######## id_ex_stage_flat ########
id_ex_stage_flat, close-up of the layout:
Window x 40 to 80, y 64 to 104 um. Cells in gray, sequential cells in the stronger gray; small squares are vias.
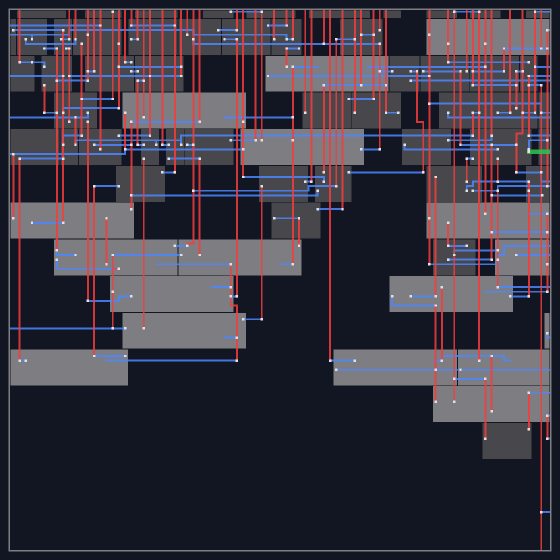

File: config.mk
export PLATFORM = sky130hd
export DESIGN_NAME = id_ex_stage_flat
export DESIGN_NICKNAME = d
export VERILOG_FILES = /design/src/rtl/id_ex_if.sv /design/src/rtl/id_ex_stage.sv /design/src/flat_wrapper.sv
export SDC_FILE = /design/constraint.sdc
export NUM_CORES = 1
export LEC_CHECK = 0
export CORE_MARGIN = 1
export CORE_UTILIZATION = 35
export CTS_BUF_LIST = sky130_fd_sc_hd__clkbuf_2
export CTS_CLUSTER_SIZE = 28
export DETAILED_ROUTE_END_ITERATION = 10
export PLACE_DENSITY = 0.83
export SYNTH_ARGS = -nofsm -noshare
export SYNTH_HDL_FRONTEND = slang
export SYNTH_SLANG_ARGS = --single-unit
File: constraint.sdc
create_clock -name clk -period 4.7 [get_ports clk]
set_input_delay 0.705 -clock clk [delete_from_list [all_inputs] [get_ports clk]]
set_output_delay 0.705 -clock clk [all_outputs]
set_load 0.1 [all_outputs]
File: src/rtl/id_ex_if.sv
// ID-to-EX pipeline bundle: decoded fields from ID (driven by the master) and
// the registered EX-side copies (driven by the ID/EX stage as slave).
interface id_ex_if #(
    parameter int DATA_W = 32
);
    logic              valid_id;
    logic [4:0]        rs_id;
    logic [4:0]        rt_id;
    logic [4:0]        rd_id;
    logic              uses_rt_id;
    logic [DATA_W-1:0] rdata1_id;
    logic [DATA_W-1:0] rdata2_id;
    logic [DATA_W-1:0] imm_id;
    logic              reg_write_id;
    logic              mem_read_id;
    logic              mem_write_id;
    logic              mem_to_reg_id;
    logic              alu_src_id;
    logic              reg_dst_id;
    logic [2:0]        alu_op_id;

    logic              valid_ex;
    logic [4:0]        rs_ex;
    logic [4:0]        rt_ex;
    logic [4:0]        dest_ex;
    logic [DATA_W-1:0] rdata1_ex;
    logic [DATA_W-1:0] rdata2_ex;
    logic [DATA_W-1:0] imm_ex;
    logic              reg_write_ex;
    logic              mem_read_ex;
    logic              mem_write_ex;
    logic              mem_to_reg_ex;
    logic              alu_src_ex;
    logic [2:0]        alu_op_ex;

    modport master (
        output valid_id, rs_id, rt_id, rd_id, uses_rt_id,
               rdata1_id, rdata2_id, imm_id,
               reg_write_id, mem_read_id, mem_write_id, mem_to_reg_id,
               alu_src_id, reg_dst_id, alu_op_id,
        input  valid_ex, rs_ex, rt_ex, dest_ex, rdata1_ex, rdata2_ex, imm_ex,
               reg_write_ex, mem_read_ex, mem_write_ex, mem_to_reg_ex,
               alu_src_ex, alu_op_ex
    );

    modport slave (
        input  valid_id, rs_id, rt_id, rd_id, uses_rt_id,
               rdata1_id, rdata2_id, imm_id,
               reg_write_id, mem_read_id, mem_write_id, mem_to_reg_id,
               alu_src_id, reg_dst_id, alu_op_id,
        output valid_ex, rs_ex, rt_ex, dest_ex, rdata1_ex, rdata2_ex, imm_ex,
               reg_write_ex, mem_read_ex, mem_write_ex, mem_to_reg_ex,
               alu_src_ex, alu_op_ex
    );
endinterface

File: src/rtl/id_ex_stage.sv
// ID/EX pipeline register with load-use hazard detection, one-cycle stall
// generation and a saturating count of inserted load-use bubbles.
module id_ex_stage #(
    parameter int DATA_W = 32,
    parameter int CNT_W  = 16
) (
    input  logic             clk,
    input  logic             rst_n,
    id_ex_if.slave           bus,
    input  logic             flush,
    output logic             stall,
    output logic             pc_write,
    output logic             if_id_write,
    output logic [CNT_W-1:0] stall_count
);
    logic       hazard;
    logic       bubble;
    logic [4:0] dest_next;

    // A load in EX whose target is read by the ID instruction must be held one cycle.
    assign hazard = bus.valid_id & bus.valid_ex & bus.mem_read_ex & (bus.rt_ex != 5'd0) &
                    ((bus.rt_ex == bus.rs_id) | (bus.uses_rt_id & (bus.rt_ex == bus.rt_id)));
    assign stall       = hazard & ~flush;
    assign pc_write    = ~stall;
    assign if_id_write = ~stall;
    assign bubble      = flush | stall | ~bus.valid_id;
    assign dest_next   = bus.reg_dst_id ? bus.rd_id : bus.rt_id;

    always_ff @(posedge clk or negedge rst_n) begin
        if (!rst_n) begin
            bus.valid_ex      <= 1'b0;
            bus.rs_ex         <= 5'd0;
            bus.rt_ex         <= 5'd0;
            bus.dest_ex       <= 5'd0;
            bus.rdata1_ex     <= '0;
            bus.rdata2_ex     <= '0;
            bus.imm_ex        <= '0;
            bus.reg_write_ex  <= 1'b0;
            bus.mem_read_ex   <= 1'b0;
            bus.mem_write_ex  <= 1'b0;
            bus.mem_to_reg_ex <= 1'b0;
            bus.alu_src_ex    <= 1'b0;
            bus.alu_op_ex     <= 3'd0;
        end else if (bubble) begin
            // Zeroed specifiers keep a bubble from matching any forwarding/hazard compare.
            bus.valid_ex      <= 1'b0;
            bus.rs_ex         <= 5'd0;
            bus.rt_ex         <= 5'd0;
            bus.dest_ex       <= 5'd0;
            bus.rdata1_ex     <= '0;
            bus.rdata2_ex     <= '0;
            bus.imm_ex        <= '0;
            bus.reg_write_ex  <= 1'b0;
            bus.mem_read_ex   <= 1'b0;
            bus.mem_write_ex  <= 1'b0;
            bus.mem_to_reg_ex <= 1'b0;
            bus.alu_src_ex    <= 1'b0;
            bus.alu_op_ex     <= 3'd0;
        end else begin
            bus.valid_ex      <= 1'b1;
            bus.rs_ex         <= bus.rs_id;
            bus.rt_ex         <= bus.rt_id;
            bus.dest_ex       <= dest_next;
            bus.rdata1_ex     <= bus.rdata1_id;
            bus.rdata2_ex     <= bus.rdata2_id;
            bus.imm_ex        <= bus.imm_id;
            // Writes to $0 die here so forwarding never needs a zero check.
            bus.reg_write_ex  <= bus.reg_write_id & (dest_next != 5'd0);
            bus.mem_read_ex   <= bus.mem_read_id;
            bus.mem_write_ex  <= bus.mem_write_id;
            bus.mem_to_reg_ex <= bus.mem_to_reg_id;
            bus.alu_src_ex    <= bus.alu_src_id;
            bus.alu_op_ex     <= bus.alu_op_id;
        end
    end

    always_ff @(posedge clk or negedge rst_n) begin
        if (!rst_n) begin
            stall_count <= '0;
        end else if (stall && (stall_count != {CNT_W{1'b1}})) begin
            stall_count <= stall_count + 1'b1;
        end
    end
endmodule

File: src/flat_wrapper.sv
// flat-port wrapper written by rule: the top's interface ports become plain ports
module id_ex_stage_flat 
#(
    parameter int DATA_W = 32,
    parameter int CNT_W  = 16
)
  (clk, rst_n, flush, stall, pc_write, if_id_write, stall_count, bus_valid_id, bus_rs_id, bus_rt_id, bus_rd_id, bus_uses_rt_id, bus_rdata1_id, bus_rdata2_id, bus_imm_id, bus_reg_write_id, bus_mem_read_id, bus_mem_write_id, bus_mem_to_reg_id, bus_alu_src_id, bus_reg_dst_id, bus_alu_op_id, bus_valid_ex, bus_rs_ex, bus_rt_ex, bus_dest_ex, bus_rdata1_ex, bus_rdata2_ex, bus_imm_ex, bus_reg_write_ex, bus_mem_read_ex, bus_mem_write_ex, bus_mem_to_reg_ex, bus_alu_src_ex, bus_alu_op_ex);
  id_ex_if #(.DATA_W(DATA_W)) bus_i ();
  input  logic clk;
  input  logic rst_n;
  input  logic flush;
  output logic stall;
  output logic pc_write;
  output logic if_id_write;
  output logic [CNT_W-1:0] stall_count;
  input wire logic [$bits(bus_i.valid_id)-1:0] bus_valid_id;
  input wire logic [$bits(bus_i.rs_id)-1:0] bus_rs_id;
  input wire logic [$bits(bus_i.rt_id)-1:0] bus_rt_id;
  input wire logic [$bits(bus_i.rd_id)-1:0] bus_rd_id;
  input wire logic [$bits(bus_i.uses_rt_id)-1:0] bus_uses_rt_id;
  input wire logic [$bits(bus_i.rdata1_id)-1:0] bus_rdata1_id;
  input wire logic [$bits(bus_i.rdata2_id)-1:0] bus_rdata2_id;
  input wire logic [$bits(bus_i.imm_id)-1:0] bus_imm_id;
  input wire logic [$bits(bus_i.reg_write_id)-1:0] bus_reg_write_id;
  input wire logic [$bits(bus_i.mem_read_id)-1:0] bus_mem_read_id;
  input wire logic [$bits(bus_i.mem_write_id)-1:0] bus_mem_write_id;
  input wire logic [$bits(bus_i.mem_to_reg_id)-1:0] bus_mem_to_reg_id;
  input wire logic [$bits(bus_i.alu_src_id)-1:0] bus_alu_src_id;
  input wire logic [$bits(bus_i.reg_dst_id)-1:0] bus_reg_dst_id;
  input wire logic [$bits(bus_i.alu_op_id)-1:0] bus_alu_op_id;
  output wire logic [$bits(bus_i.valid_ex)-1:0] bus_valid_ex;
  output wire logic [$bits(bus_i.rs_ex)-1:0] bus_rs_ex;
  output wire logic [$bits(bus_i.rt_ex)-1:0] bus_rt_ex;
  output wire logic [$bits(bus_i.dest_ex)-1:0] bus_dest_ex;
  output wire logic [$bits(bus_i.rdata1_ex)-1:0] bus_rdata1_ex;
  output wire logic [$bits(bus_i.rdata2_ex)-1:0] bus_rdata2_ex;
  output wire logic [$bits(bus_i.imm_ex)-1:0] bus_imm_ex;
  output wire logic [$bits(bus_i.reg_write_ex)-1:0] bus_reg_write_ex;
  output wire logic [$bits(bus_i.mem_read_ex)-1:0] bus_mem_read_ex;
  output wire logic [$bits(bus_i.mem_write_ex)-1:0] bus_mem_write_ex;
  output wire logic [$bits(bus_i.mem_to_reg_ex)-1:0] bus_mem_to_reg_ex;
  output wire logic [$bits(bus_i.alu_src_ex)-1:0] bus_alu_src_ex;
  output wire logic [$bits(bus_i.alu_op_ex)-1:0] bus_alu_op_ex;
  assign bus_i.valid_id = bus_valid_id;
  assign bus_i.rs_id = bus_rs_id;
  assign bus_i.rt_id = bus_rt_id;
  assign bus_i.rd_id = bus_rd_id;
  assign bus_i.uses_rt_id = bus_uses_rt_id;
  assign bus_i.rdata1_id = bus_rdata1_id;
  assign bus_i.rdata2_id = bus_rdata2_id;
  assign bus_i.imm_id = bus_imm_id;
  assign bus_i.reg_write_id = bus_reg_write_id;
  assign bus_i.mem_read_id = bus_mem_read_id;
  assign bus_i.mem_write_id = bus_mem_write_id;
  assign bus_i.mem_to_reg_id = bus_mem_to_reg_id;
  assign bus_i.alu_src_id = bus_alu_src_id;
  assign bus_i.reg_dst_id = bus_reg_dst_id;
  assign bus_i.alu_op_id = bus_alu_op_id;
  assign bus_valid_ex = bus_i.valid_ex;
  assign bus_rs_ex = bus_i.rs_ex;
  assign bus_rt_ex = bus_i.rt_ex;
  assign bus_dest_ex = bus_i.dest_ex;
  assign bus_rdata1_ex = bus_i.rdata1_ex;
  assign bus_rdata2_ex = bus_i.rdata2_ex;
  assign bus_imm_ex = bus_i.imm_ex;
  assign bus_reg_write_ex = bus_i.reg_write_ex;
  assign bus_mem_read_ex = bus_i.mem_read_ex;
  assign bus_mem_write_ex = bus_i.mem_write_ex;
  assign bus_mem_to_reg_ex = bus_i.mem_to_reg_ex;
  assign bus_alu_src_ex = bus_i.alu_src_ex;
  assign bus_alu_op_ex = bus_i.alu_op_ex;
  id_ex_stage #(.DATA_W(DATA_W), .CNT_W(CNT_W)) u_core (.clk(clk), .rst_n(rst_n), .bus(bus_i), .flush(flush), .stall(stall), .pc_write(pc_write), .if_id_write(if_id_write), .stall_count(stall_count));
endmodule
######## flash_prefetch_buffer ########
--- config.mk ---
export PLATFORM = sky130hd
export DESIGN_NAME = flash_prefetch_buffer
export DESIGN_NICKNAME = d
export VERILOG_FILES = /design/src/rtl/flash_prefetch_buffer.sv
export SDC_FILE = /design/constraint.sdc
export NUM_CORES = 1
export LEC_CHECK = 0
export CAP_MARGIN = 20
export CORE_MARGIN = 3
export CORE_UTILIZATION = 50
export CTS_BUF_LIST = sky130_fd_sc_hd__clkbuf_16
export DETAILED_ROUTE_END_ITERATION = 10
export GPL_TIMING_DRIVEN = 0
export PLACE_DENSITY = 0.77
export SLEW_MARGIN = 40
export SYNTH_ARGS = -nofsm -noshare
export SYNTH_HDL_FRONTEND = slang
export SYNTH_SLANG_ARGS = --single-unit
--- constraint.sdc ---
create_clock -name CLK -period 8.9 [get_ports CLK]
set_input_delay 2.67 -clock CLK [delete_from_list [all_inputs] [get_ports CLK]]
set_output_delay 2.67 -clock CLK [all_outputs]
set_load 0.02 [all_outputs]
--- src/rtl/flash_prefetch_buffer.sv ---
// flash_prefetch_buffer: sequential prefetch window between the CPU
// fetch port and the flash_controller memory-mapped read port.
module flash_prefetch_buffer #(
    parameter int DEPTH     = 4,
    parameter int ADDR_BITS = 24
) (
    input  logic                 CLK,
    input  logic                 RST,
    input  logic [ADDR_BITS-1:0] cpu_addr,
    input  logic                 cpu_RD_ready,
    output logic                 cpu_RD_valid,
    output logic [31:0]          cpu_data_out,
    input  logic                 cpu_flush,
    output logic [ADDR_BITS-1:0] fl_addr,
    output logic                 fl_RD_ready,
    input  logic                 fl_RD_valid,
    input  logic [31:0]          fl_data_in
);
    localparam int PW = $clog2(DEPTH);
    localparam int CW = PW + 1;
    localparam logic [0:0] S_IDLE = 1'b0;
    localparam logic [0:0] S_REQ  = 1'b1;
    localparam logic [CW-1:0] FULL = CW'(DEPTH);
    localparam logic [CW-1:0] ONE_C = CW'(1);
    localparam logic [PW-1:0] ONE_P = PW'(1);
    localparam logic [ADDR_BITS-1:0] WSTEP = ADDR_BITS'(4);

    logic [0:0]           state_q, state_d;
    logic [ADDR_BITS-1:0] head_q, head_d;
    logic [ADDR_BITS-1:0] fl_addr_q, fl_addr_d;
    logic [CW-1:0]        count_q, count_d;
    logic [PW-1:0]        rd_ptr_q, rd_ptr_d;
    logic                 active_q, active_d;
    logic                 stale_q, stale_d;
    logic                 fwd_q, fwd_d;
    logic                 valid_q, valid_d;
    logic [31:0]          data_q, data_d;
    logic [31:0]          win_q [DEPTH];

    logic [ADDR_BITS-1:0] req_addr, req_off, req_k;
    logic [PW-1:0]        wr_ptr, rd_idx;
    logic                 fl_done, accept, hit, arriving, push;
    logic                 unused_bits;

    assign req_addr = {cpu_addr[ADDR_BITS-1:2], 2'b00};
    assign req_off  = req_addr - head_q;
    assign req_k    = {2'b00, req_off[ADDR_BITS-1:2]};
    assign hit      = req_k < ADDR_BITS'(count_q);
    assign rd_idx   = rd_ptr_q + req_k[PW-1:0];
    assign wr_ptr   = rd_ptr_q + count_q[PW-1:0];
    assign fl_done  = (state_q == S_REQ) && fl_RD_valid;
    assign accept   = cpu_RD_ready && !valid_q && !fwd_q && !cpu_flush;
    assign arriving = (state_q == S_REQ) && !stale_q
                      && (fl_addr_q == req_addr);
    assign push     = fl_done && !stale_q && !fwd_q;

    assign unused_bits = ^{cpu_addr[1:0], req_off[1:0]};

    // Next-state: flash completion, CPU hit/miss, flush, then refill issue.
    always_comb begin
        state_d   = state_q;
        head_d    = head_q;
        fl_addr_d = fl_addr_q;
        count_d   = count_q;
        rd_ptr_d  = rd_ptr_q;
        active_d  = active_q;
        stale_d   = stale_q;
        fwd_d     = fwd_q;
        valid_d   = 1'b0;
        data_d    = data_q;

        if (fl_done) begin
            state_d = S_IDLE;
            if (stale_q) begin
                stale_d = 1'b0;
            end else if (fwd_q) begin
                valid_d = 1'b1;
                data_d  = fl_data_in;
                head_d  = head_q + WSTEP;
                fwd_d   = 1'b0;
            end else begin
                count_d = count_q + ONE_C;
            end
        end

        if (accept) begin
            if (hit) begin
                valid_d  = 1'b1;
                data_d   = win_q[rd_idx];
                rd_ptr_d = rd_idx + ONE_P;
                count_d  = count_d - (req_k[CW-1:0] + ONE_C);
                head_d   = req_addr + WSTEP;
            end else if (arriving) begin
                count_d = '0;
                if (fl_done) begin
                    valid_d = 1'b1;
                    data_d  = fl_data_in;
                    head_d  = req_addr + WSTEP;
                end else begin
                    head_d = req_addr;
                    fwd_d  = 1'b1;
                end
            end else begin
                count_d  = '0;
                head_d   = req_addr;
                active_d = 1'b1;
                fwd_d    = 1'b1;
                if ((state_q == S_REQ) && !fl_RD_valid) stale_d = 1'b1;
            end
        end

        if (cpu_flush) begin
            count_d  = '0;
            active_d = 1'b0;
            fwd_d    = 1'b0;
            valid_d  = 1'b0;
            if ((state_q == S_REQ) && !fl_RD_valid) stale_d = 1'b1;
        end

        if ((state_q == S_IDLE) && active_d && (count_d < FULL)) begin
            state_d   = S_REQ;
            fl_addr_d = head_d + ADDR_BITS'({count_d, 2'b00});
        end
    end

    // Control and address state with synchronous reset.
    always_ff @(posedge CLK) begin
        if (RST) begin
            state_q   <= S_IDLE;
            head_q    <= '0;
            fl_addr_q <= '0;
            count_q   <= '0;
            rd_ptr_q  <= '0;
            active_q  <= 1'b0;
            stale_q   <= 1'b0;
            fwd_q     <= 1'b0;
            valid_q   <= 1'b0;
            data_q    <= '0;
        end else begin
            state_q   <= state_d;
            head_q    <= head_d;
            fl_addr_q <= fl_addr_d;
            count_q   <= count_d;
            rd_ptr_q  <= rd_ptr_d;
            active_q  <= active_d;
            stale_q   <= stale_d;
            fwd_q     <= fwd_d;
            valid_q   <= valid_d;
            data_q    <= data_d;
        end
    end

    // Window storage; contents only meaningful under count_q.
    always_ff @(posedge CLK) begin
        if (push) win_q[wr_ptr] <= fl_data_in;
    end

    assign cpu_RD_valid = valid_q;
    assign cpu_data_out = data_q;
    assign fl_addr      = fl_addr_q;
    assign fl_RD_ready  = (state_q == S_REQ);
endmodule
######## bus_arbiter_rr ########
[src/rtl/bus_arbiter_rr.sv]
// rtl/bus_arbiter_rr.sv - N-port round-robin bus arbiter with slave decode, tenure timeout and data mux
module bus_arbiter_rr #(
  parameter int NUM_DEVICES = 8,
  parameter int D_WIDTH     = 32,
  parameter int C_WIDTH     = 8,
  parameter int ID_W        = 3,
  parameter int TIMEOUT     = 256
) (
  input  logic                           clk,
  input  logic                           reset,
  input  logic [NUM_DEVICES-1:0]         req,
  input  logic [NUM_DEVICES*D_WIDTH-1:0] bus_in,
  input  logic [NUM_DEVICES*C_WIDTH-1:0] ctrl_in,
  output logic [NUM_DEVICES-1:0]         master_ack,
  output logic [NUM_DEVICES-1:0]         slave_en,
  output logic [D_WIDTH-1:0]             bus_out,
  output logic [C_WIDTH-1:0]             ctrl_out,
  output logic [ID_W-1:0]                owner_id,
  output logic                           timeout_err
);

  localparam int CNT_W = (TIMEOUT > 1) ? $clog2(TIMEOUT) : 1;
  localparam bit TO_EN = (TIMEOUT != 0);
  localparam logic [CNT_W-1:0] CNT_MAX = CNT_W'((TIMEOUT > 0) ? TIMEOUT - 1 : 0);

  typedef enum logic [1:0] {IDLE = 2'd0, ADDR = 2'd1, XFER = 2'd2} state_t;

  state_t                 state, state_nxt;
  logic [ID_W-1:0]        rr_ptr, rr_nxt, owner_nxt, owner_inc, dst, hi_id, lo_id;
  logic [NUM_DEVICES-1:0] mask, mask_nxt, ack_nxt, slv_nxt;
  logic [NUM_DEVICES-1:0] eligible, hi_oh, lo_oh, dst_oh;
  logic [CNT_W-1:0]       cnt, cnt_nxt;
  logic [D_WIDTH-1:0]     owner_data, slave_data;
  logic                   terr_nxt, hi_found, lo_found, slave_drive, req_owner;
  logic                   dst_bad, addr_release, xfer_release, timeout_hit;

  // Owner/slave selection is driven by the one-hot grant registers, so no index decode is needed.
  always_comb begin
    owner_data  = '0;
    slave_data  = '0;
    slave_drive = 1'b0;
    ctrl_out    = '0;
    for (int k = 0; k < NUM_DEVICES; k++) begin
      if (master_ack[k]) owner_data = owner_data | bus_in[k*D_WIDTH +: D_WIDTH];
      if (slave_en[k]) begin
        slave_data  = slave_data | bus_in[k*D_WIDTH +: D_WIDTH];
        slave_drive = slave_drive | ctrl_in[k*C_WIDTH + C_WIDTH - 1];
      end
      ctrl_out = ctrl_out | ctrl_in[k*C_WIDTH +: C_WIDTH];
    end
  end

  // Round-robin pick: lowest eligible index >= rr_ptr, otherwise lowest eligible below it.
  always_comb begin
    eligible = req & ~mask;
    hi_found = 1'b0;
    lo_found = 1'b0;
    hi_id    = '0;
    lo_id    = '0;
    hi_oh    = '0;
    lo_oh    = '0;
    for (int k = NUM_DEVICES - 1; k >= 0; k--) begin
      if (eligible[k]) begin
        if (ID_W'(k) >= rr_ptr) begin
          hi_found = 1'b1;
          hi_id    = ID_W'(k);
          hi_oh    = '0;
          hi_oh[k] = 1'b1;
        end else begin
          lo_found = 1'b1;
          lo_id    = ID_W'(k);
          lo_oh    = '0;
          lo_oh[k] = 1'b1;
        end
      end
    end
  end

  always_comb begin
    req_owner    = |(req & master_ack);
    dst          = owner_data[D_WIDTH-1 -: ID_W];
    dst_bad      = ({1'b0, dst} >= (ID_W+1)'(NUM_DEVICES)) || (dst == owner_id);
    timeout_hit  = TO_EN && (cnt == CNT_MAX);
    addr_release = !req_owner || dst_bad;
    xfer_release = !req_owner || timeout_hit;
    owner_inc    = (owner_id == ID_W'(NUM_DEVICES - 1)) ? '0 : owner_id + ID_W'(1);
    for (int k = 0; k < NUM_DEVICES; k++) dst_oh[k] = (dst == ID_W'(k));
  end

  always_ff @(posedge clk) begin
    if (reset) begin
      state       <= IDLE;
      master_ack  <= '0;
      slave_en    <= '0;
      owner_id    <= '0;
      timeout_err <= 1'b0;
      rr_ptr      <= '0;
      mask        <= '0;
      cnt         <= '0;
    end else begin
      state       <= state_nxt;
      master_ack  <= ack_nxt;
      slave_en    <= slv_nxt;
      owner_id    <= owner_nxt;
      timeout_err <= terr_nxt;
      rr_ptr      <= rr_nxt;
      mask        <= mask_nxt;
      cnt         <= cnt_nxt;
    end
  end

  always_comb begin
    state_nxt = state;
    case (state)
      IDLE:    if (|eligible) state_nxt = ADDR;
      ADDR:    state_nxt = addr_release ? IDLE : XFER;
      XFER:    if (xfer_release) state_nxt = IDLE;
      default: state_nxt = IDLE;
    endcase
  end

  always_comb begin
    ack_nxt   = master_ack;
    slv_nxt   = slave_en;
    owner_nxt = owner_id;
    rr_nxt    = rr_ptr;
    cnt_nxt   = cnt;
    terr_nxt  = 1'b0;
    mask_nxt  = mask & req;
    case (state)
      IDLE: begin
        if (|eligible) begin
          owner_nxt = hi_found ? hi_id : lo_id;
          ack_nxt   = hi_found ? hi_oh : lo_oh;
        end
      end
      ADDR: begin
        if (addr_release) begin
          ack_nxt = '0;
          slv_nxt = '0;
          rr_nxt  = owner_inc;
        end else begin
          slv_nxt = dst_oh;
          cnt_nxt = '0;
        end
      end
      XFER: begin
        if (xfer_release) begin
          ack_nxt = '0;
          slv_nxt = '0;
          rr_nxt  = owner_inc;
          if (req_owner) begin
            terr_nxt = 1'b1;
            mask_nxt = mask_nxt | master_ack;
          end
        end else begin
          cnt_nxt = cnt + CNT_W'(1);
        end
      end
      default: begin
        ack_nxt = '0;
        slv_nxt = '0;
      end
    endcase
  end

  always_comb begin
    if (state == XFER && slave_drive) bus_out = slave_data;
    else if (state != IDLE)           bus_out = owner_data;
    else                              bus_out = '0;
  end

endmodule

[config.mk]
export PLATFORM = sky130hd
export DESIGN_NAME = bus_arbiter_rr
export DESIGN_NICKNAME = d
export VERILOG_FILES = /design/src/rtl/bus_arbiter_rr.sv
export SDC_FILE = /design/constraint.sdc
export NUM_CORES = 1
export LEC_CHECK = 0
export CAP_MARGIN = 15
export CORE_AREA = 2 2 153 155
export DETAILED_ROUTE_END_ITERATION = 10
export DIE_AREA = 0 0 155 157
export PLACE_DENSITY = 0.73
export SLEW_MARGIN = 20
export SYNTH_ARGS = -nofsm -noshare
export SYNTH_HDL_FRONTEND = slang
export SYNTH_SLANG_ARGS = --single-unit
[constraint.sdc]
create_clock -name clk -period 2.1 [get_ports clk]
set_input_delay 0.315 -clock clk [delete_from_list [all_inputs] [get_ports clk]]
set_output_delay 0.315 -clock clk [all_outputs]
set_load 0.05 [all_outputs]

==> screenshots <==
Selected gate families.
Plate I
Scale: 3 px per um.
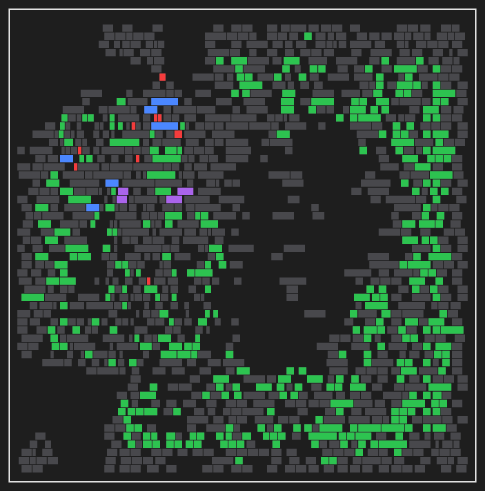
Plate II
Scale: 3 px per um.
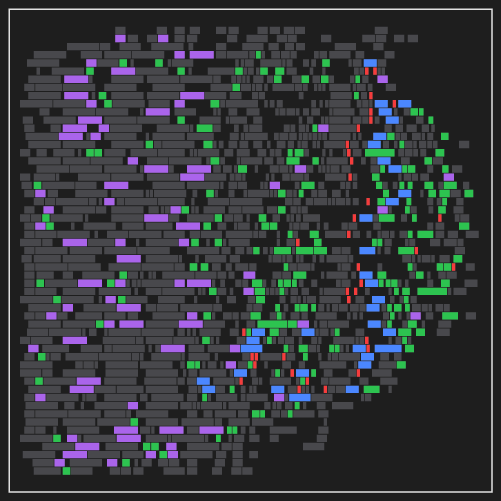
Plate III
Scale: 4 px per um.
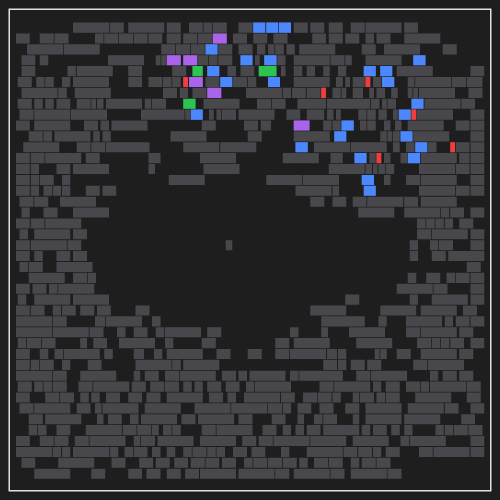
bus_arbiter_rr -> Plate I
id_ex_stage_flat -> Plate III
flash_prefetch_buffer -> Plate II

flash_prefetch_buffer, the metal 2 layer:
Scale: 1.5 px per um.
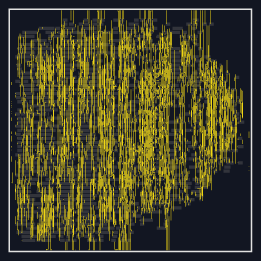
longest straight run: 79.9 um
wire length on this layer: 16600 um
nets with wire on the layer: 1190
share of all routed wire: 49%
Vias: 9725
total routed wirelength: 33600 um
met2 global-route usage: 43.5%

==> results.py, flash_prefetch_buffer <==
# Metrics from the implementation run
metrics = {
    "layout": {
        "largest_reg_flops": 128,
        "combGateArea_um2": 6030,
        "fill_cells": 1790,
        "comb-cell-share_pct": 41.3,
        "ff_latch_area_um2": 5650,
        "final_area_um2": 14600,
        "num-nonclk-buffers": 206,
    },
    "timing": {
        "worst_slew_pin_slew_ns": 0.853,
        "clock-skew-final_ns": 0.0120,
        "hold_violations": 0,
    },
    "logic_synthesis": {
        "top_cells_by_area": "edfxtp_1, dfxtp_1, mux4_2, nor2_1, mux2i_1",
        "yosys-top-cells-count": "edfxtp_1, nor2_1, dfxtp_1, nand2_1, a211oi_1",
    },
    "global_routing": {
        "grt_pass1_wl_um": 51800,
        "grt_util_met3_pct": 3.79,
    },
    "power": {
        "powerSeq_mw": 1.09,
    },
    "status": {
        "status": "completed",
    },
    "hold_path": {
        "hp-class": "reg2reg",
    },
    "detailed_routing": {
        "drc": 0,
    },
}
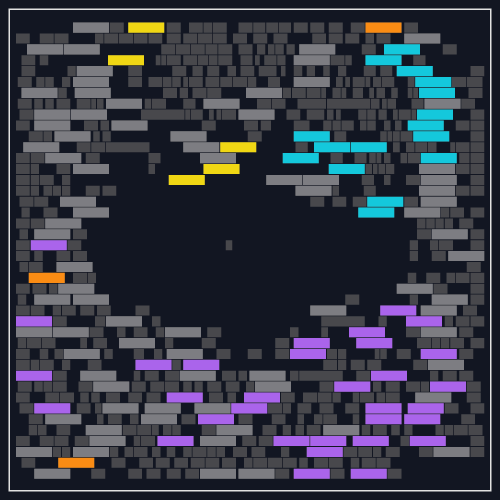
id_ex_stage_flat: sequential cells grouped by signal name
Scale: 4 px per um. Other sequential cells in the stronger gray, the rest of the logic in the fainter gray.
legend:
  orange:
    name_in_the_netlist: `u_core.bus.alu_op_ex`
    sequential_cells: 3
  yellow:
    name_in_the_netlist: `u_core.bus.dest_ex`
    sequential_cells: 5
  cyan:
    name_in_the_netlist: `u_core.stall_count`
    sequential_cells: 16
    where: north-east
  purple:
    name_in_the_netlist: `u_core.bus.rdata2_ex`
    sequential_cells: 32
    where: a horizontal strip, bottom
P_seq: 1.22 mW
FF+latch area: 3400 um^2
post-layout util: 59.0%

About 'close-up of the layout' of id_ex_stage_flat:
legend:
  green:
    layer: M3
  blue:
    layer: M1
  red:
    layer: M2
most frequent: dfrtp_1 (15), clkdlybuf4s50_1 (14), xnor2_1 (4)
sequential cells in the window: 15
netlist names of flops here include: `u_core.bus.rt_ex` (5), `u_core.bus.dest_ex` (3), `u_core.bus.rs_ex` (3)
cells with their middle in the window: 50

==> results.py, id_ex_stage_flat <==
# Metrics from the implementation run
metrics = {
    "timing": {
        "grt_setup_unrepaired": "false",
        "fmax_mhz": 253,
        "finalMaxSlewViolations": 0,
        "worst_slack_ns": 0.745,
        "clock-skew-final_ns": 0.0359,
        "hold_violations": 0,
        "worst_slew_pin_slew_ns": 1.04,
    },
    "power": {
        "power_switching_mw": 0.816,
        "power_mw": 2.61,
        "power_frac_clock_pct": 30.9,
        "power_leader": "registers",
    },
    "placement": {
        "hpwl_um": 9540,
        "io_buffers": 263,
        "dp_slack_ns": 1.00,
        "dp.cells": 785,
    },
    "logic_synthesis": {
        "xor_area_share_pct": 4.49,
        "yosys_warnings": 0,
        "synth_cell_type_count": 32,
        "yosys.area.top_type": "dfrtp_1",
        "synth_nets": 485,
        "syn_avg_cell_area_um2": 13.6,
    },
    "critical_path": {
        "cp-end-kind": "output port",
        "rrSetupSlack_ns": 1.81,
        "worstReg2RegStart": "u_core.bus.rt_ex[3]",
        "start_kind": "flip-flop",
        "cp_slowest_cell": "clkdlybuf4s50_1",
    },
    "layout": {
        "diodes": 0,
        "largest_class": "flip-flops and latches",
        "flops": 136,
        "finalNetCount": 754,
        "fin_cells": 817,
        "drive_gt1_share_pct": 6.08,
        "lay_top_cells": "clkdlybuf4s50_1, dfrtp_1, and2_1",
        "comb-cell-share_pct": 16.8,
    },
    "detailed_routing": {
        "drc": 0,
        "highest_layer": "met4",
        "drt-total-wl_um": 12600,
        "wl_per_cell_um": 15.4,
    },
    "global_routing": {
        "grt_max_degree": 100,
    },
    "clock_tree": {
        "clock_path_buffers": 2,
        "clk_pin_slew_ns": 0.20,
        "cts_tree": "built",
        "insertion_delay_ns": 0.67,
        "cts_sinks": 136,
    },
    "hold_path": {
        "hp-class": "in2async",
    },
    "status": {
        "status": "completed",
    },
}
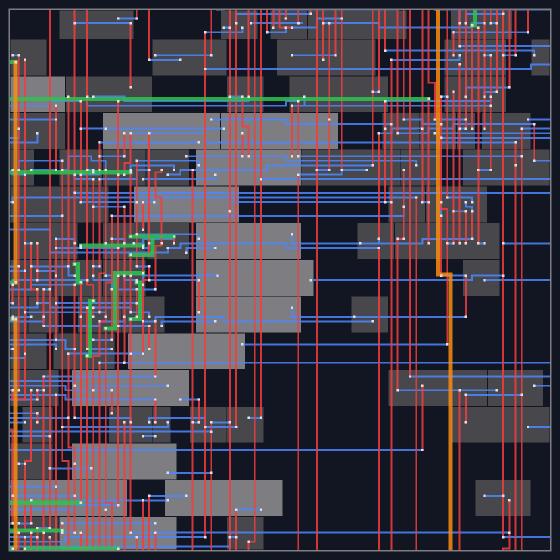
bus_arbiter_rr: close-up of the layout
Window x 58 to 98, y 90 to 130 um. Cells in gray, sequential cells in the stronger gray; small squares are vias.
legend:
  red:
    layer: M2
  green:
    layer: M3
  blue:
    layer: M1
  orange:
    layer: M4
cells with their middle in the window: 71
sequential cells in the window: 14
most frequent: buf_4 (13)
netlist names of flops here include: `slave_en` (8), `master_ack` (5)

==> results.py, bus_arbiter_rr <==
# Metrics from the implementation run
metrics = {
    "detailed_routing": {
        "met3_length_um": 4150,
        "vias": 9545,
        "drt-vias-per-instance": 6.37,
        "firstDrtPassIters": 6,
    },
    "logic_synthesis": {
        "yosys.area.top_type": "a22oi_1",
        "synth_area_um2": 5790,
        "yosys_warnings": 0,
    },
    "critical_path": {
        "worstReg2RegStart": "master_ack[0]",
    },
    "hold_path": {
        "hold_path_end": "state[1]",
    },
    "power": {
        "internal_power_mw": 2.66,
        "pg_clk_mw": 0.910,
        "power_mw": 4.25,
        "vdd_drop_max_uv": 376,
    },
    "placement": {
        "post_dp_cell_area_um2": 11000,
        "dp_slack_ns": -0.370,
    },
    "global_routing": {
        "use_met2_pct": 50.7,
    },
    "status": {
        "status": "finished with violations",
        "violations": "setup timing",
    },
    "clock_tree": {
        "cts_root_buf": "clkbuf_16",
    },
    "die": {
        "die_h_um": 157,
        "chip_area_um2": 24300,
    },
    "timing": {
        "fmax_mhz": 447,
        "finalSetupViolCount": 35,
        "worst_slack_ns": -0.136,
    },
    "layout": {
        "inverters": 9,
        "area_growth_pct": 121,
    },
}

######## wb_regfile ########
wb_regfile, sequential cells grouped by signal name:
Scale: 1 px per um. Other cells in gray.
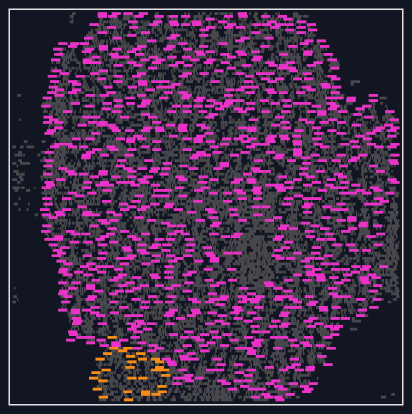

==> src/rtl/pipe_pkg.sv <==
// Shared pipeline constants: data/index widths, write-back source encodings, zero-register index.
package pipe_pkg;

    localparam int DATA_W = 32;
    localparam int ADDR_W = 5;

    typedef enum logic [1:0] {
        WB_SEL_ALU = 2'b00,
        WB_SEL_MEM = 2'b01,
        WB_SEL_NPC = 2'b10,
        WB_SEL_RSV = 2'b11
    } wb_sel_e;

    localparam logic [4:0] REG_ZERO = 5'd0;

endpackage

==> src/rtl/regfile_2r1w.sv <==
// Two combinational read ports, one write port committed on posedge; r0 hardwired to zero.
// Async active-low clear of all storage; optional same-cycle write-through bypass under WB_BYPASS_EN.
module regfile_2r1w #(
    parameter int DATA_W = pipe_pkg::DATA_W,
    parameter int ADDR_W = pipe_pkg::ADDR_W
) (
    input  logic              clock,
    input  logic              reset,
    input  logic              we,
    input  logic [ADDR_W-1:0] waddr,
    input  logic [DATA_W-1:0] wdata,
    input  logic [ADDR_W-1:0] raddr_a,
    input  logic [ADDR_W-1:0] raddr_b,
    output logic [DATA_W-1:0] rdata_a,
    output logic [DATA_W-1:0] rdata_b
);
    import pipe_pkg::*;

    localparam int NREG = 2 ** ADDR_W;

    logic [DATA_W-1:0] mem [NREG];
    logic              wr_ok;

    assign wr_ok = we && (waddr != ADDR_W'(REG_ZERO));

    always_ff @(posedge clock or negedge reset) begin
        if (!reset) begin
            for (int i = 0; i < NREG; i++) begin
                mem[i] <= '0;
            end
        end else if (wr_ok) begin
            mem[waddr] <= wdata;
        end
    end

`ifdef WB_BYPASS_EN
    // Bypass must not leak write data while reset holds the array cleared.
    always_comb begin
        rdata_a = mem[raddr_a];
        rdata_b = mem[raddr_b];
        if (wr_ok && reset && (raddr_a == waddr)) rdata_a = wdata;
        if (wr_ok && reset && (raddr_b == waddr)) rdata_b = wdata;
        if (raddr_a == ADDR_W'(REG_ZERO)) rdata_a = '0;
        if (raddr_b == ADDR_W'(REG_ZERO)) rdata_b = '0;
    end
`else
    always_comb begin
        rdata_a = mem[raddr_a];
        rdata_b = mem[raddr_b];
        if (raddr_a == ADDR_W'(REG_ZERO)) rdata_a = '0;
        if (raddr_b == ADDR_W'(REG_ZERO)) rdata_b = '0;
    end
`endif

endmodule

==> src/rtl/wb_regfile.sv <==
// Write-back select + 32x32 register file; commit 1 edge after wb_en, reads combinational, no backpressure.
// Define WB_BYPASS_EN to make a same-cycle write visible on the read ports.
module wb_regfile #(
    parameter int DATA_W = pipe_pkg::DATA_W,
    parameter int ADDR_W = pipe_pkg::ADDR_W
) (
    input  logic              clock,
    input  logic              reset,
    input  logic [DATA_W-1:0] c_MEM_WB,
    input  logic [DATA_W-1:0] npc_MEM_WB,
    input  logic [DATA_W-1:0] data_out_MEM_WB,
    input  logic [ADDR_W-1:0] num_write_MEM_WB,
    input  logic              reg_write_MEM_WB,
    input  logic [1:0]        s_data_write_MEM_WB,
    input  logic [ADDR_W-1:0] num_a,
    input  logic [ADDR_W-1:0] num_b,
    output logic [DATA_W-1:0] a,
    output logic [DATA_W-1:0] b,
    output logic [DATA_W-1:0] data_write,
    output logic              wb_en,
    output logic [31:0]       commit_count
);
    import pipe_pkg::*;

    always_comb begin
        data_write = '0;
        case (s_data_write_MEM_WB)
            WB_SEL_ALU: data_write = c_MEM_WB;
            WB_SEL_MEM: data_write = data_out_MEM_WB;
            WB_SEL_NPC: data_write = npc_MEM_WB;
            default:    data_write = '0;
        endcase
    end

    // Reserved select and r0 targets never commit, so they never count either.
    assign wb_en = reg_write_MEM_WB
                && (num_write_MEM_WB != ADDR_W'(REG_ZERO))
                && (s_data_write_MEM_WB != WB_SEL_RSV);

    always_ff @(posedge clock or negedge reset) begin
        if (!reset) begin
            commit_count <= '0;
        end else if (wb_en) begin
            commit_count <= commit_count + 32'd1;
        end
    end

    regfile_2r1w #(
        .DATA_W (DATA_W),
        .ADDR_W (ADDR_W)
    ) u_rf (
        .clock   (clock),
        .reset   (reset),
        .we      (wb_en),
        .waddr   (num_write_MEM_WB),
        .wdata   (data_write),
        .raddr_a (num_a),
        .raddr_b (num_b),
        .rdata_a (a),
        .rdata_b (b)
    );

endmodule

==> config.mk <==
export PLATFORM = sky130hd
export DESIGN_NAME = wb_regfile
export DESIGN_NICKNAME = d
export VERILOG_FILES = /design/src/rtl/pipe_pkg.sv /design/src/rtl/regfile_2r1w.sv /design/src/rtl/wb_regfile.sv
export SDC_FILE = /design/constraint.sdc
export NUM_CORES = 2
export LEC_CHECK = 0
export ABC_AREA = 1
export CAP_MARGIN = 30
export CELL_PAD_IN_SITES_DETAIL_PLACEMENT = 0
export CELL_PAD_IN_SITES_GLOBAL_PLACEMENT = 1
export CORE_AREA = 2 2 390 392
export CTS_CLUSTER_SIZE = 16
export DETAILED_ROUTE_END_ITERATION = 12
export DIE_AREA = 0 0 392 394
export MAX_ROUTING_LAYER = met4
export PLACE_DENSITY = 0.83
export SKIP_LAST_GASP = 1
export SYNTH_ARGS = -nofsm -noshare
export SYNTH_HDL_FRONTEND = slang
export SYNTH_SLANG_ARGS = --single-unit
export TNS_END_PERCENT = 20
==> constraint.sdc <==
create_clock -name clock -period 2.05 [get_ports clock]
set_input_delay 0.41 -clock clock [delete_from_list [all_inputs] [get_ports clock]]
set_output_delay 0.41 -clock clock [all_outputs]
set_load 0.01 [all_outputs]
######## fetch_unit_flat ########
File: src/rtl/fetch_if.sv
// Fetch-stage bus bundle: instruction BRAM read port, execute redirect
// request and the valid/ready hand-off of {inst, pc} towards decode.
interface fetch_if #(
    parameter int IMEM_AW = 14
);
    logic               imem_en;
    logic [IMEM_AW-1:0] imem_addr;
    logic [31:0]        imem_rdata;
    logic               redirect;
    logic [31:0]        redirect_pc;
    logic               dec_valid;
    logic               dec_ready;
    logic [31:0]        dec_inst;
    logic [31:0]        dec_pc;

    // Fetch unit side
    modport master (
        output imem_en,
        output imem_addr,
        input  imem_rdata,
        input  redirect,
        input  redirect_pc,
        output dec_valid,
        input  dec_ready,
        output dec_inst,
        output dec_pc
    );

    // Environment side: BRAM, execute and decode
    modport slave (
        input  imem_en,
        input  imem_addr,
        output imem_rdata,
        output redirect,
        output redirect_pc,
        input  dec_valid,
        output dec_ready,
        input  dec_inst,
        input  dec_pc
    );
endinterface

File: src/rtl/fetch_unit.sv
// Instruction fetch stage: owns the PC, reads a 1-cycle-latency BRAM and
// buffers returned words in a 2-entry FIFO for decode. A FIFO slot is
// reserved for every read in flight, so the FIFO cannot overflow. A redirect
// from execute flushes the FIFO and the pending read and restarts at the
// target on the following cycle.
module fetch_unit #(
    parameter logic [31:0] PC_INIT = 32'h0000_0000,
    parameter int          IMEM_AW = 14
) (
    input  logic     clk,
    input  logic     rstn,
    fetch_if.master  bus
);

    logic [31:0]        fetch_pc_r;
    logic               inflight_r;
    logic [31:0]        inflight_pc_r;
    logic [31:0]        inst_mem_r [2];
    logic [31:0]        pc_mem_r   [2];
    logic               head_r;
    logic [1:0]         count_r;
    logic [IMEM_AW-1:0] addr_r;

    logic               dec_valid_s;
    logic               pop_s;
    logic               push_s;
    logic               issue_s;
    logic               tail_s;
    logic [2:0]         occ_s;
    logic [IMEM_AW-1:0] addr_s;
    logic               unused_s;

    // Byte-offset bits of the redirect target are ignored by design.
    assign unused_s = ^bus.redirect_pc[1:0];

    // Handshake, issue decision, FIFO pointers and output drive.
    always_comb begin
        dec_valid_s = 1'b0;
        issue_s     = 1'b0;
        push_s      = 1'b0;
        addr_s      = addr_r;

        if (rstn && (count_r != 2'd0) && !bus.redirect) begin
            dec_valid_s = 1'b1;
        end else begin
            dec_valid_s = 1'b0;
        end

        pop_s = dec_valid_s & bus.dec_ready;

        // Slots already committed after this cycle's pop; pop never exceeds count.
        occ_s = {1'b0, count_r} + {2'b00, inflight_r} - {2'b00, pop_s};

        if (rstn && !bus.redirect && (occ_s < 3'd2)) begin
            issue_s = 1'b1;
        end else begin
            issue_s = 1'b0;
        end

        if (rstn && inflight_r && !bus.redirect) begin
            push_s = 1'b1;
        end else begin
            push_s = 1'b0;
        end

        // A push only happens with count 0 or 1, so the tail is head or head+1.
        tail_s = head_r ^ count_r[0];

        if (issue_s) begin
            addr_s = fetch_pc_r[IMEM_AW+1:2];
        end else begin
            addr_s = addr_r;
        end

        bus.imem_en   = issue_s;
        bus.imem_addr = addr_s;
        bus.dec_valid = dec_valid_s;
        if (rstn) begin
            bus.dec_inst = inst_mem_r[head_r];
            bus.dec_pc   = pc_mem_r[head_r];
        end else begin
            bus.dec_inst = 32'h0000_0000;
            bus.dec_pc   = 32'h0000_0000;
        end
    end

    // PC, in-flight tracking and FIFO state; redirect overrides everything but reset.
    always_ff @(posedge clk) begin
        if (!rstn) begin
            fetch_pc_r    <= PC_INIT;
            inflight_r    <= 1'b0;
            inflight_pc_r <= 32'h0000_0000;
            inst_mem_r[0] <= 32'h0000_0000;
            inst_mem_r[1] <= 32'h0000_0000;
            pc_mem_r[0]   <= 32'h0000_0000;
            pc_mem_r[1]   <= 32'h0000_0000;
            head_r        <= 1'b0;
            count_r       <= 2'd0;
            addr_r        <= '0;
        end else if (bus.redirect) begin
            fetch_pc_r <= {bus.redirect_pc[31:2], 2'b00};
            inflight_r <= 1'b0;
            head_r     <= 1'b0;
            count_r    <= 2'd0;
        end else begin
            if (issue_s) begin
                fetch_pc_r    <= fetch_pc_r + 32'd4;
                inflight_r    <= 1'b1;
                inflight_pc_r <= fetch_pc_r;
                addr_r        <= addr_s;
            end else begin
                inflight_r <= 1'b0;
            end

            if (push_s) begin
                inst_mem_r[tail_s] <= bus.imem_rdata;
                pc_mem_r[tail_s]   <= inflight_pc_r;
            end

            if (pop_s) begin
                head_r <= ~head_r;
            end

            case ({push_s, pop_s})
                2'b10:   count_r <= count_r + 2'd1;
                2'b01:   count_r <= count_r - 2'd1;
                default: count_r <= count_r;
            endcase
        end
    end

endmodule

File: src/flat_wrapper.sv
// flat-port wrapper written by rule: the top's interface ports become plain ports
module fetch_unit_flat 
#(
    parameter logic [31:0] PC_INIT = 32'h0000_0000,
    parameter int          IMEM_AW = 14
)
  (clk, rstn, bus_imem_en, bus_imem_addr, bus_imem_rdata, bus_redirect, bus_redirect_pc, bus_dec_valid, bus_dec_ready, bus_dec_inst, bus_dec_pc);
  fetch_if #(.IMEM_AW(IMEM_AW)) bus_i ();
  input  logic clk;
  input  logic rstn;
  output wire logic [$bits(bus_i.imem_en)-1:0] bus_imem_en;
  output wire logic [$bits(bus_i.imem_addr)-1:0] bus_imem_addr;
  input wire logic [$bits(bus_i.imem_rdata)-1:0] bus_imem_rdata;
  input wire logic [$bits(bus_i.redirect)-1:0] bus_redirect;
  input wire logic [$bits(bus_i.redirect_pc)-1:0] bus_redirect_pc;
  output wire logic [$bits(bus_i.dec_valid)-1:0] bus_dec_valid;
  input wire logic [$bits(bus_i.dec_ready)-1:0] bus_dec_ready;
  output wire logic [$bits(bus_i.dec_inst)-1:0] bus_dec_inst;
  output wire logic [$bits(bus_i.dec_pc)-1:0] bus_dec_pc;
  assign bus_imem_en = bus_i.imem_en;
  assign bus_imem_addr = bus_i.imem_addr;
  assign bus_i.imem_rdata = bus_imem_rdata;
  assign bus_i.redirect = bus_redirect;
  assign bus_i.redirect_pc = bus_redirect_pc;
  assign bus_dec_valid = bus_i.dec_valid;
  assign bus_i.dec_ready = bus_dec_ready;
  assign bus_dec_inst = bus_i.dec_inst;
  assign bus_dec_pc = bus_i.dec_pc;
  fetch_unit #(.PC_INIT(PC_INIT), .IMEM_AW(IMEM_AW)) u_core (.clk(clk), .rstn(rstn), .bus(bus_i));
endmodule
File: config.mk
export PLATFORM = sky130hd
export DESIGN_NAME = fetch_unit_flat
export DESIGN_NICKNAME = d
export VERILOG_FILES = /design/src/rtl/fetch_if.sv /design/src/rtl/fetch_unit.sv /design/src/flat_wrapper.sv
export SDC_FILE = /design/constraint.sdc
export NUM_CORES = 1
export LEC_CHECK = 0
export ABC_CLOCK_PERIOD_IN_PS = 14700
export CORE_MARGIN = 4
export CORE_UTILIZATION = 55
export DETAILED_ROUTE_END_ITERATION = 10
export GPL_ROUTABILITY_DRIVEN = 0
export PLACE_DENSITY = 0.82
export SLEW_MARGIN = 20
export SYNTH_ARGS = -nofsm -noshare
export SYNTH_HDL_FRONTEND = slang
export SYNTH_SLANG_ARGS = --single-unit
export TNS_END_PERCENT = 1
File: constraint.sdc
create_clock -name clk -period 14.7 [get_ports clk]
set_input_delay 4.41 -clock clk [delete_from_list [all_inputs] [get_ports clk]]
set_output_delay 4.41 -clock clk [all_outputs]
set_load 0.01 [all_outputs]
######## riscv_multicycle_core ########
--- config.mk ---
export PLATFORM = sky130hd
export DESIGN_NAME = riscv_multicycle_core
export DESIGN_NICKNAME = d
export VERILOG_FILES = /design/src/rtl/riscv_multicycle_core.sv
export SDC_FILE = /design/constraint.sdc
export NUM_CORES = 2
export LEC_CHECK = 0
export ABC_AREA = 0
export CAP_MARGIN = 20
export CORE_MARGIN = 3
export CORE_UTILIZATION = 60
export CTS_BUF_LIST = sky130_fd_sc_hd__clkbuf_8
export DETAILED_ROUTE_END_ITERATION = 6
export GPL_ROUTABILITY_DRIVEN = 1
export HOLD_SLACK_MARGIN = 0.12
export PLACE_DENSITY = 0.76
export SETUP_SLACK_MARGIN = 0.4
export SLEW_MARGIN = 20
export SYNTH_ARGS = -nofsm -noshare
export SYNTH_HDL_FRONTEND = slang
export SYNTH_SLANG_ARGS = --single-unit
--- constraint.sdc ---
create_clock -name clk -period 14.4 [get_ports clk]
set_input_delay 2.16 -clock clk [delete_from_list [all_inputs] [get_ports clk]]
set_output_delay 2.16 -clock clk [all_outputs]
set_load 0.02 [all_outputs]
--- src/rtl/riscv_multicycle_core.sv ---
// riscv_multicycle_core
//   Multicycle RV64I-subset core: PC, IR, 32-entry register file, A/B/ALUOut/MDR
//   holding registers, an ALU and the control FSM. Instruction and data
//   memories are external and reached over req/ready handshakes, so wait-state
//   memories stall the core in FETCH / MEM_LD / MEM_ST.
//
//   Supported: ADD SUB AND OR SLT ADDI LD SD BEQ BNE JAL. Anything else halts.
//
// Ports
//   clk, reset        clock; synchronous active-low reset
//   imem_req/addr     fetch request, address = PC
//   imem_ready/rdata  fetch accepted, instruction word valid that cycle
//   dmem_req/we/addr  data request, 1 = store, byte address from ALUOut
//   dmem_wdata        store data (B register)
//   dmem_ready/rdata  access accepted, load data valid that cycle
//   pc_out            current PC
//   retired           one-cycle pulse per completed instruction
//   halted            sticky until reset
//
// Build option
//   CORE_MISALIGN_TRAP_EN: misaligned LD/SD halts from ADDR without touching
//   memory. Without it, address bits [2:0] are cleared and the access proceeds.
module riscv_multicycle_core #(
    parameter int              XLEN     = 64,
    parameter int              PC_W     = 32,
    parameter logic [PC_W-1:0] RESET_PC = '0
) (
    input  logic            clk,
    input  logic            reset,
    output logic            imem_req,
    output logic [PC_W-1:0] imem_addr,
    input  logic            imem_ready,
    input  logic [31:0]     imem_rdata,
    output logic            dmem_req,
    output logic            dmem_we,
    output logic [PC_W-1:0] dmem_addr,
    output logic [XLEN-1:0] dmem_wdata,
    input  logic            dmem_ready,
    input  logic [XLEN-1:0] dmem_rdata,
    output logic [PC_W-1:0] pc_out,
    output logic            retired,
    output logic            halted
);

    localparam logic [6:0] OP_R      = 7'b0110011;
    localparam logic [6:0] OP_IMM    = 7'b0010011;
    localparam logic [6:0] OP_LOAD   = 7'b0000011;
    localparam logic [6:0] OP_STORE  = 7'b0100011;
    localparam logic [6:0] OP_BRANCH = 7'b1100011;
    localparam logic [6:0] OP_JAL    = 7'b1101111;

    typedef enum logic [3:0] {
        S_FETCH, S_DECODE, S_EXEC_R, S_EXEC_I, S_ADDR, S_MEM_LD, S_WB_LD,
        S_MEM_ST, S_WB_ALU, S_BRANCH, S_JAL, S_HALT
    } state_t;

    state_t state, state_next;

    logic [PC_W-1:0] pc;
    logic [31:0]     ir;
    logic [XLEN-1:0] a, b, alu_out, mdr;
    logic [XLEN-1:0] regs [32];

    logic [6:0] opcode, f7;
    logic [4:0] rd, rs1, rs2;
    logic [2:0] f3;
    assign opcode = ir[6:0];
    assign rd     = ir[11:7];
    assign f3     = ir[14:12];
    assign rs1    = ir[19:15];
    assign rs2    = ir[24:20];
    assign f7     = ir[31:25];

    logic signed [XLEN-1:0] imm_i, imm_s, imm_b, imm_j;
    assign imm_i = {{(XLEN-12){ir[31]}}, ir[31:20]};
    assign imm_s = {{(XLEN-12){ir[31]}}, ir[31:25], ir[11:7]};
    assign imm_b = {{(XLEN-13){ir[31]}}, ir[31], ir[7], ir[30:25], ir[11:8], 1'b0};
    assign imm_j = {{(XLEN-21){ir[31]}}, ir[31], ir[19:12], ir[20], ir[30:21], 1'b0};

    logic is_r, is_addi, is_ld, is_sd, is_br, is_jal;
    assign is_r    = (opcode == OP_R) &&
                     (((f7 == 7'b0000000) && ((f3 == 3'b000) || (f3 == 3'b111) ||
                                              (f3 == 3'b110) || (f3 == 3'b010))) ||
                      ((f7 == 7'b0100000) && (f3 == 3'b000)));
    assign is_addi = (opcode == OP_IMM)    && (f3 == 3'b000);
    assign is_ld   = (opcode == OP_LOAD)   && (f3 == 3'b011);
    assign is_sd   = (opcode == OP_STORE)  && (f3 == 3'b011);
    assign is_br   = (opcode == OP_BRANCH) && ((f3 == 3'b000) || (f3 == 3'b001));
    assign is_jal  = (opcode == OP_JAL);

    // PC has already advanced past this instruction by DECODE.
    logic [PC_W-1:0] pc_old;
    assign pc_old = pc - PC_W'(4);

    logic [XLEN-1:0] addr_sum, target;
    logic            br_taken, misaligned;
    assign addr_sum = a + (is_sd ? imm_s : imm_i);
    assign target   = XLEN'(pc_old) + (is_jal ? imm_j : imm_b);
    assign br_taken = (f3 == 3'b000) ? (a == b) : (a != b);

`ifdef CORE_MISALIGN_TRAP_EN
    assign misaligned = (addr_sum[2:0] != 3'b000);
    assign dmem_addr  = alu_out[PC_W-1:0];
`else
    assign misaligned = 1'b0;
    assign dmem_addr  = {alu_out[PC_W-1:3], 3'b000};
`endif

    function automatic logic [XLEN-1:0] alu_r(input logic [XLEN-1:0] x,
                                              input logic [XLEN-1:0] y,
                                              input logic [2:0]      op,
                                              input logic            sub);
        logic signed [XLEN-1:0] xs, ys;
        xs = x;
        ys = y;
        case (op)
            3'b000:  alu_r = sub ? (x - y) : (x + y);
            3'b111:  alu_r = x & y;
            3'b110:  alu_r = x | y;
            3'b010:  alu_r = (xs < ys) ? XLEN'(1) : '0;
            default: alu_r = '0;
        endcase
    endfunction

    // State register
    always_ff @(posedge clk) begin
        if (!reset) state <= S_FETCH;
        else        state <= state_next;
    end

    // Next-state logic
    always_comb begin
        state_next = state;
        case (state)
            S_FETCH:  if (imem_ready) state_next = S_DECODE;
            S_DECODE: begin
                if (is_r)                      state_next = S_EXEC_R;
                else if (is_addi)              state_next = S_EXEC_I;
                else if (is_ld || is_sd)       state_next = S_ADDR;
                else if (is_br)                state_next = S_BRANCH;
                else if (is_jal)               state_next = S_JAL;
                else                           state_next = S_HALT;
            end
            S_EXEC_R, S_EXEC_I: state_next = S_WB_ALU;
            S_ADDR: begin
                if (misaligned)  state_next = S_HALT;
                else if (is_sd)  state_next = S_MEM_ST;
                else             state_next = S_MEM_LD;
            end
            S_MEM_LD: if (dmem_ready) state_next = S_WB_LD;
            S_MEM_ST: if (dmem_ready) state_next = S_FETCH;
            S_WB_LD, S_WB_ALU, S_BRANCH, S_JAL: state_next = S_FETCH;
            S_HALT:   state_next = S_HALT;
            default:  state_next = S_HALT;
        endcase
    end

    // Outputs. imem_req is qualified by reset so the fetch request stays low
    // while reset is held and rises in the first cycle after release.
    always_comb begin
        imem_req = reset && (state == S_FETCH);
        dmem_req = (state == S_MEM_LD) || (state == S_MEM_ST);
        dmem_we  = (state == S_MEM_ST);
        retired  = (state == S_WB_ALU) || (state == S_WB_LD) || (state == S_BRANCH) ||
                   (state == S_JAL) || ((state == S_MEM_ST) && dmem_ready);
        halted   = (state == S_HALT);
    end

    assign imem_addr  = pc;
    assign pc_out     = pc;
    assign dmem_wdata = b;

    // Datapath registers and register file
    always_ff @(posedge clk) begin
        if (!reset) begin
            pc      <= RESET_PC;
            ir      <= '0;
            a       <= '0;
            b       <= '0;
            alu_out <= '0;
            mdr     <= '0;
            for (int i = 0; i < 32; i++) regs[i] <= '0;
        end else begin
            case (state)
                S_FETCH: if (imem_ready) begin
                    ir <= imem_rdata;
                    pc <= pc + PC_W'(4);
                end
                S_DECODE: begin
                    a       <= regs[rs1];
                    b       <= regs[rs2];
                    alu_out <= target;
                end
                S_EXEC_R: alu_out <= alu_r(a, b, f3, f7[5]);
                S_EXEC_I: alu_out <= a + imm_i;
                S_ADDR:   alu_out <= addr_sum;
                S_MEM_LD: if (dmem_ready) mdr <= dmem_rdata;
                S_WB_ALU: if (rd != 5'd0) regs[rd] <= alu_out;
                S_WB_LD:  if (rd != 5'd0) regs[rd] <= mdr;
                S_BRANCH: if (br_taken) pc <= alu_out[PC_W-1:0];
                S_JAL: begin
                    if (rd != 5'd0) regs[rd] <= XLEN'(pc);
                    pc <= alu_out[PC_W-1:0];
                end
                default: ;
            endcase
        end
    end

endmodule

######## cic_decim_ctrl ########
### config.mk
export PLATFORM = sky130hd
export DESIGN_NAME = cic_decim_ctrl
export DESIGN_NICKNAME = d
export VERILOG_FILES = /design/src/rtl/cic_ctrl_pkg.sv /design/src/rtl/cic_phase_gen.sv /design/src/rtl/cic_decim_ctrl.sv
export SDC_FILE = /design/constraint.sdc
export NUM_CORES = 1
export LEC_CHECK = 0
export ABC_AREA = 0
export CORE_ASPECT_RATIO = 0.8
export CORE_MARGIN = 10
export CORE_UTILIZATION = 45
export DETAILED_ROUTE_END_ITERATION = 8
export MAX_ROUTING_LAYER = met4
export PLACE_DENSITY = 0.78
export SETUP_SLACK_MARGIN = 0.1
export SLEW_MARGIN = 30
export SYNTH_ARGS = -nofsm -noshare
export SYNTH_HDL_FRONTEND = slang
export SYNTH_SLANG_ARGS = --single-unit
### constraint.sdc
create_clock -name CLK -period 2.2 [get_ports CLK]
set_input_delay 0.33 -clock CLK [delete_from_list [all_inputs] [get_ports CLK]]
set_output_delay 0.33 -clock CLK [all_outputs]
set_load 0.02 [all_outputs]
### src/rtl/cic_ctrl_pkg.sv
// Shared constants for the CIC decimation sequencing controller:
// state encodings, default widths and the decimation geometry.
package cic_ctrl_pkg;

   // Default filter input width; the decimated output word is 4 bits wider.
   localparam int CIC_BW = 6;
   localparam int OUT_W  = CIC_BW + 4;

   // Phase counter geometry for the two-stage 4x decimator.
   localparam int PH_W  = 2;
   localparam int DECIM = 4;

   // Width of the shared clear/flush counter (both ranges are 1..15).
   localparam int CNT_W = 4;

   // Controller states, kept as plain constants so the STATE port encoding
   // stays fixed for register-bank readback.
   localparam logic [1:0] ST_IDLE  = 2'd0;
   localparam logic [1:0] ST_CLEAR = 2'd1;
   localparam logic [1:0] ST_FLUSH = 2'd2;
   localparam logic [1:0] ST_RUN   = 2'd3;

   // True for the states in which the filter is enabled and strobed.
   function automatic logic isActive(input logic [1:0] st);
      return (st == ST_FLUSH) || (st == ST_RUN);
   endfunction

endpackage

### src/rtl/cic_phase_gen.sv
// Phase strobe generator for the 4x polyphase CIC filter. A free-running
// 2-bit phase counter produces a half-rate and a quarter-rate strobe, both
// taken straight from flops so the filter sees glitch-free enables.
module cic_phase_gen
   import cic_ctrl_pkg::*;
(
   input  logic clk_i,
   input  logic resN_i,
   input  logic clr_i,
   input  logic run_i,
   output logic clk2En_o,
   output logic clk4En_o
);

   logic [PH_W-1:0] ph_q;
   logic            clk2En_q;
   logic            clk4En_q;

   // Phase counter and strobe flops; counter sits at 0 whenever not running.
   always_ff @(posedge clk_i) begin
      if (!resN_i) begin
         ph_q     <= '0;
         clk2En_q <= 1'b0;
         clk4En_q <= 1'b0;
      end else if (clr_i || !run_i) begin
         ph_q     <= '0;
         clk2En_q <= 1'b0;
         clk4En_q <= 1'b0;
      end else begin
         ph_q     <= ph_q + PH_W'(1);
         clk2En_q <= ph_q[0];
         clk4En_q <= (ph_q == PH_W'(DECIM - 1));
      end
   end

   assign clk2En_o = clk2En_q;
   assign clk4En_o = clk4En_q;

endmodule

### src/rtl/cic_decim_ctrl.sv
// Sequencing controller for the two-stage 4x CIC decimator: resets the
// filter, lets start-up transients flush out, then hands every decimated
// word to the consumer over a valid/ready handshake.
module cic_decim_ctrl
   import cic_ctrl_pkg::*;
#(
   parameter int BW        = CIC_BW,
   parameter int CLR_CYC   = 4,
   parameter int FLUSH_CNT = 4
) (
   input  logic                CLK,
   input  logic                RES,
   input  logic                START,
   input  logic                STOP,
   input  logic signed [BW+3:0] FILT_OUT,
   output logic                CLK_2_EN,
   output logic                CLK_4_EN,
   output logic                FILT_RES_N,
   output logic                FILT_ENABLE,
   output logic signed [BW+3:0] DOUT,
   output logic                DOUT_VALID,
   input  logic                DOUT_READY,
   output logic                OVERRUN,
   output logic                BUSY,
   output logic [1:0]          STATE
);

   localparam int OW = BW + 4;

   logic [1:0]          state_q, state_d;
   logic [CNT_W-1:0]    cnt_q, cnt_d;
   logic signed [OW-1:0] dout_q;
   logic                doutValid_q;
   logic                overrun_q;

   logic clk2En, clk4En;
   logic phRun, phClr;
   logic startAccept, stopAbort, capture;

   assign startAccept = (state_q == ST_IDLE) && START && !STOP;
   assign stopAbort   = (state_q != ST_IDLE) && STOP;
   assign capture     = (state_q == ST_RUN) && clk4En;

   // Phase counter runs only while staying in FLUSH/RUN, so it starts from 0
   // on FLUSH entry and its strobes drop the cycle after a STOP.
   assign phRun = isActive(state_q);
   assign phClr = !isActive(state_d);

   cic_phase_gen u_phase (
      .clk_i   (CLK),
      .resN_i  (RES),
      .clr_i   (phClr),
      .run_i   (phRun),
      .clk2En_o(clk2En),
      .clk4En_o(clk4En)
   );

   // Next-state logic; one counter times CLEAR, then counts flush strobes.
   always_comb begin
      state_d = state_q;
      cnt_d   = cnt_q;
      case (state_q)
         ST_IDLE: begin
            cnt_d = '0;
            if (startAccept) begin
               state_d = ST_CLEAR;
            end
         end
         ST_CLEAR: begin
            if (STOP) begin
               state_d = ST_IDLE;
               cnt_d   = '0;
            end else if (cnt_q == CNT_W'(CLR_CYC - 1)) begin
               state_d = ST_FLUSH;
               cnt_d   = '0;
            end else begin
               cnt_d = cnt_q + CNT_W'(1);
            end
         end
         ST_FLUSH: begin
            if (STOP) begin
               state_d = ST_IDLE;
               cnt_d   = '0;
            end else if (clk4En) begin
               if (cnt_q == CNT_W'(FLUSH_CNT - 1)) begin
                  state_d = ST_RUN;
                  cnt_d   = '0;
               end else begin
                  cnt_d = cnt_q + CNT_W'(1);
               end
            end
         end
         ST_RUN: begin
            if (STOP) begin
               state_d = ST_IDLE;
               cnt_d   = '0;
            end
         end
         default: begin
            state_d = ST_IDLE;
            cnt_d   = '0;
         end
      endcase
   end

   // State and counter registers.
   always_ff @(posedge CLK) begin
      if (!RES) begin
         state_q <= ST_IDLE;
         cnt_q   <= '0;
      end else begin
         state_q <= state_d;
         cnt_q   <= cnt_d;
      end
   end

   // Output handshake: capture on quarter-rate strobes in RUN, drop and flag
   // overrun when the previous word is still unconsumed.
   always_ff @(posedge CLK) begin
      if (!RES) begin
         dout_q      <= '0;
         doutValid_q <= 1'b0;
         overrun_q   <= 1'b0;
      end else begin
         if (startAccept) begin
            overrun_q <= 1'b0;
         end
         if (stopAbort) begin
            doutValid_q <= 1'b0;
         end else if (capture) begin
            if (!doutValid_q || DOUT_READY) begin
               dout_q      <= FILT_OUT;
               doutValid_q <= 1'b1;
            end else begin
               overrun_q <= 1'b1;
            end
         end else if (DOUT_READY) begin
            doutValid_q <= 1'b0;
         end
      end
   end

   assign CLK_2_EN    = clk2En;
   assign CLK_4_EN    = clk4En;
   assign FILT_RES_N  = isActive(state_q);
   assign FILT_ENABLE = isActive(state_q);
   assign DOUT        = dout_q;
   assign DOUT_VALID  = doutValid_q;
   assign OVERRUN     = overrun_q;
   assign BUSY        = (state_q != ST_IDLE);
   assign STATE       = state_q;

endmodule
wb_regfile, close-up of the layout:
Window x 176 to 216, y 256 to 296 um. Cells in gray, sequential cells in the stronger gray; small squares are vias.
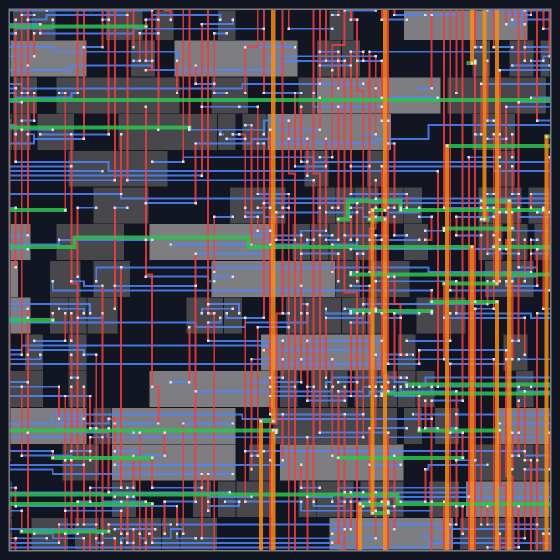
legend:
  blue:
    layer: M1
  orange:
    layer: M4
  red:
    layer: M2
  green:
    layer: M3
sequential cells in the window: 15
cells with their middle in the window: 116
netlist names of flops here include: `u_rf.mem` (15)
most frequent: nand2_1 (34), dfrtp_1 (15), nand3_1 (12)

About 'sequential cells grouped by signal name' of wb_regfile:
legend:
  magenta:
    name_in_the_netlist: `u_rf.mem`
    sequential_cells: 1024
    where: all over the die
  orange:
    name_in_the_netlist: `commit_count`
    sequential_cells: 32

==> results.py, wb_regfile <==
# Metrics from the implementation run
metrics = {
    "status": {
        "status": "finished with violations",
        "violations": "setup timing",
    },
    "logic_synthesis": {
        "synth_cell_type_count": 26,
        "top_cells_by_area": "dfrtp_1, nand2_1, nand3_1, a21oi_1, nor2_1",
        "syn_avg_cell_area_um2": 6.82,
        "yosys.area.top_type": "dfrtp_1",
        "synthAoiAreaFrac_pct": 11.2,
        "edf_count": 0,
    },
    "timing": {
        "clock-skew-final_ns": 0.00659,
        "worst_slack_ns": -0.589,
        "finalSetupViolCount": 126,
        "setup_tns_ns": -39.37,
        "final.min_clock_period_ns": 2.64,
        "fin_crit_sh_pct": 129,
    },
    "placement": {
        "dp_slack_ns": -1.09,
    },
    "clock_tree": {
        "numCtsBuffers": 120,
        "ctsHoldBuffers": 1,
    },
    "detailed_routing": {
        "met3_length_um": 28300,
        "highest_layer": "met4",
        "vias": 64800,
        "firstDrtPassIters": 7,
    },
    "power": {
        "power_mw": 71.6,
        "seqPwrFrac_pct": 41.1,
        "combPwrFrac_pct": 26.8,
        "p_sw_share_pct": 33.2,
        "vdd_drop_max_uv": 737,
    },
    "global_routing": {
        "top_usage_layer": "met2",
        "met1_usage_pct": 45.1,
    },
    "layout": {
        "largest_class": "logic gates",
        "inverters": 148,
        "clockBufferCount": 185,
        "area_growth_pct": 30.9,
    },
    "critical_path": {
        "cp-end-kind": "output port",
    },
    "die": {
        "io_pins": 245,
        "chip_area_um2": 154000,
    },
    "hold_path": {
        "hp-class": "in2async",
    },
}
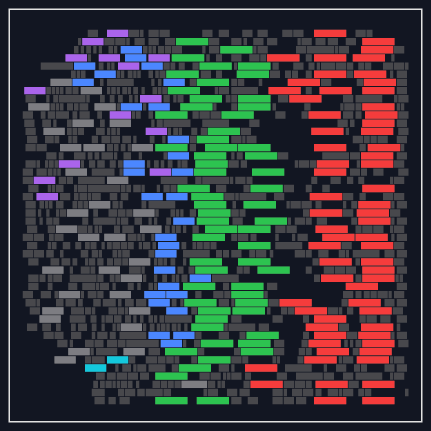
fetch_unit_flat: sequential cells grouped by signal name
Scale: 3 px per um. Other sequential cells in the stronger gray, the rest of the logic in the fainter gray.
legend:
  purple:
    name_in_the_netlist: `u_core.addr_r`
    sequential_cells: 14
    where: north-west
  red:
    name_in_the_netlist: `u_core.inst_mem_r`
    sequential_cells: 64
    where: a column on the right
  cyan:
    name_in_the_netlist: `u_core.count_r`
    sequential_cells: 2
  green:
    name_in_the_netlist: `u_core.pc_mem_r`
    sequential_cells: 60
    where: a column down the middle
  blue:
    name_in_the_netlist: `u_core.inflight_pc_r`
    sequential_cells: 30
not colored: 33

==> results.py, fetch_unit_flat <==
# Metrics from the implementation run
metrics = {
    "status": {
        "status": "completed",
    },
    "detailed_routing": {
        "initialDrtViolationCount": 408,
    },
    "power": {
        "p_sw_share_pct": 21.3,
        "vdd_drop_max_uv": 77.5,
    },
    "timing": {
        "finalMaxSlewViolations": 0,
        "setup_tns_ns": 0,
        "worst_slack_ns": 1.84,
        "final.min_clock_period_ns": 12.86,
    },
    "die": {
        "fp.dieW_um": 137,
        "chip_area_um2": 18800,
    },
    "logic_synthesis": {
        "yosys_warnings": 0,
        "ys_area_um2": 9160,
        "ys_seq_elements": 203,
    },
    "layout": {
        "fill_cells": 1146,
        "largest_class": "flip-flops and latches",
        "lay_top_cells": "clkdlybuf4s50_1, and2_1, edfxtp_1",
        "num-nonclk-buffers": 155,
        "regMostFlops": "u_core.inst_mem_r",
        "diodes": 0,
        "clockBufferCount": 30,
        "sh_seq_area_pct": 46.4,
        "lay_top_count": "clkdlybuf4s50_1",
        "area_growth_pct": 25.1,
    },
    "critical_path": {
        "crit_arrival_ns": 8.45,
        "cp.depth": 15,
        "startpoint": "bus_redirect",
    },
    "clock_tree": {
        "ctsHoldBuffers": 0,
    },
    "global_routing": {
        "antenna_found_initial": 0,
    },
}
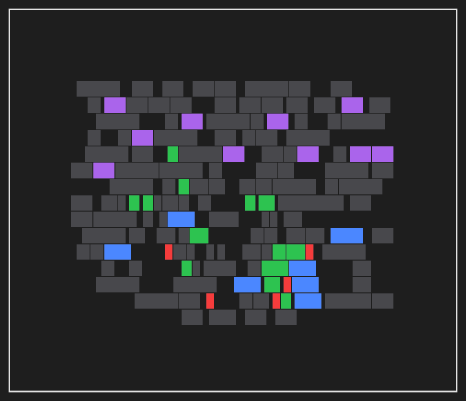
cic_decim_ctrl: selected gate families
Scale: 6 px per um.
legend:
  blue:
    family: fa/ha/maj cells
    cells: 7
  green:
    family: aoi and oai cells
    cells: 13
    where: center
  purple:
    family: mux cells
    cells: 10
  red:
    family: inv cells
    cells: 5
    where: south
Layout Cells excl Fill: 169
Comb/total area: 39.8%
Commonest Layout Cell: clkdlybuf4s50_1

==> results.py, cic_decim_ctrl <==
# Metrics from the implementation run
metrics = {
    "global_routing": {
        "grt_pass1_wl_um": 4230,
        "grt_use_total_pct": 11.2,
        "met1_usage_pct": 13.5,
        "grt_overflow": 0,
        "antenna_found_initial": 0,
    },
    "detailed_routing": {
        "wl_per_cell_um": 14.5,
        "drt.antenna.violating_nets": 0,
        "firstDrtPassIters": 4,
        "highest_layer": "met4",
    },
    "logic_synthesis": {
        "synthAoiAreaFrac_pct": 9.78,
        "synth_cell_type_count": 33,
        "synth_nets": 132,
        "top_logic_kind": "simple AND/OR/NAND/NOR gates",
        "synth_area_um2": 1060,
    },
    "critical_path": {
        "cp_num_buf_inv": 3,
        "crit_family": "buffers and inverters",
        "cp-end-kind": "output port",
        "rrSetupSlack_ns": 0.33,
        "cp.depth": 5,
        "startpoint": "STATE[0]",
        "worstReg2RegStart": "STATE[0]",
        "crit_fanout": 4,
        "path_common_cell": "inv_1",
    },
    "status": {
        "status": "completed",
    },
    "die": {
        "fp.coreArea_um2": 2200,
        "fp_util_pct": 48.4,
        "die_h_um": 63.5,
    },
    "clock_tree": {
        "clk_pin_slew_ns": 0.12,
        "ctsHoldBuffers": 0,
        "cts.htree.levels": 1,
    },
    "power": {
        "power_frac_clock_pct": 39.0,
        "vdd_drop_max_uv": 470,
        "pg_clk_mw": 0.307,
        "internal_power_mw": 0.629,
    },
    "layout": {
        "num-nonclk-buffers": 35,
        "largest_reg_flops": 10,
        "fill_cells": 181,
        "sh_seq_area_pct": 29.9,
        "ff_latch_area_um2": 442,
        "lay_top_cells": "clkdlybuf4s50_1, dfxtp_1, nor2b_1",
        "clockBufferCount": 3,
        "diodes": 0,
        "finalNetCount": 167,
    },
    "timing": {
        "final.min_clock_period_ns": 1.98,
        "fmax_mhz": 506,
        "worst_slew_pin_slew_ns": 0.293,
    },
    "placement": {
        "routabilityCongestion": 0.832,
        "hpwl_um": 1980,
    },
    "hold_path": {
        "hold_path_end": "u_phase.ph_q[0]",
    },
}
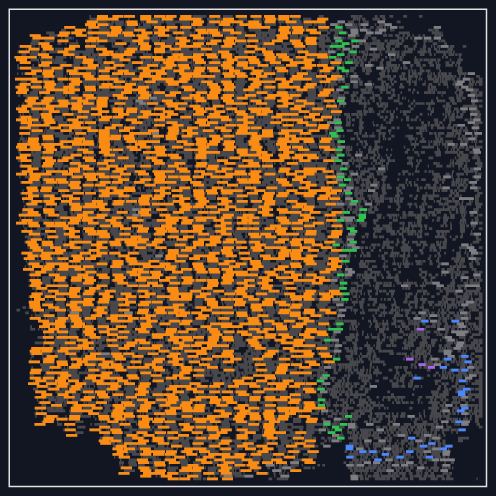
riscv_multicycle_core: sequential cells grouped by signal name
Scale: 1 px per um. Other sequential cells in the stronger gray, the rest of the logic in the fainter gray.
legend:
  blue:
    name_in_the_netlist: `imem_addr`
    sequential_cells: 32
    where: south-east
  orange:
    name_in_the_netlist: `regs`
    sequential_cells: 2048
  green:
    name_in_the_netlist: `a`
    sequential_cells: 64
  purple:
    name_in_the_netlist: `state`
    sequential_cells: 4
    where: south-east
not colored: 224
post-layout util: 66.1%
FF+latch area: 68000 um^2

==> results.py, riscv_multicycle_core <==
# Metrics from the implementation run
metrics = {
    "critical_path": {
        "crit_fanout": 64,
        "start_kind": "flip-flop",
    },
    "timing": {
        "finalSetupViolCount": 0,
    },
    "clock_tree": {
        "insertion_delay_ns": 1.16,
        "postCtsSetupRepairBufs": 0,
        "clock_path_buffers": 4,
        "cts_root_buf": "clkbuf_8",
    },
    "logic_synthesis": {
        "top_logic_kind": "multiplexers",
        "mux_share_pct": 23.5,
        "synth_cell_type_count": 102,
    },
    "layout": {
        "inverters": 219,
        "finalNetCount": 10700,
        "drive_gt1_share_pct": 21.1,
        "comb-cell-share_pct": 41.7,
        "fill_cells": 15400,
    },
    "detailed_routing": {
        "highest_layer": "met5",
        "drc": 3,
    },
    "power": {
        "combPwrFrac_pct": 43.7,
        "pg_clk_mw": 5.67,
        "leakage_nw": 48.0,
    },
    "status": {
        "violations": "DRC",
        "status": "finished with violations",
    },
    "die": {
        "die_h_um": 476,
    },
}


==> notes/layouts.md <==
Pictures saved along the way, in no particular order.

Track usage over the die.
image #1
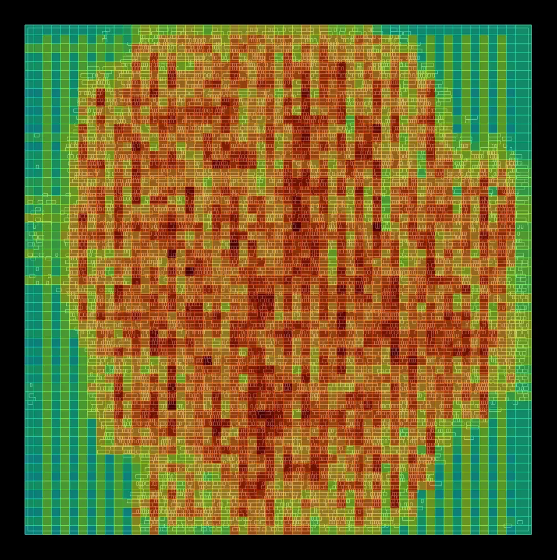
image #2
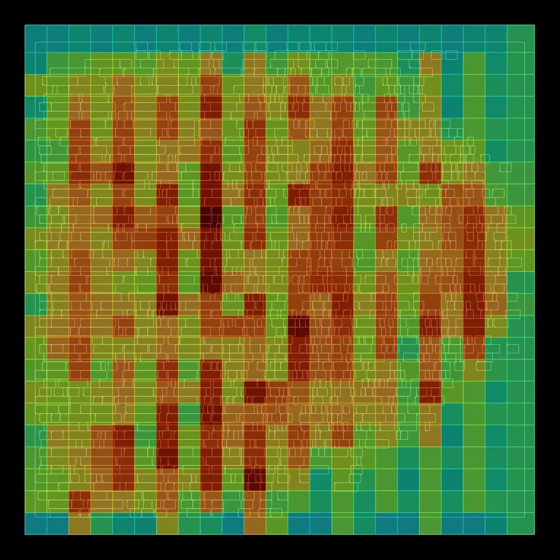
image #3
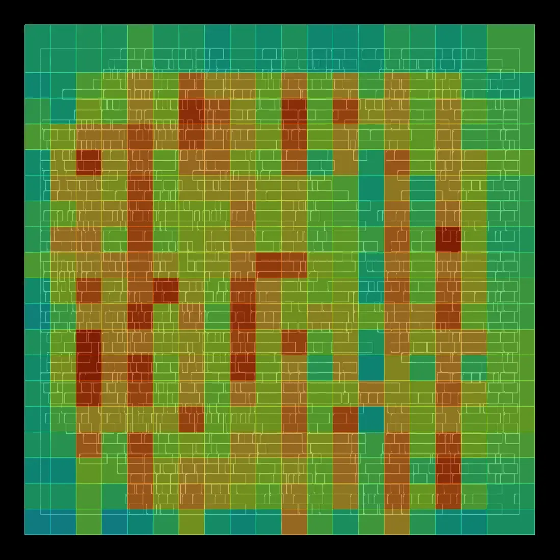
image #4
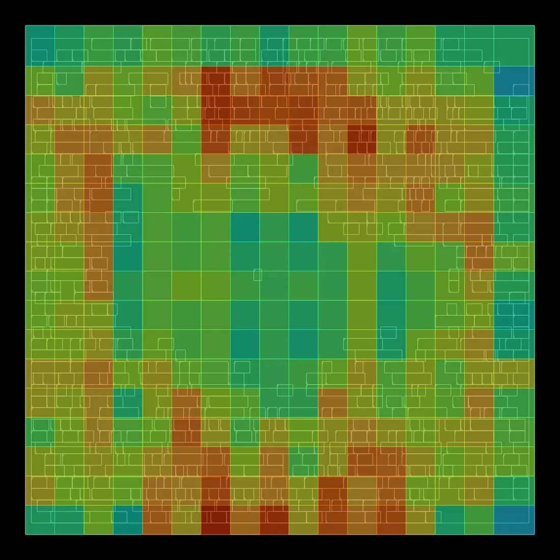
image #5
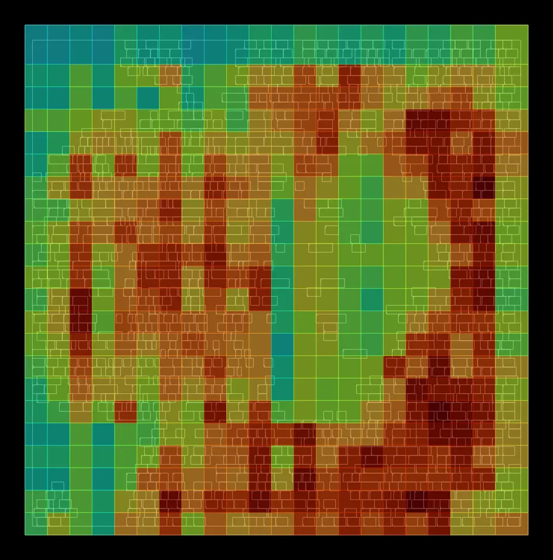
image #6
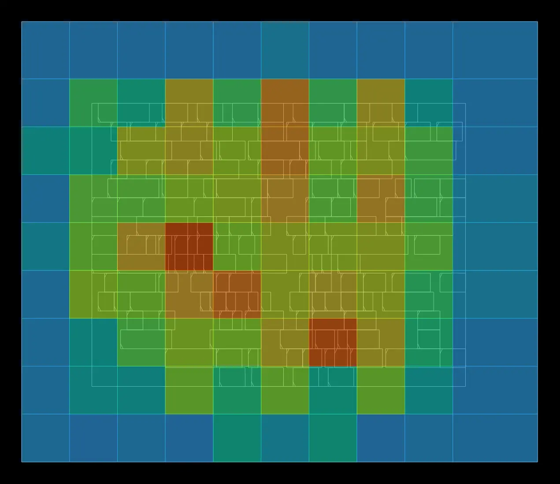
The one with the most wire per cell is image #5.
Image #5 comes from bus_arbiter_rr.
Image #2 comes from flash_prefetch_buffer.
Image #6 comes from cic_decim_ctrl.
Image #4 comes from id_ex_stage_flat.
Image #3 comes from fetch_unit_flat.
Image #1 comes from wb_regfile.


## Gallery

Close-up of the layout.
picture 1
Window x 218 to 258, y 313 to 353 um. Cells in gray, sequential cells in the stronger gray; small squares are vias.
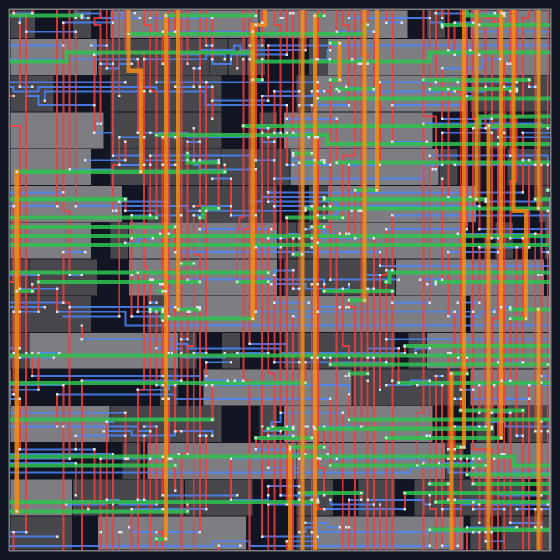
picture 2
Window x 17 to 57, y 23 to 63 um. Cells in gray, sequential cells in the stronger gray; small squares are vias.
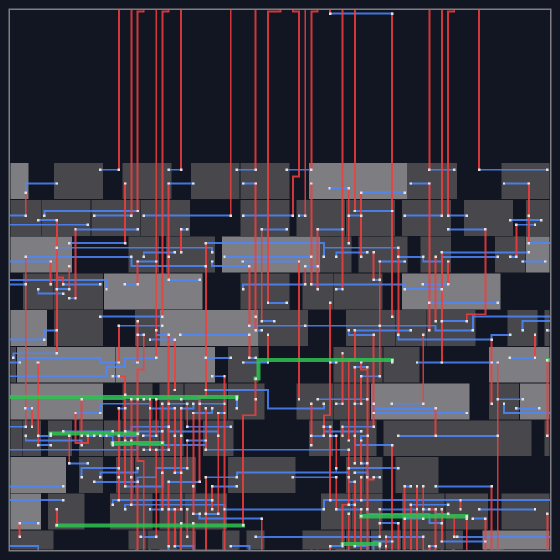
picture 3
Window x 60 to 100, y 92 to 132 um. Cells in gray, sequential cells in the stronger gray; small squares are vias.
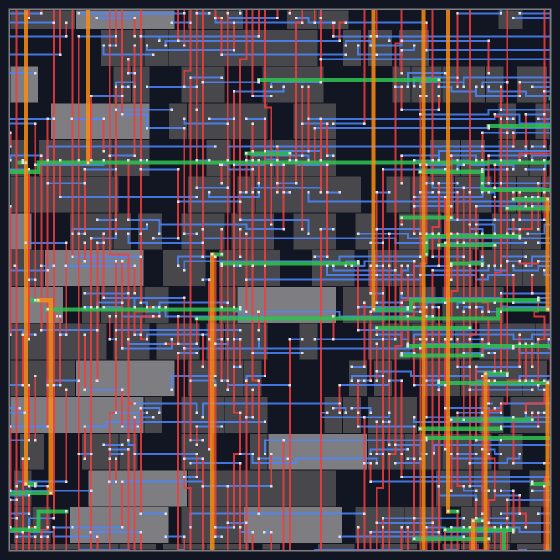
picture 4
Window x 49 to 89, y 76 to 116 um. Cells in gray, sequential cells in the stronger gray; small squares are vias.
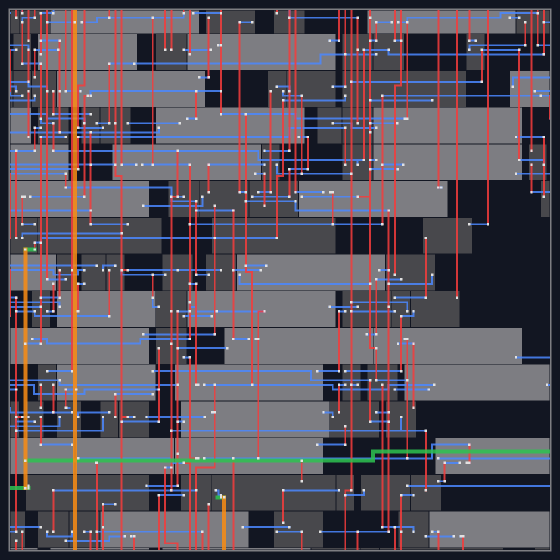
cic_decim_ctrl: picture 2
riscv_multicycle_core: picture 1
fetch_unit_flat: picture 4
flash_prefetch_buffer: picture 3

Key to picture 4:
legend:
  green:
    layer: M3
  red:
    layer: M2
  blue:
    layer: M1
  orange:
    layer: M4
cells with their middle in the window: 89
most frequent: and2_1 (23), edfxtp_1 (22), nand2_1 (10)
netlist names of flops here include: `u_core.pc_mem_r` (22), `u_core.inflight_pc_r` (5)
sequential cells in the window: 28

Power is estimated from default activity; no workload was simulated.
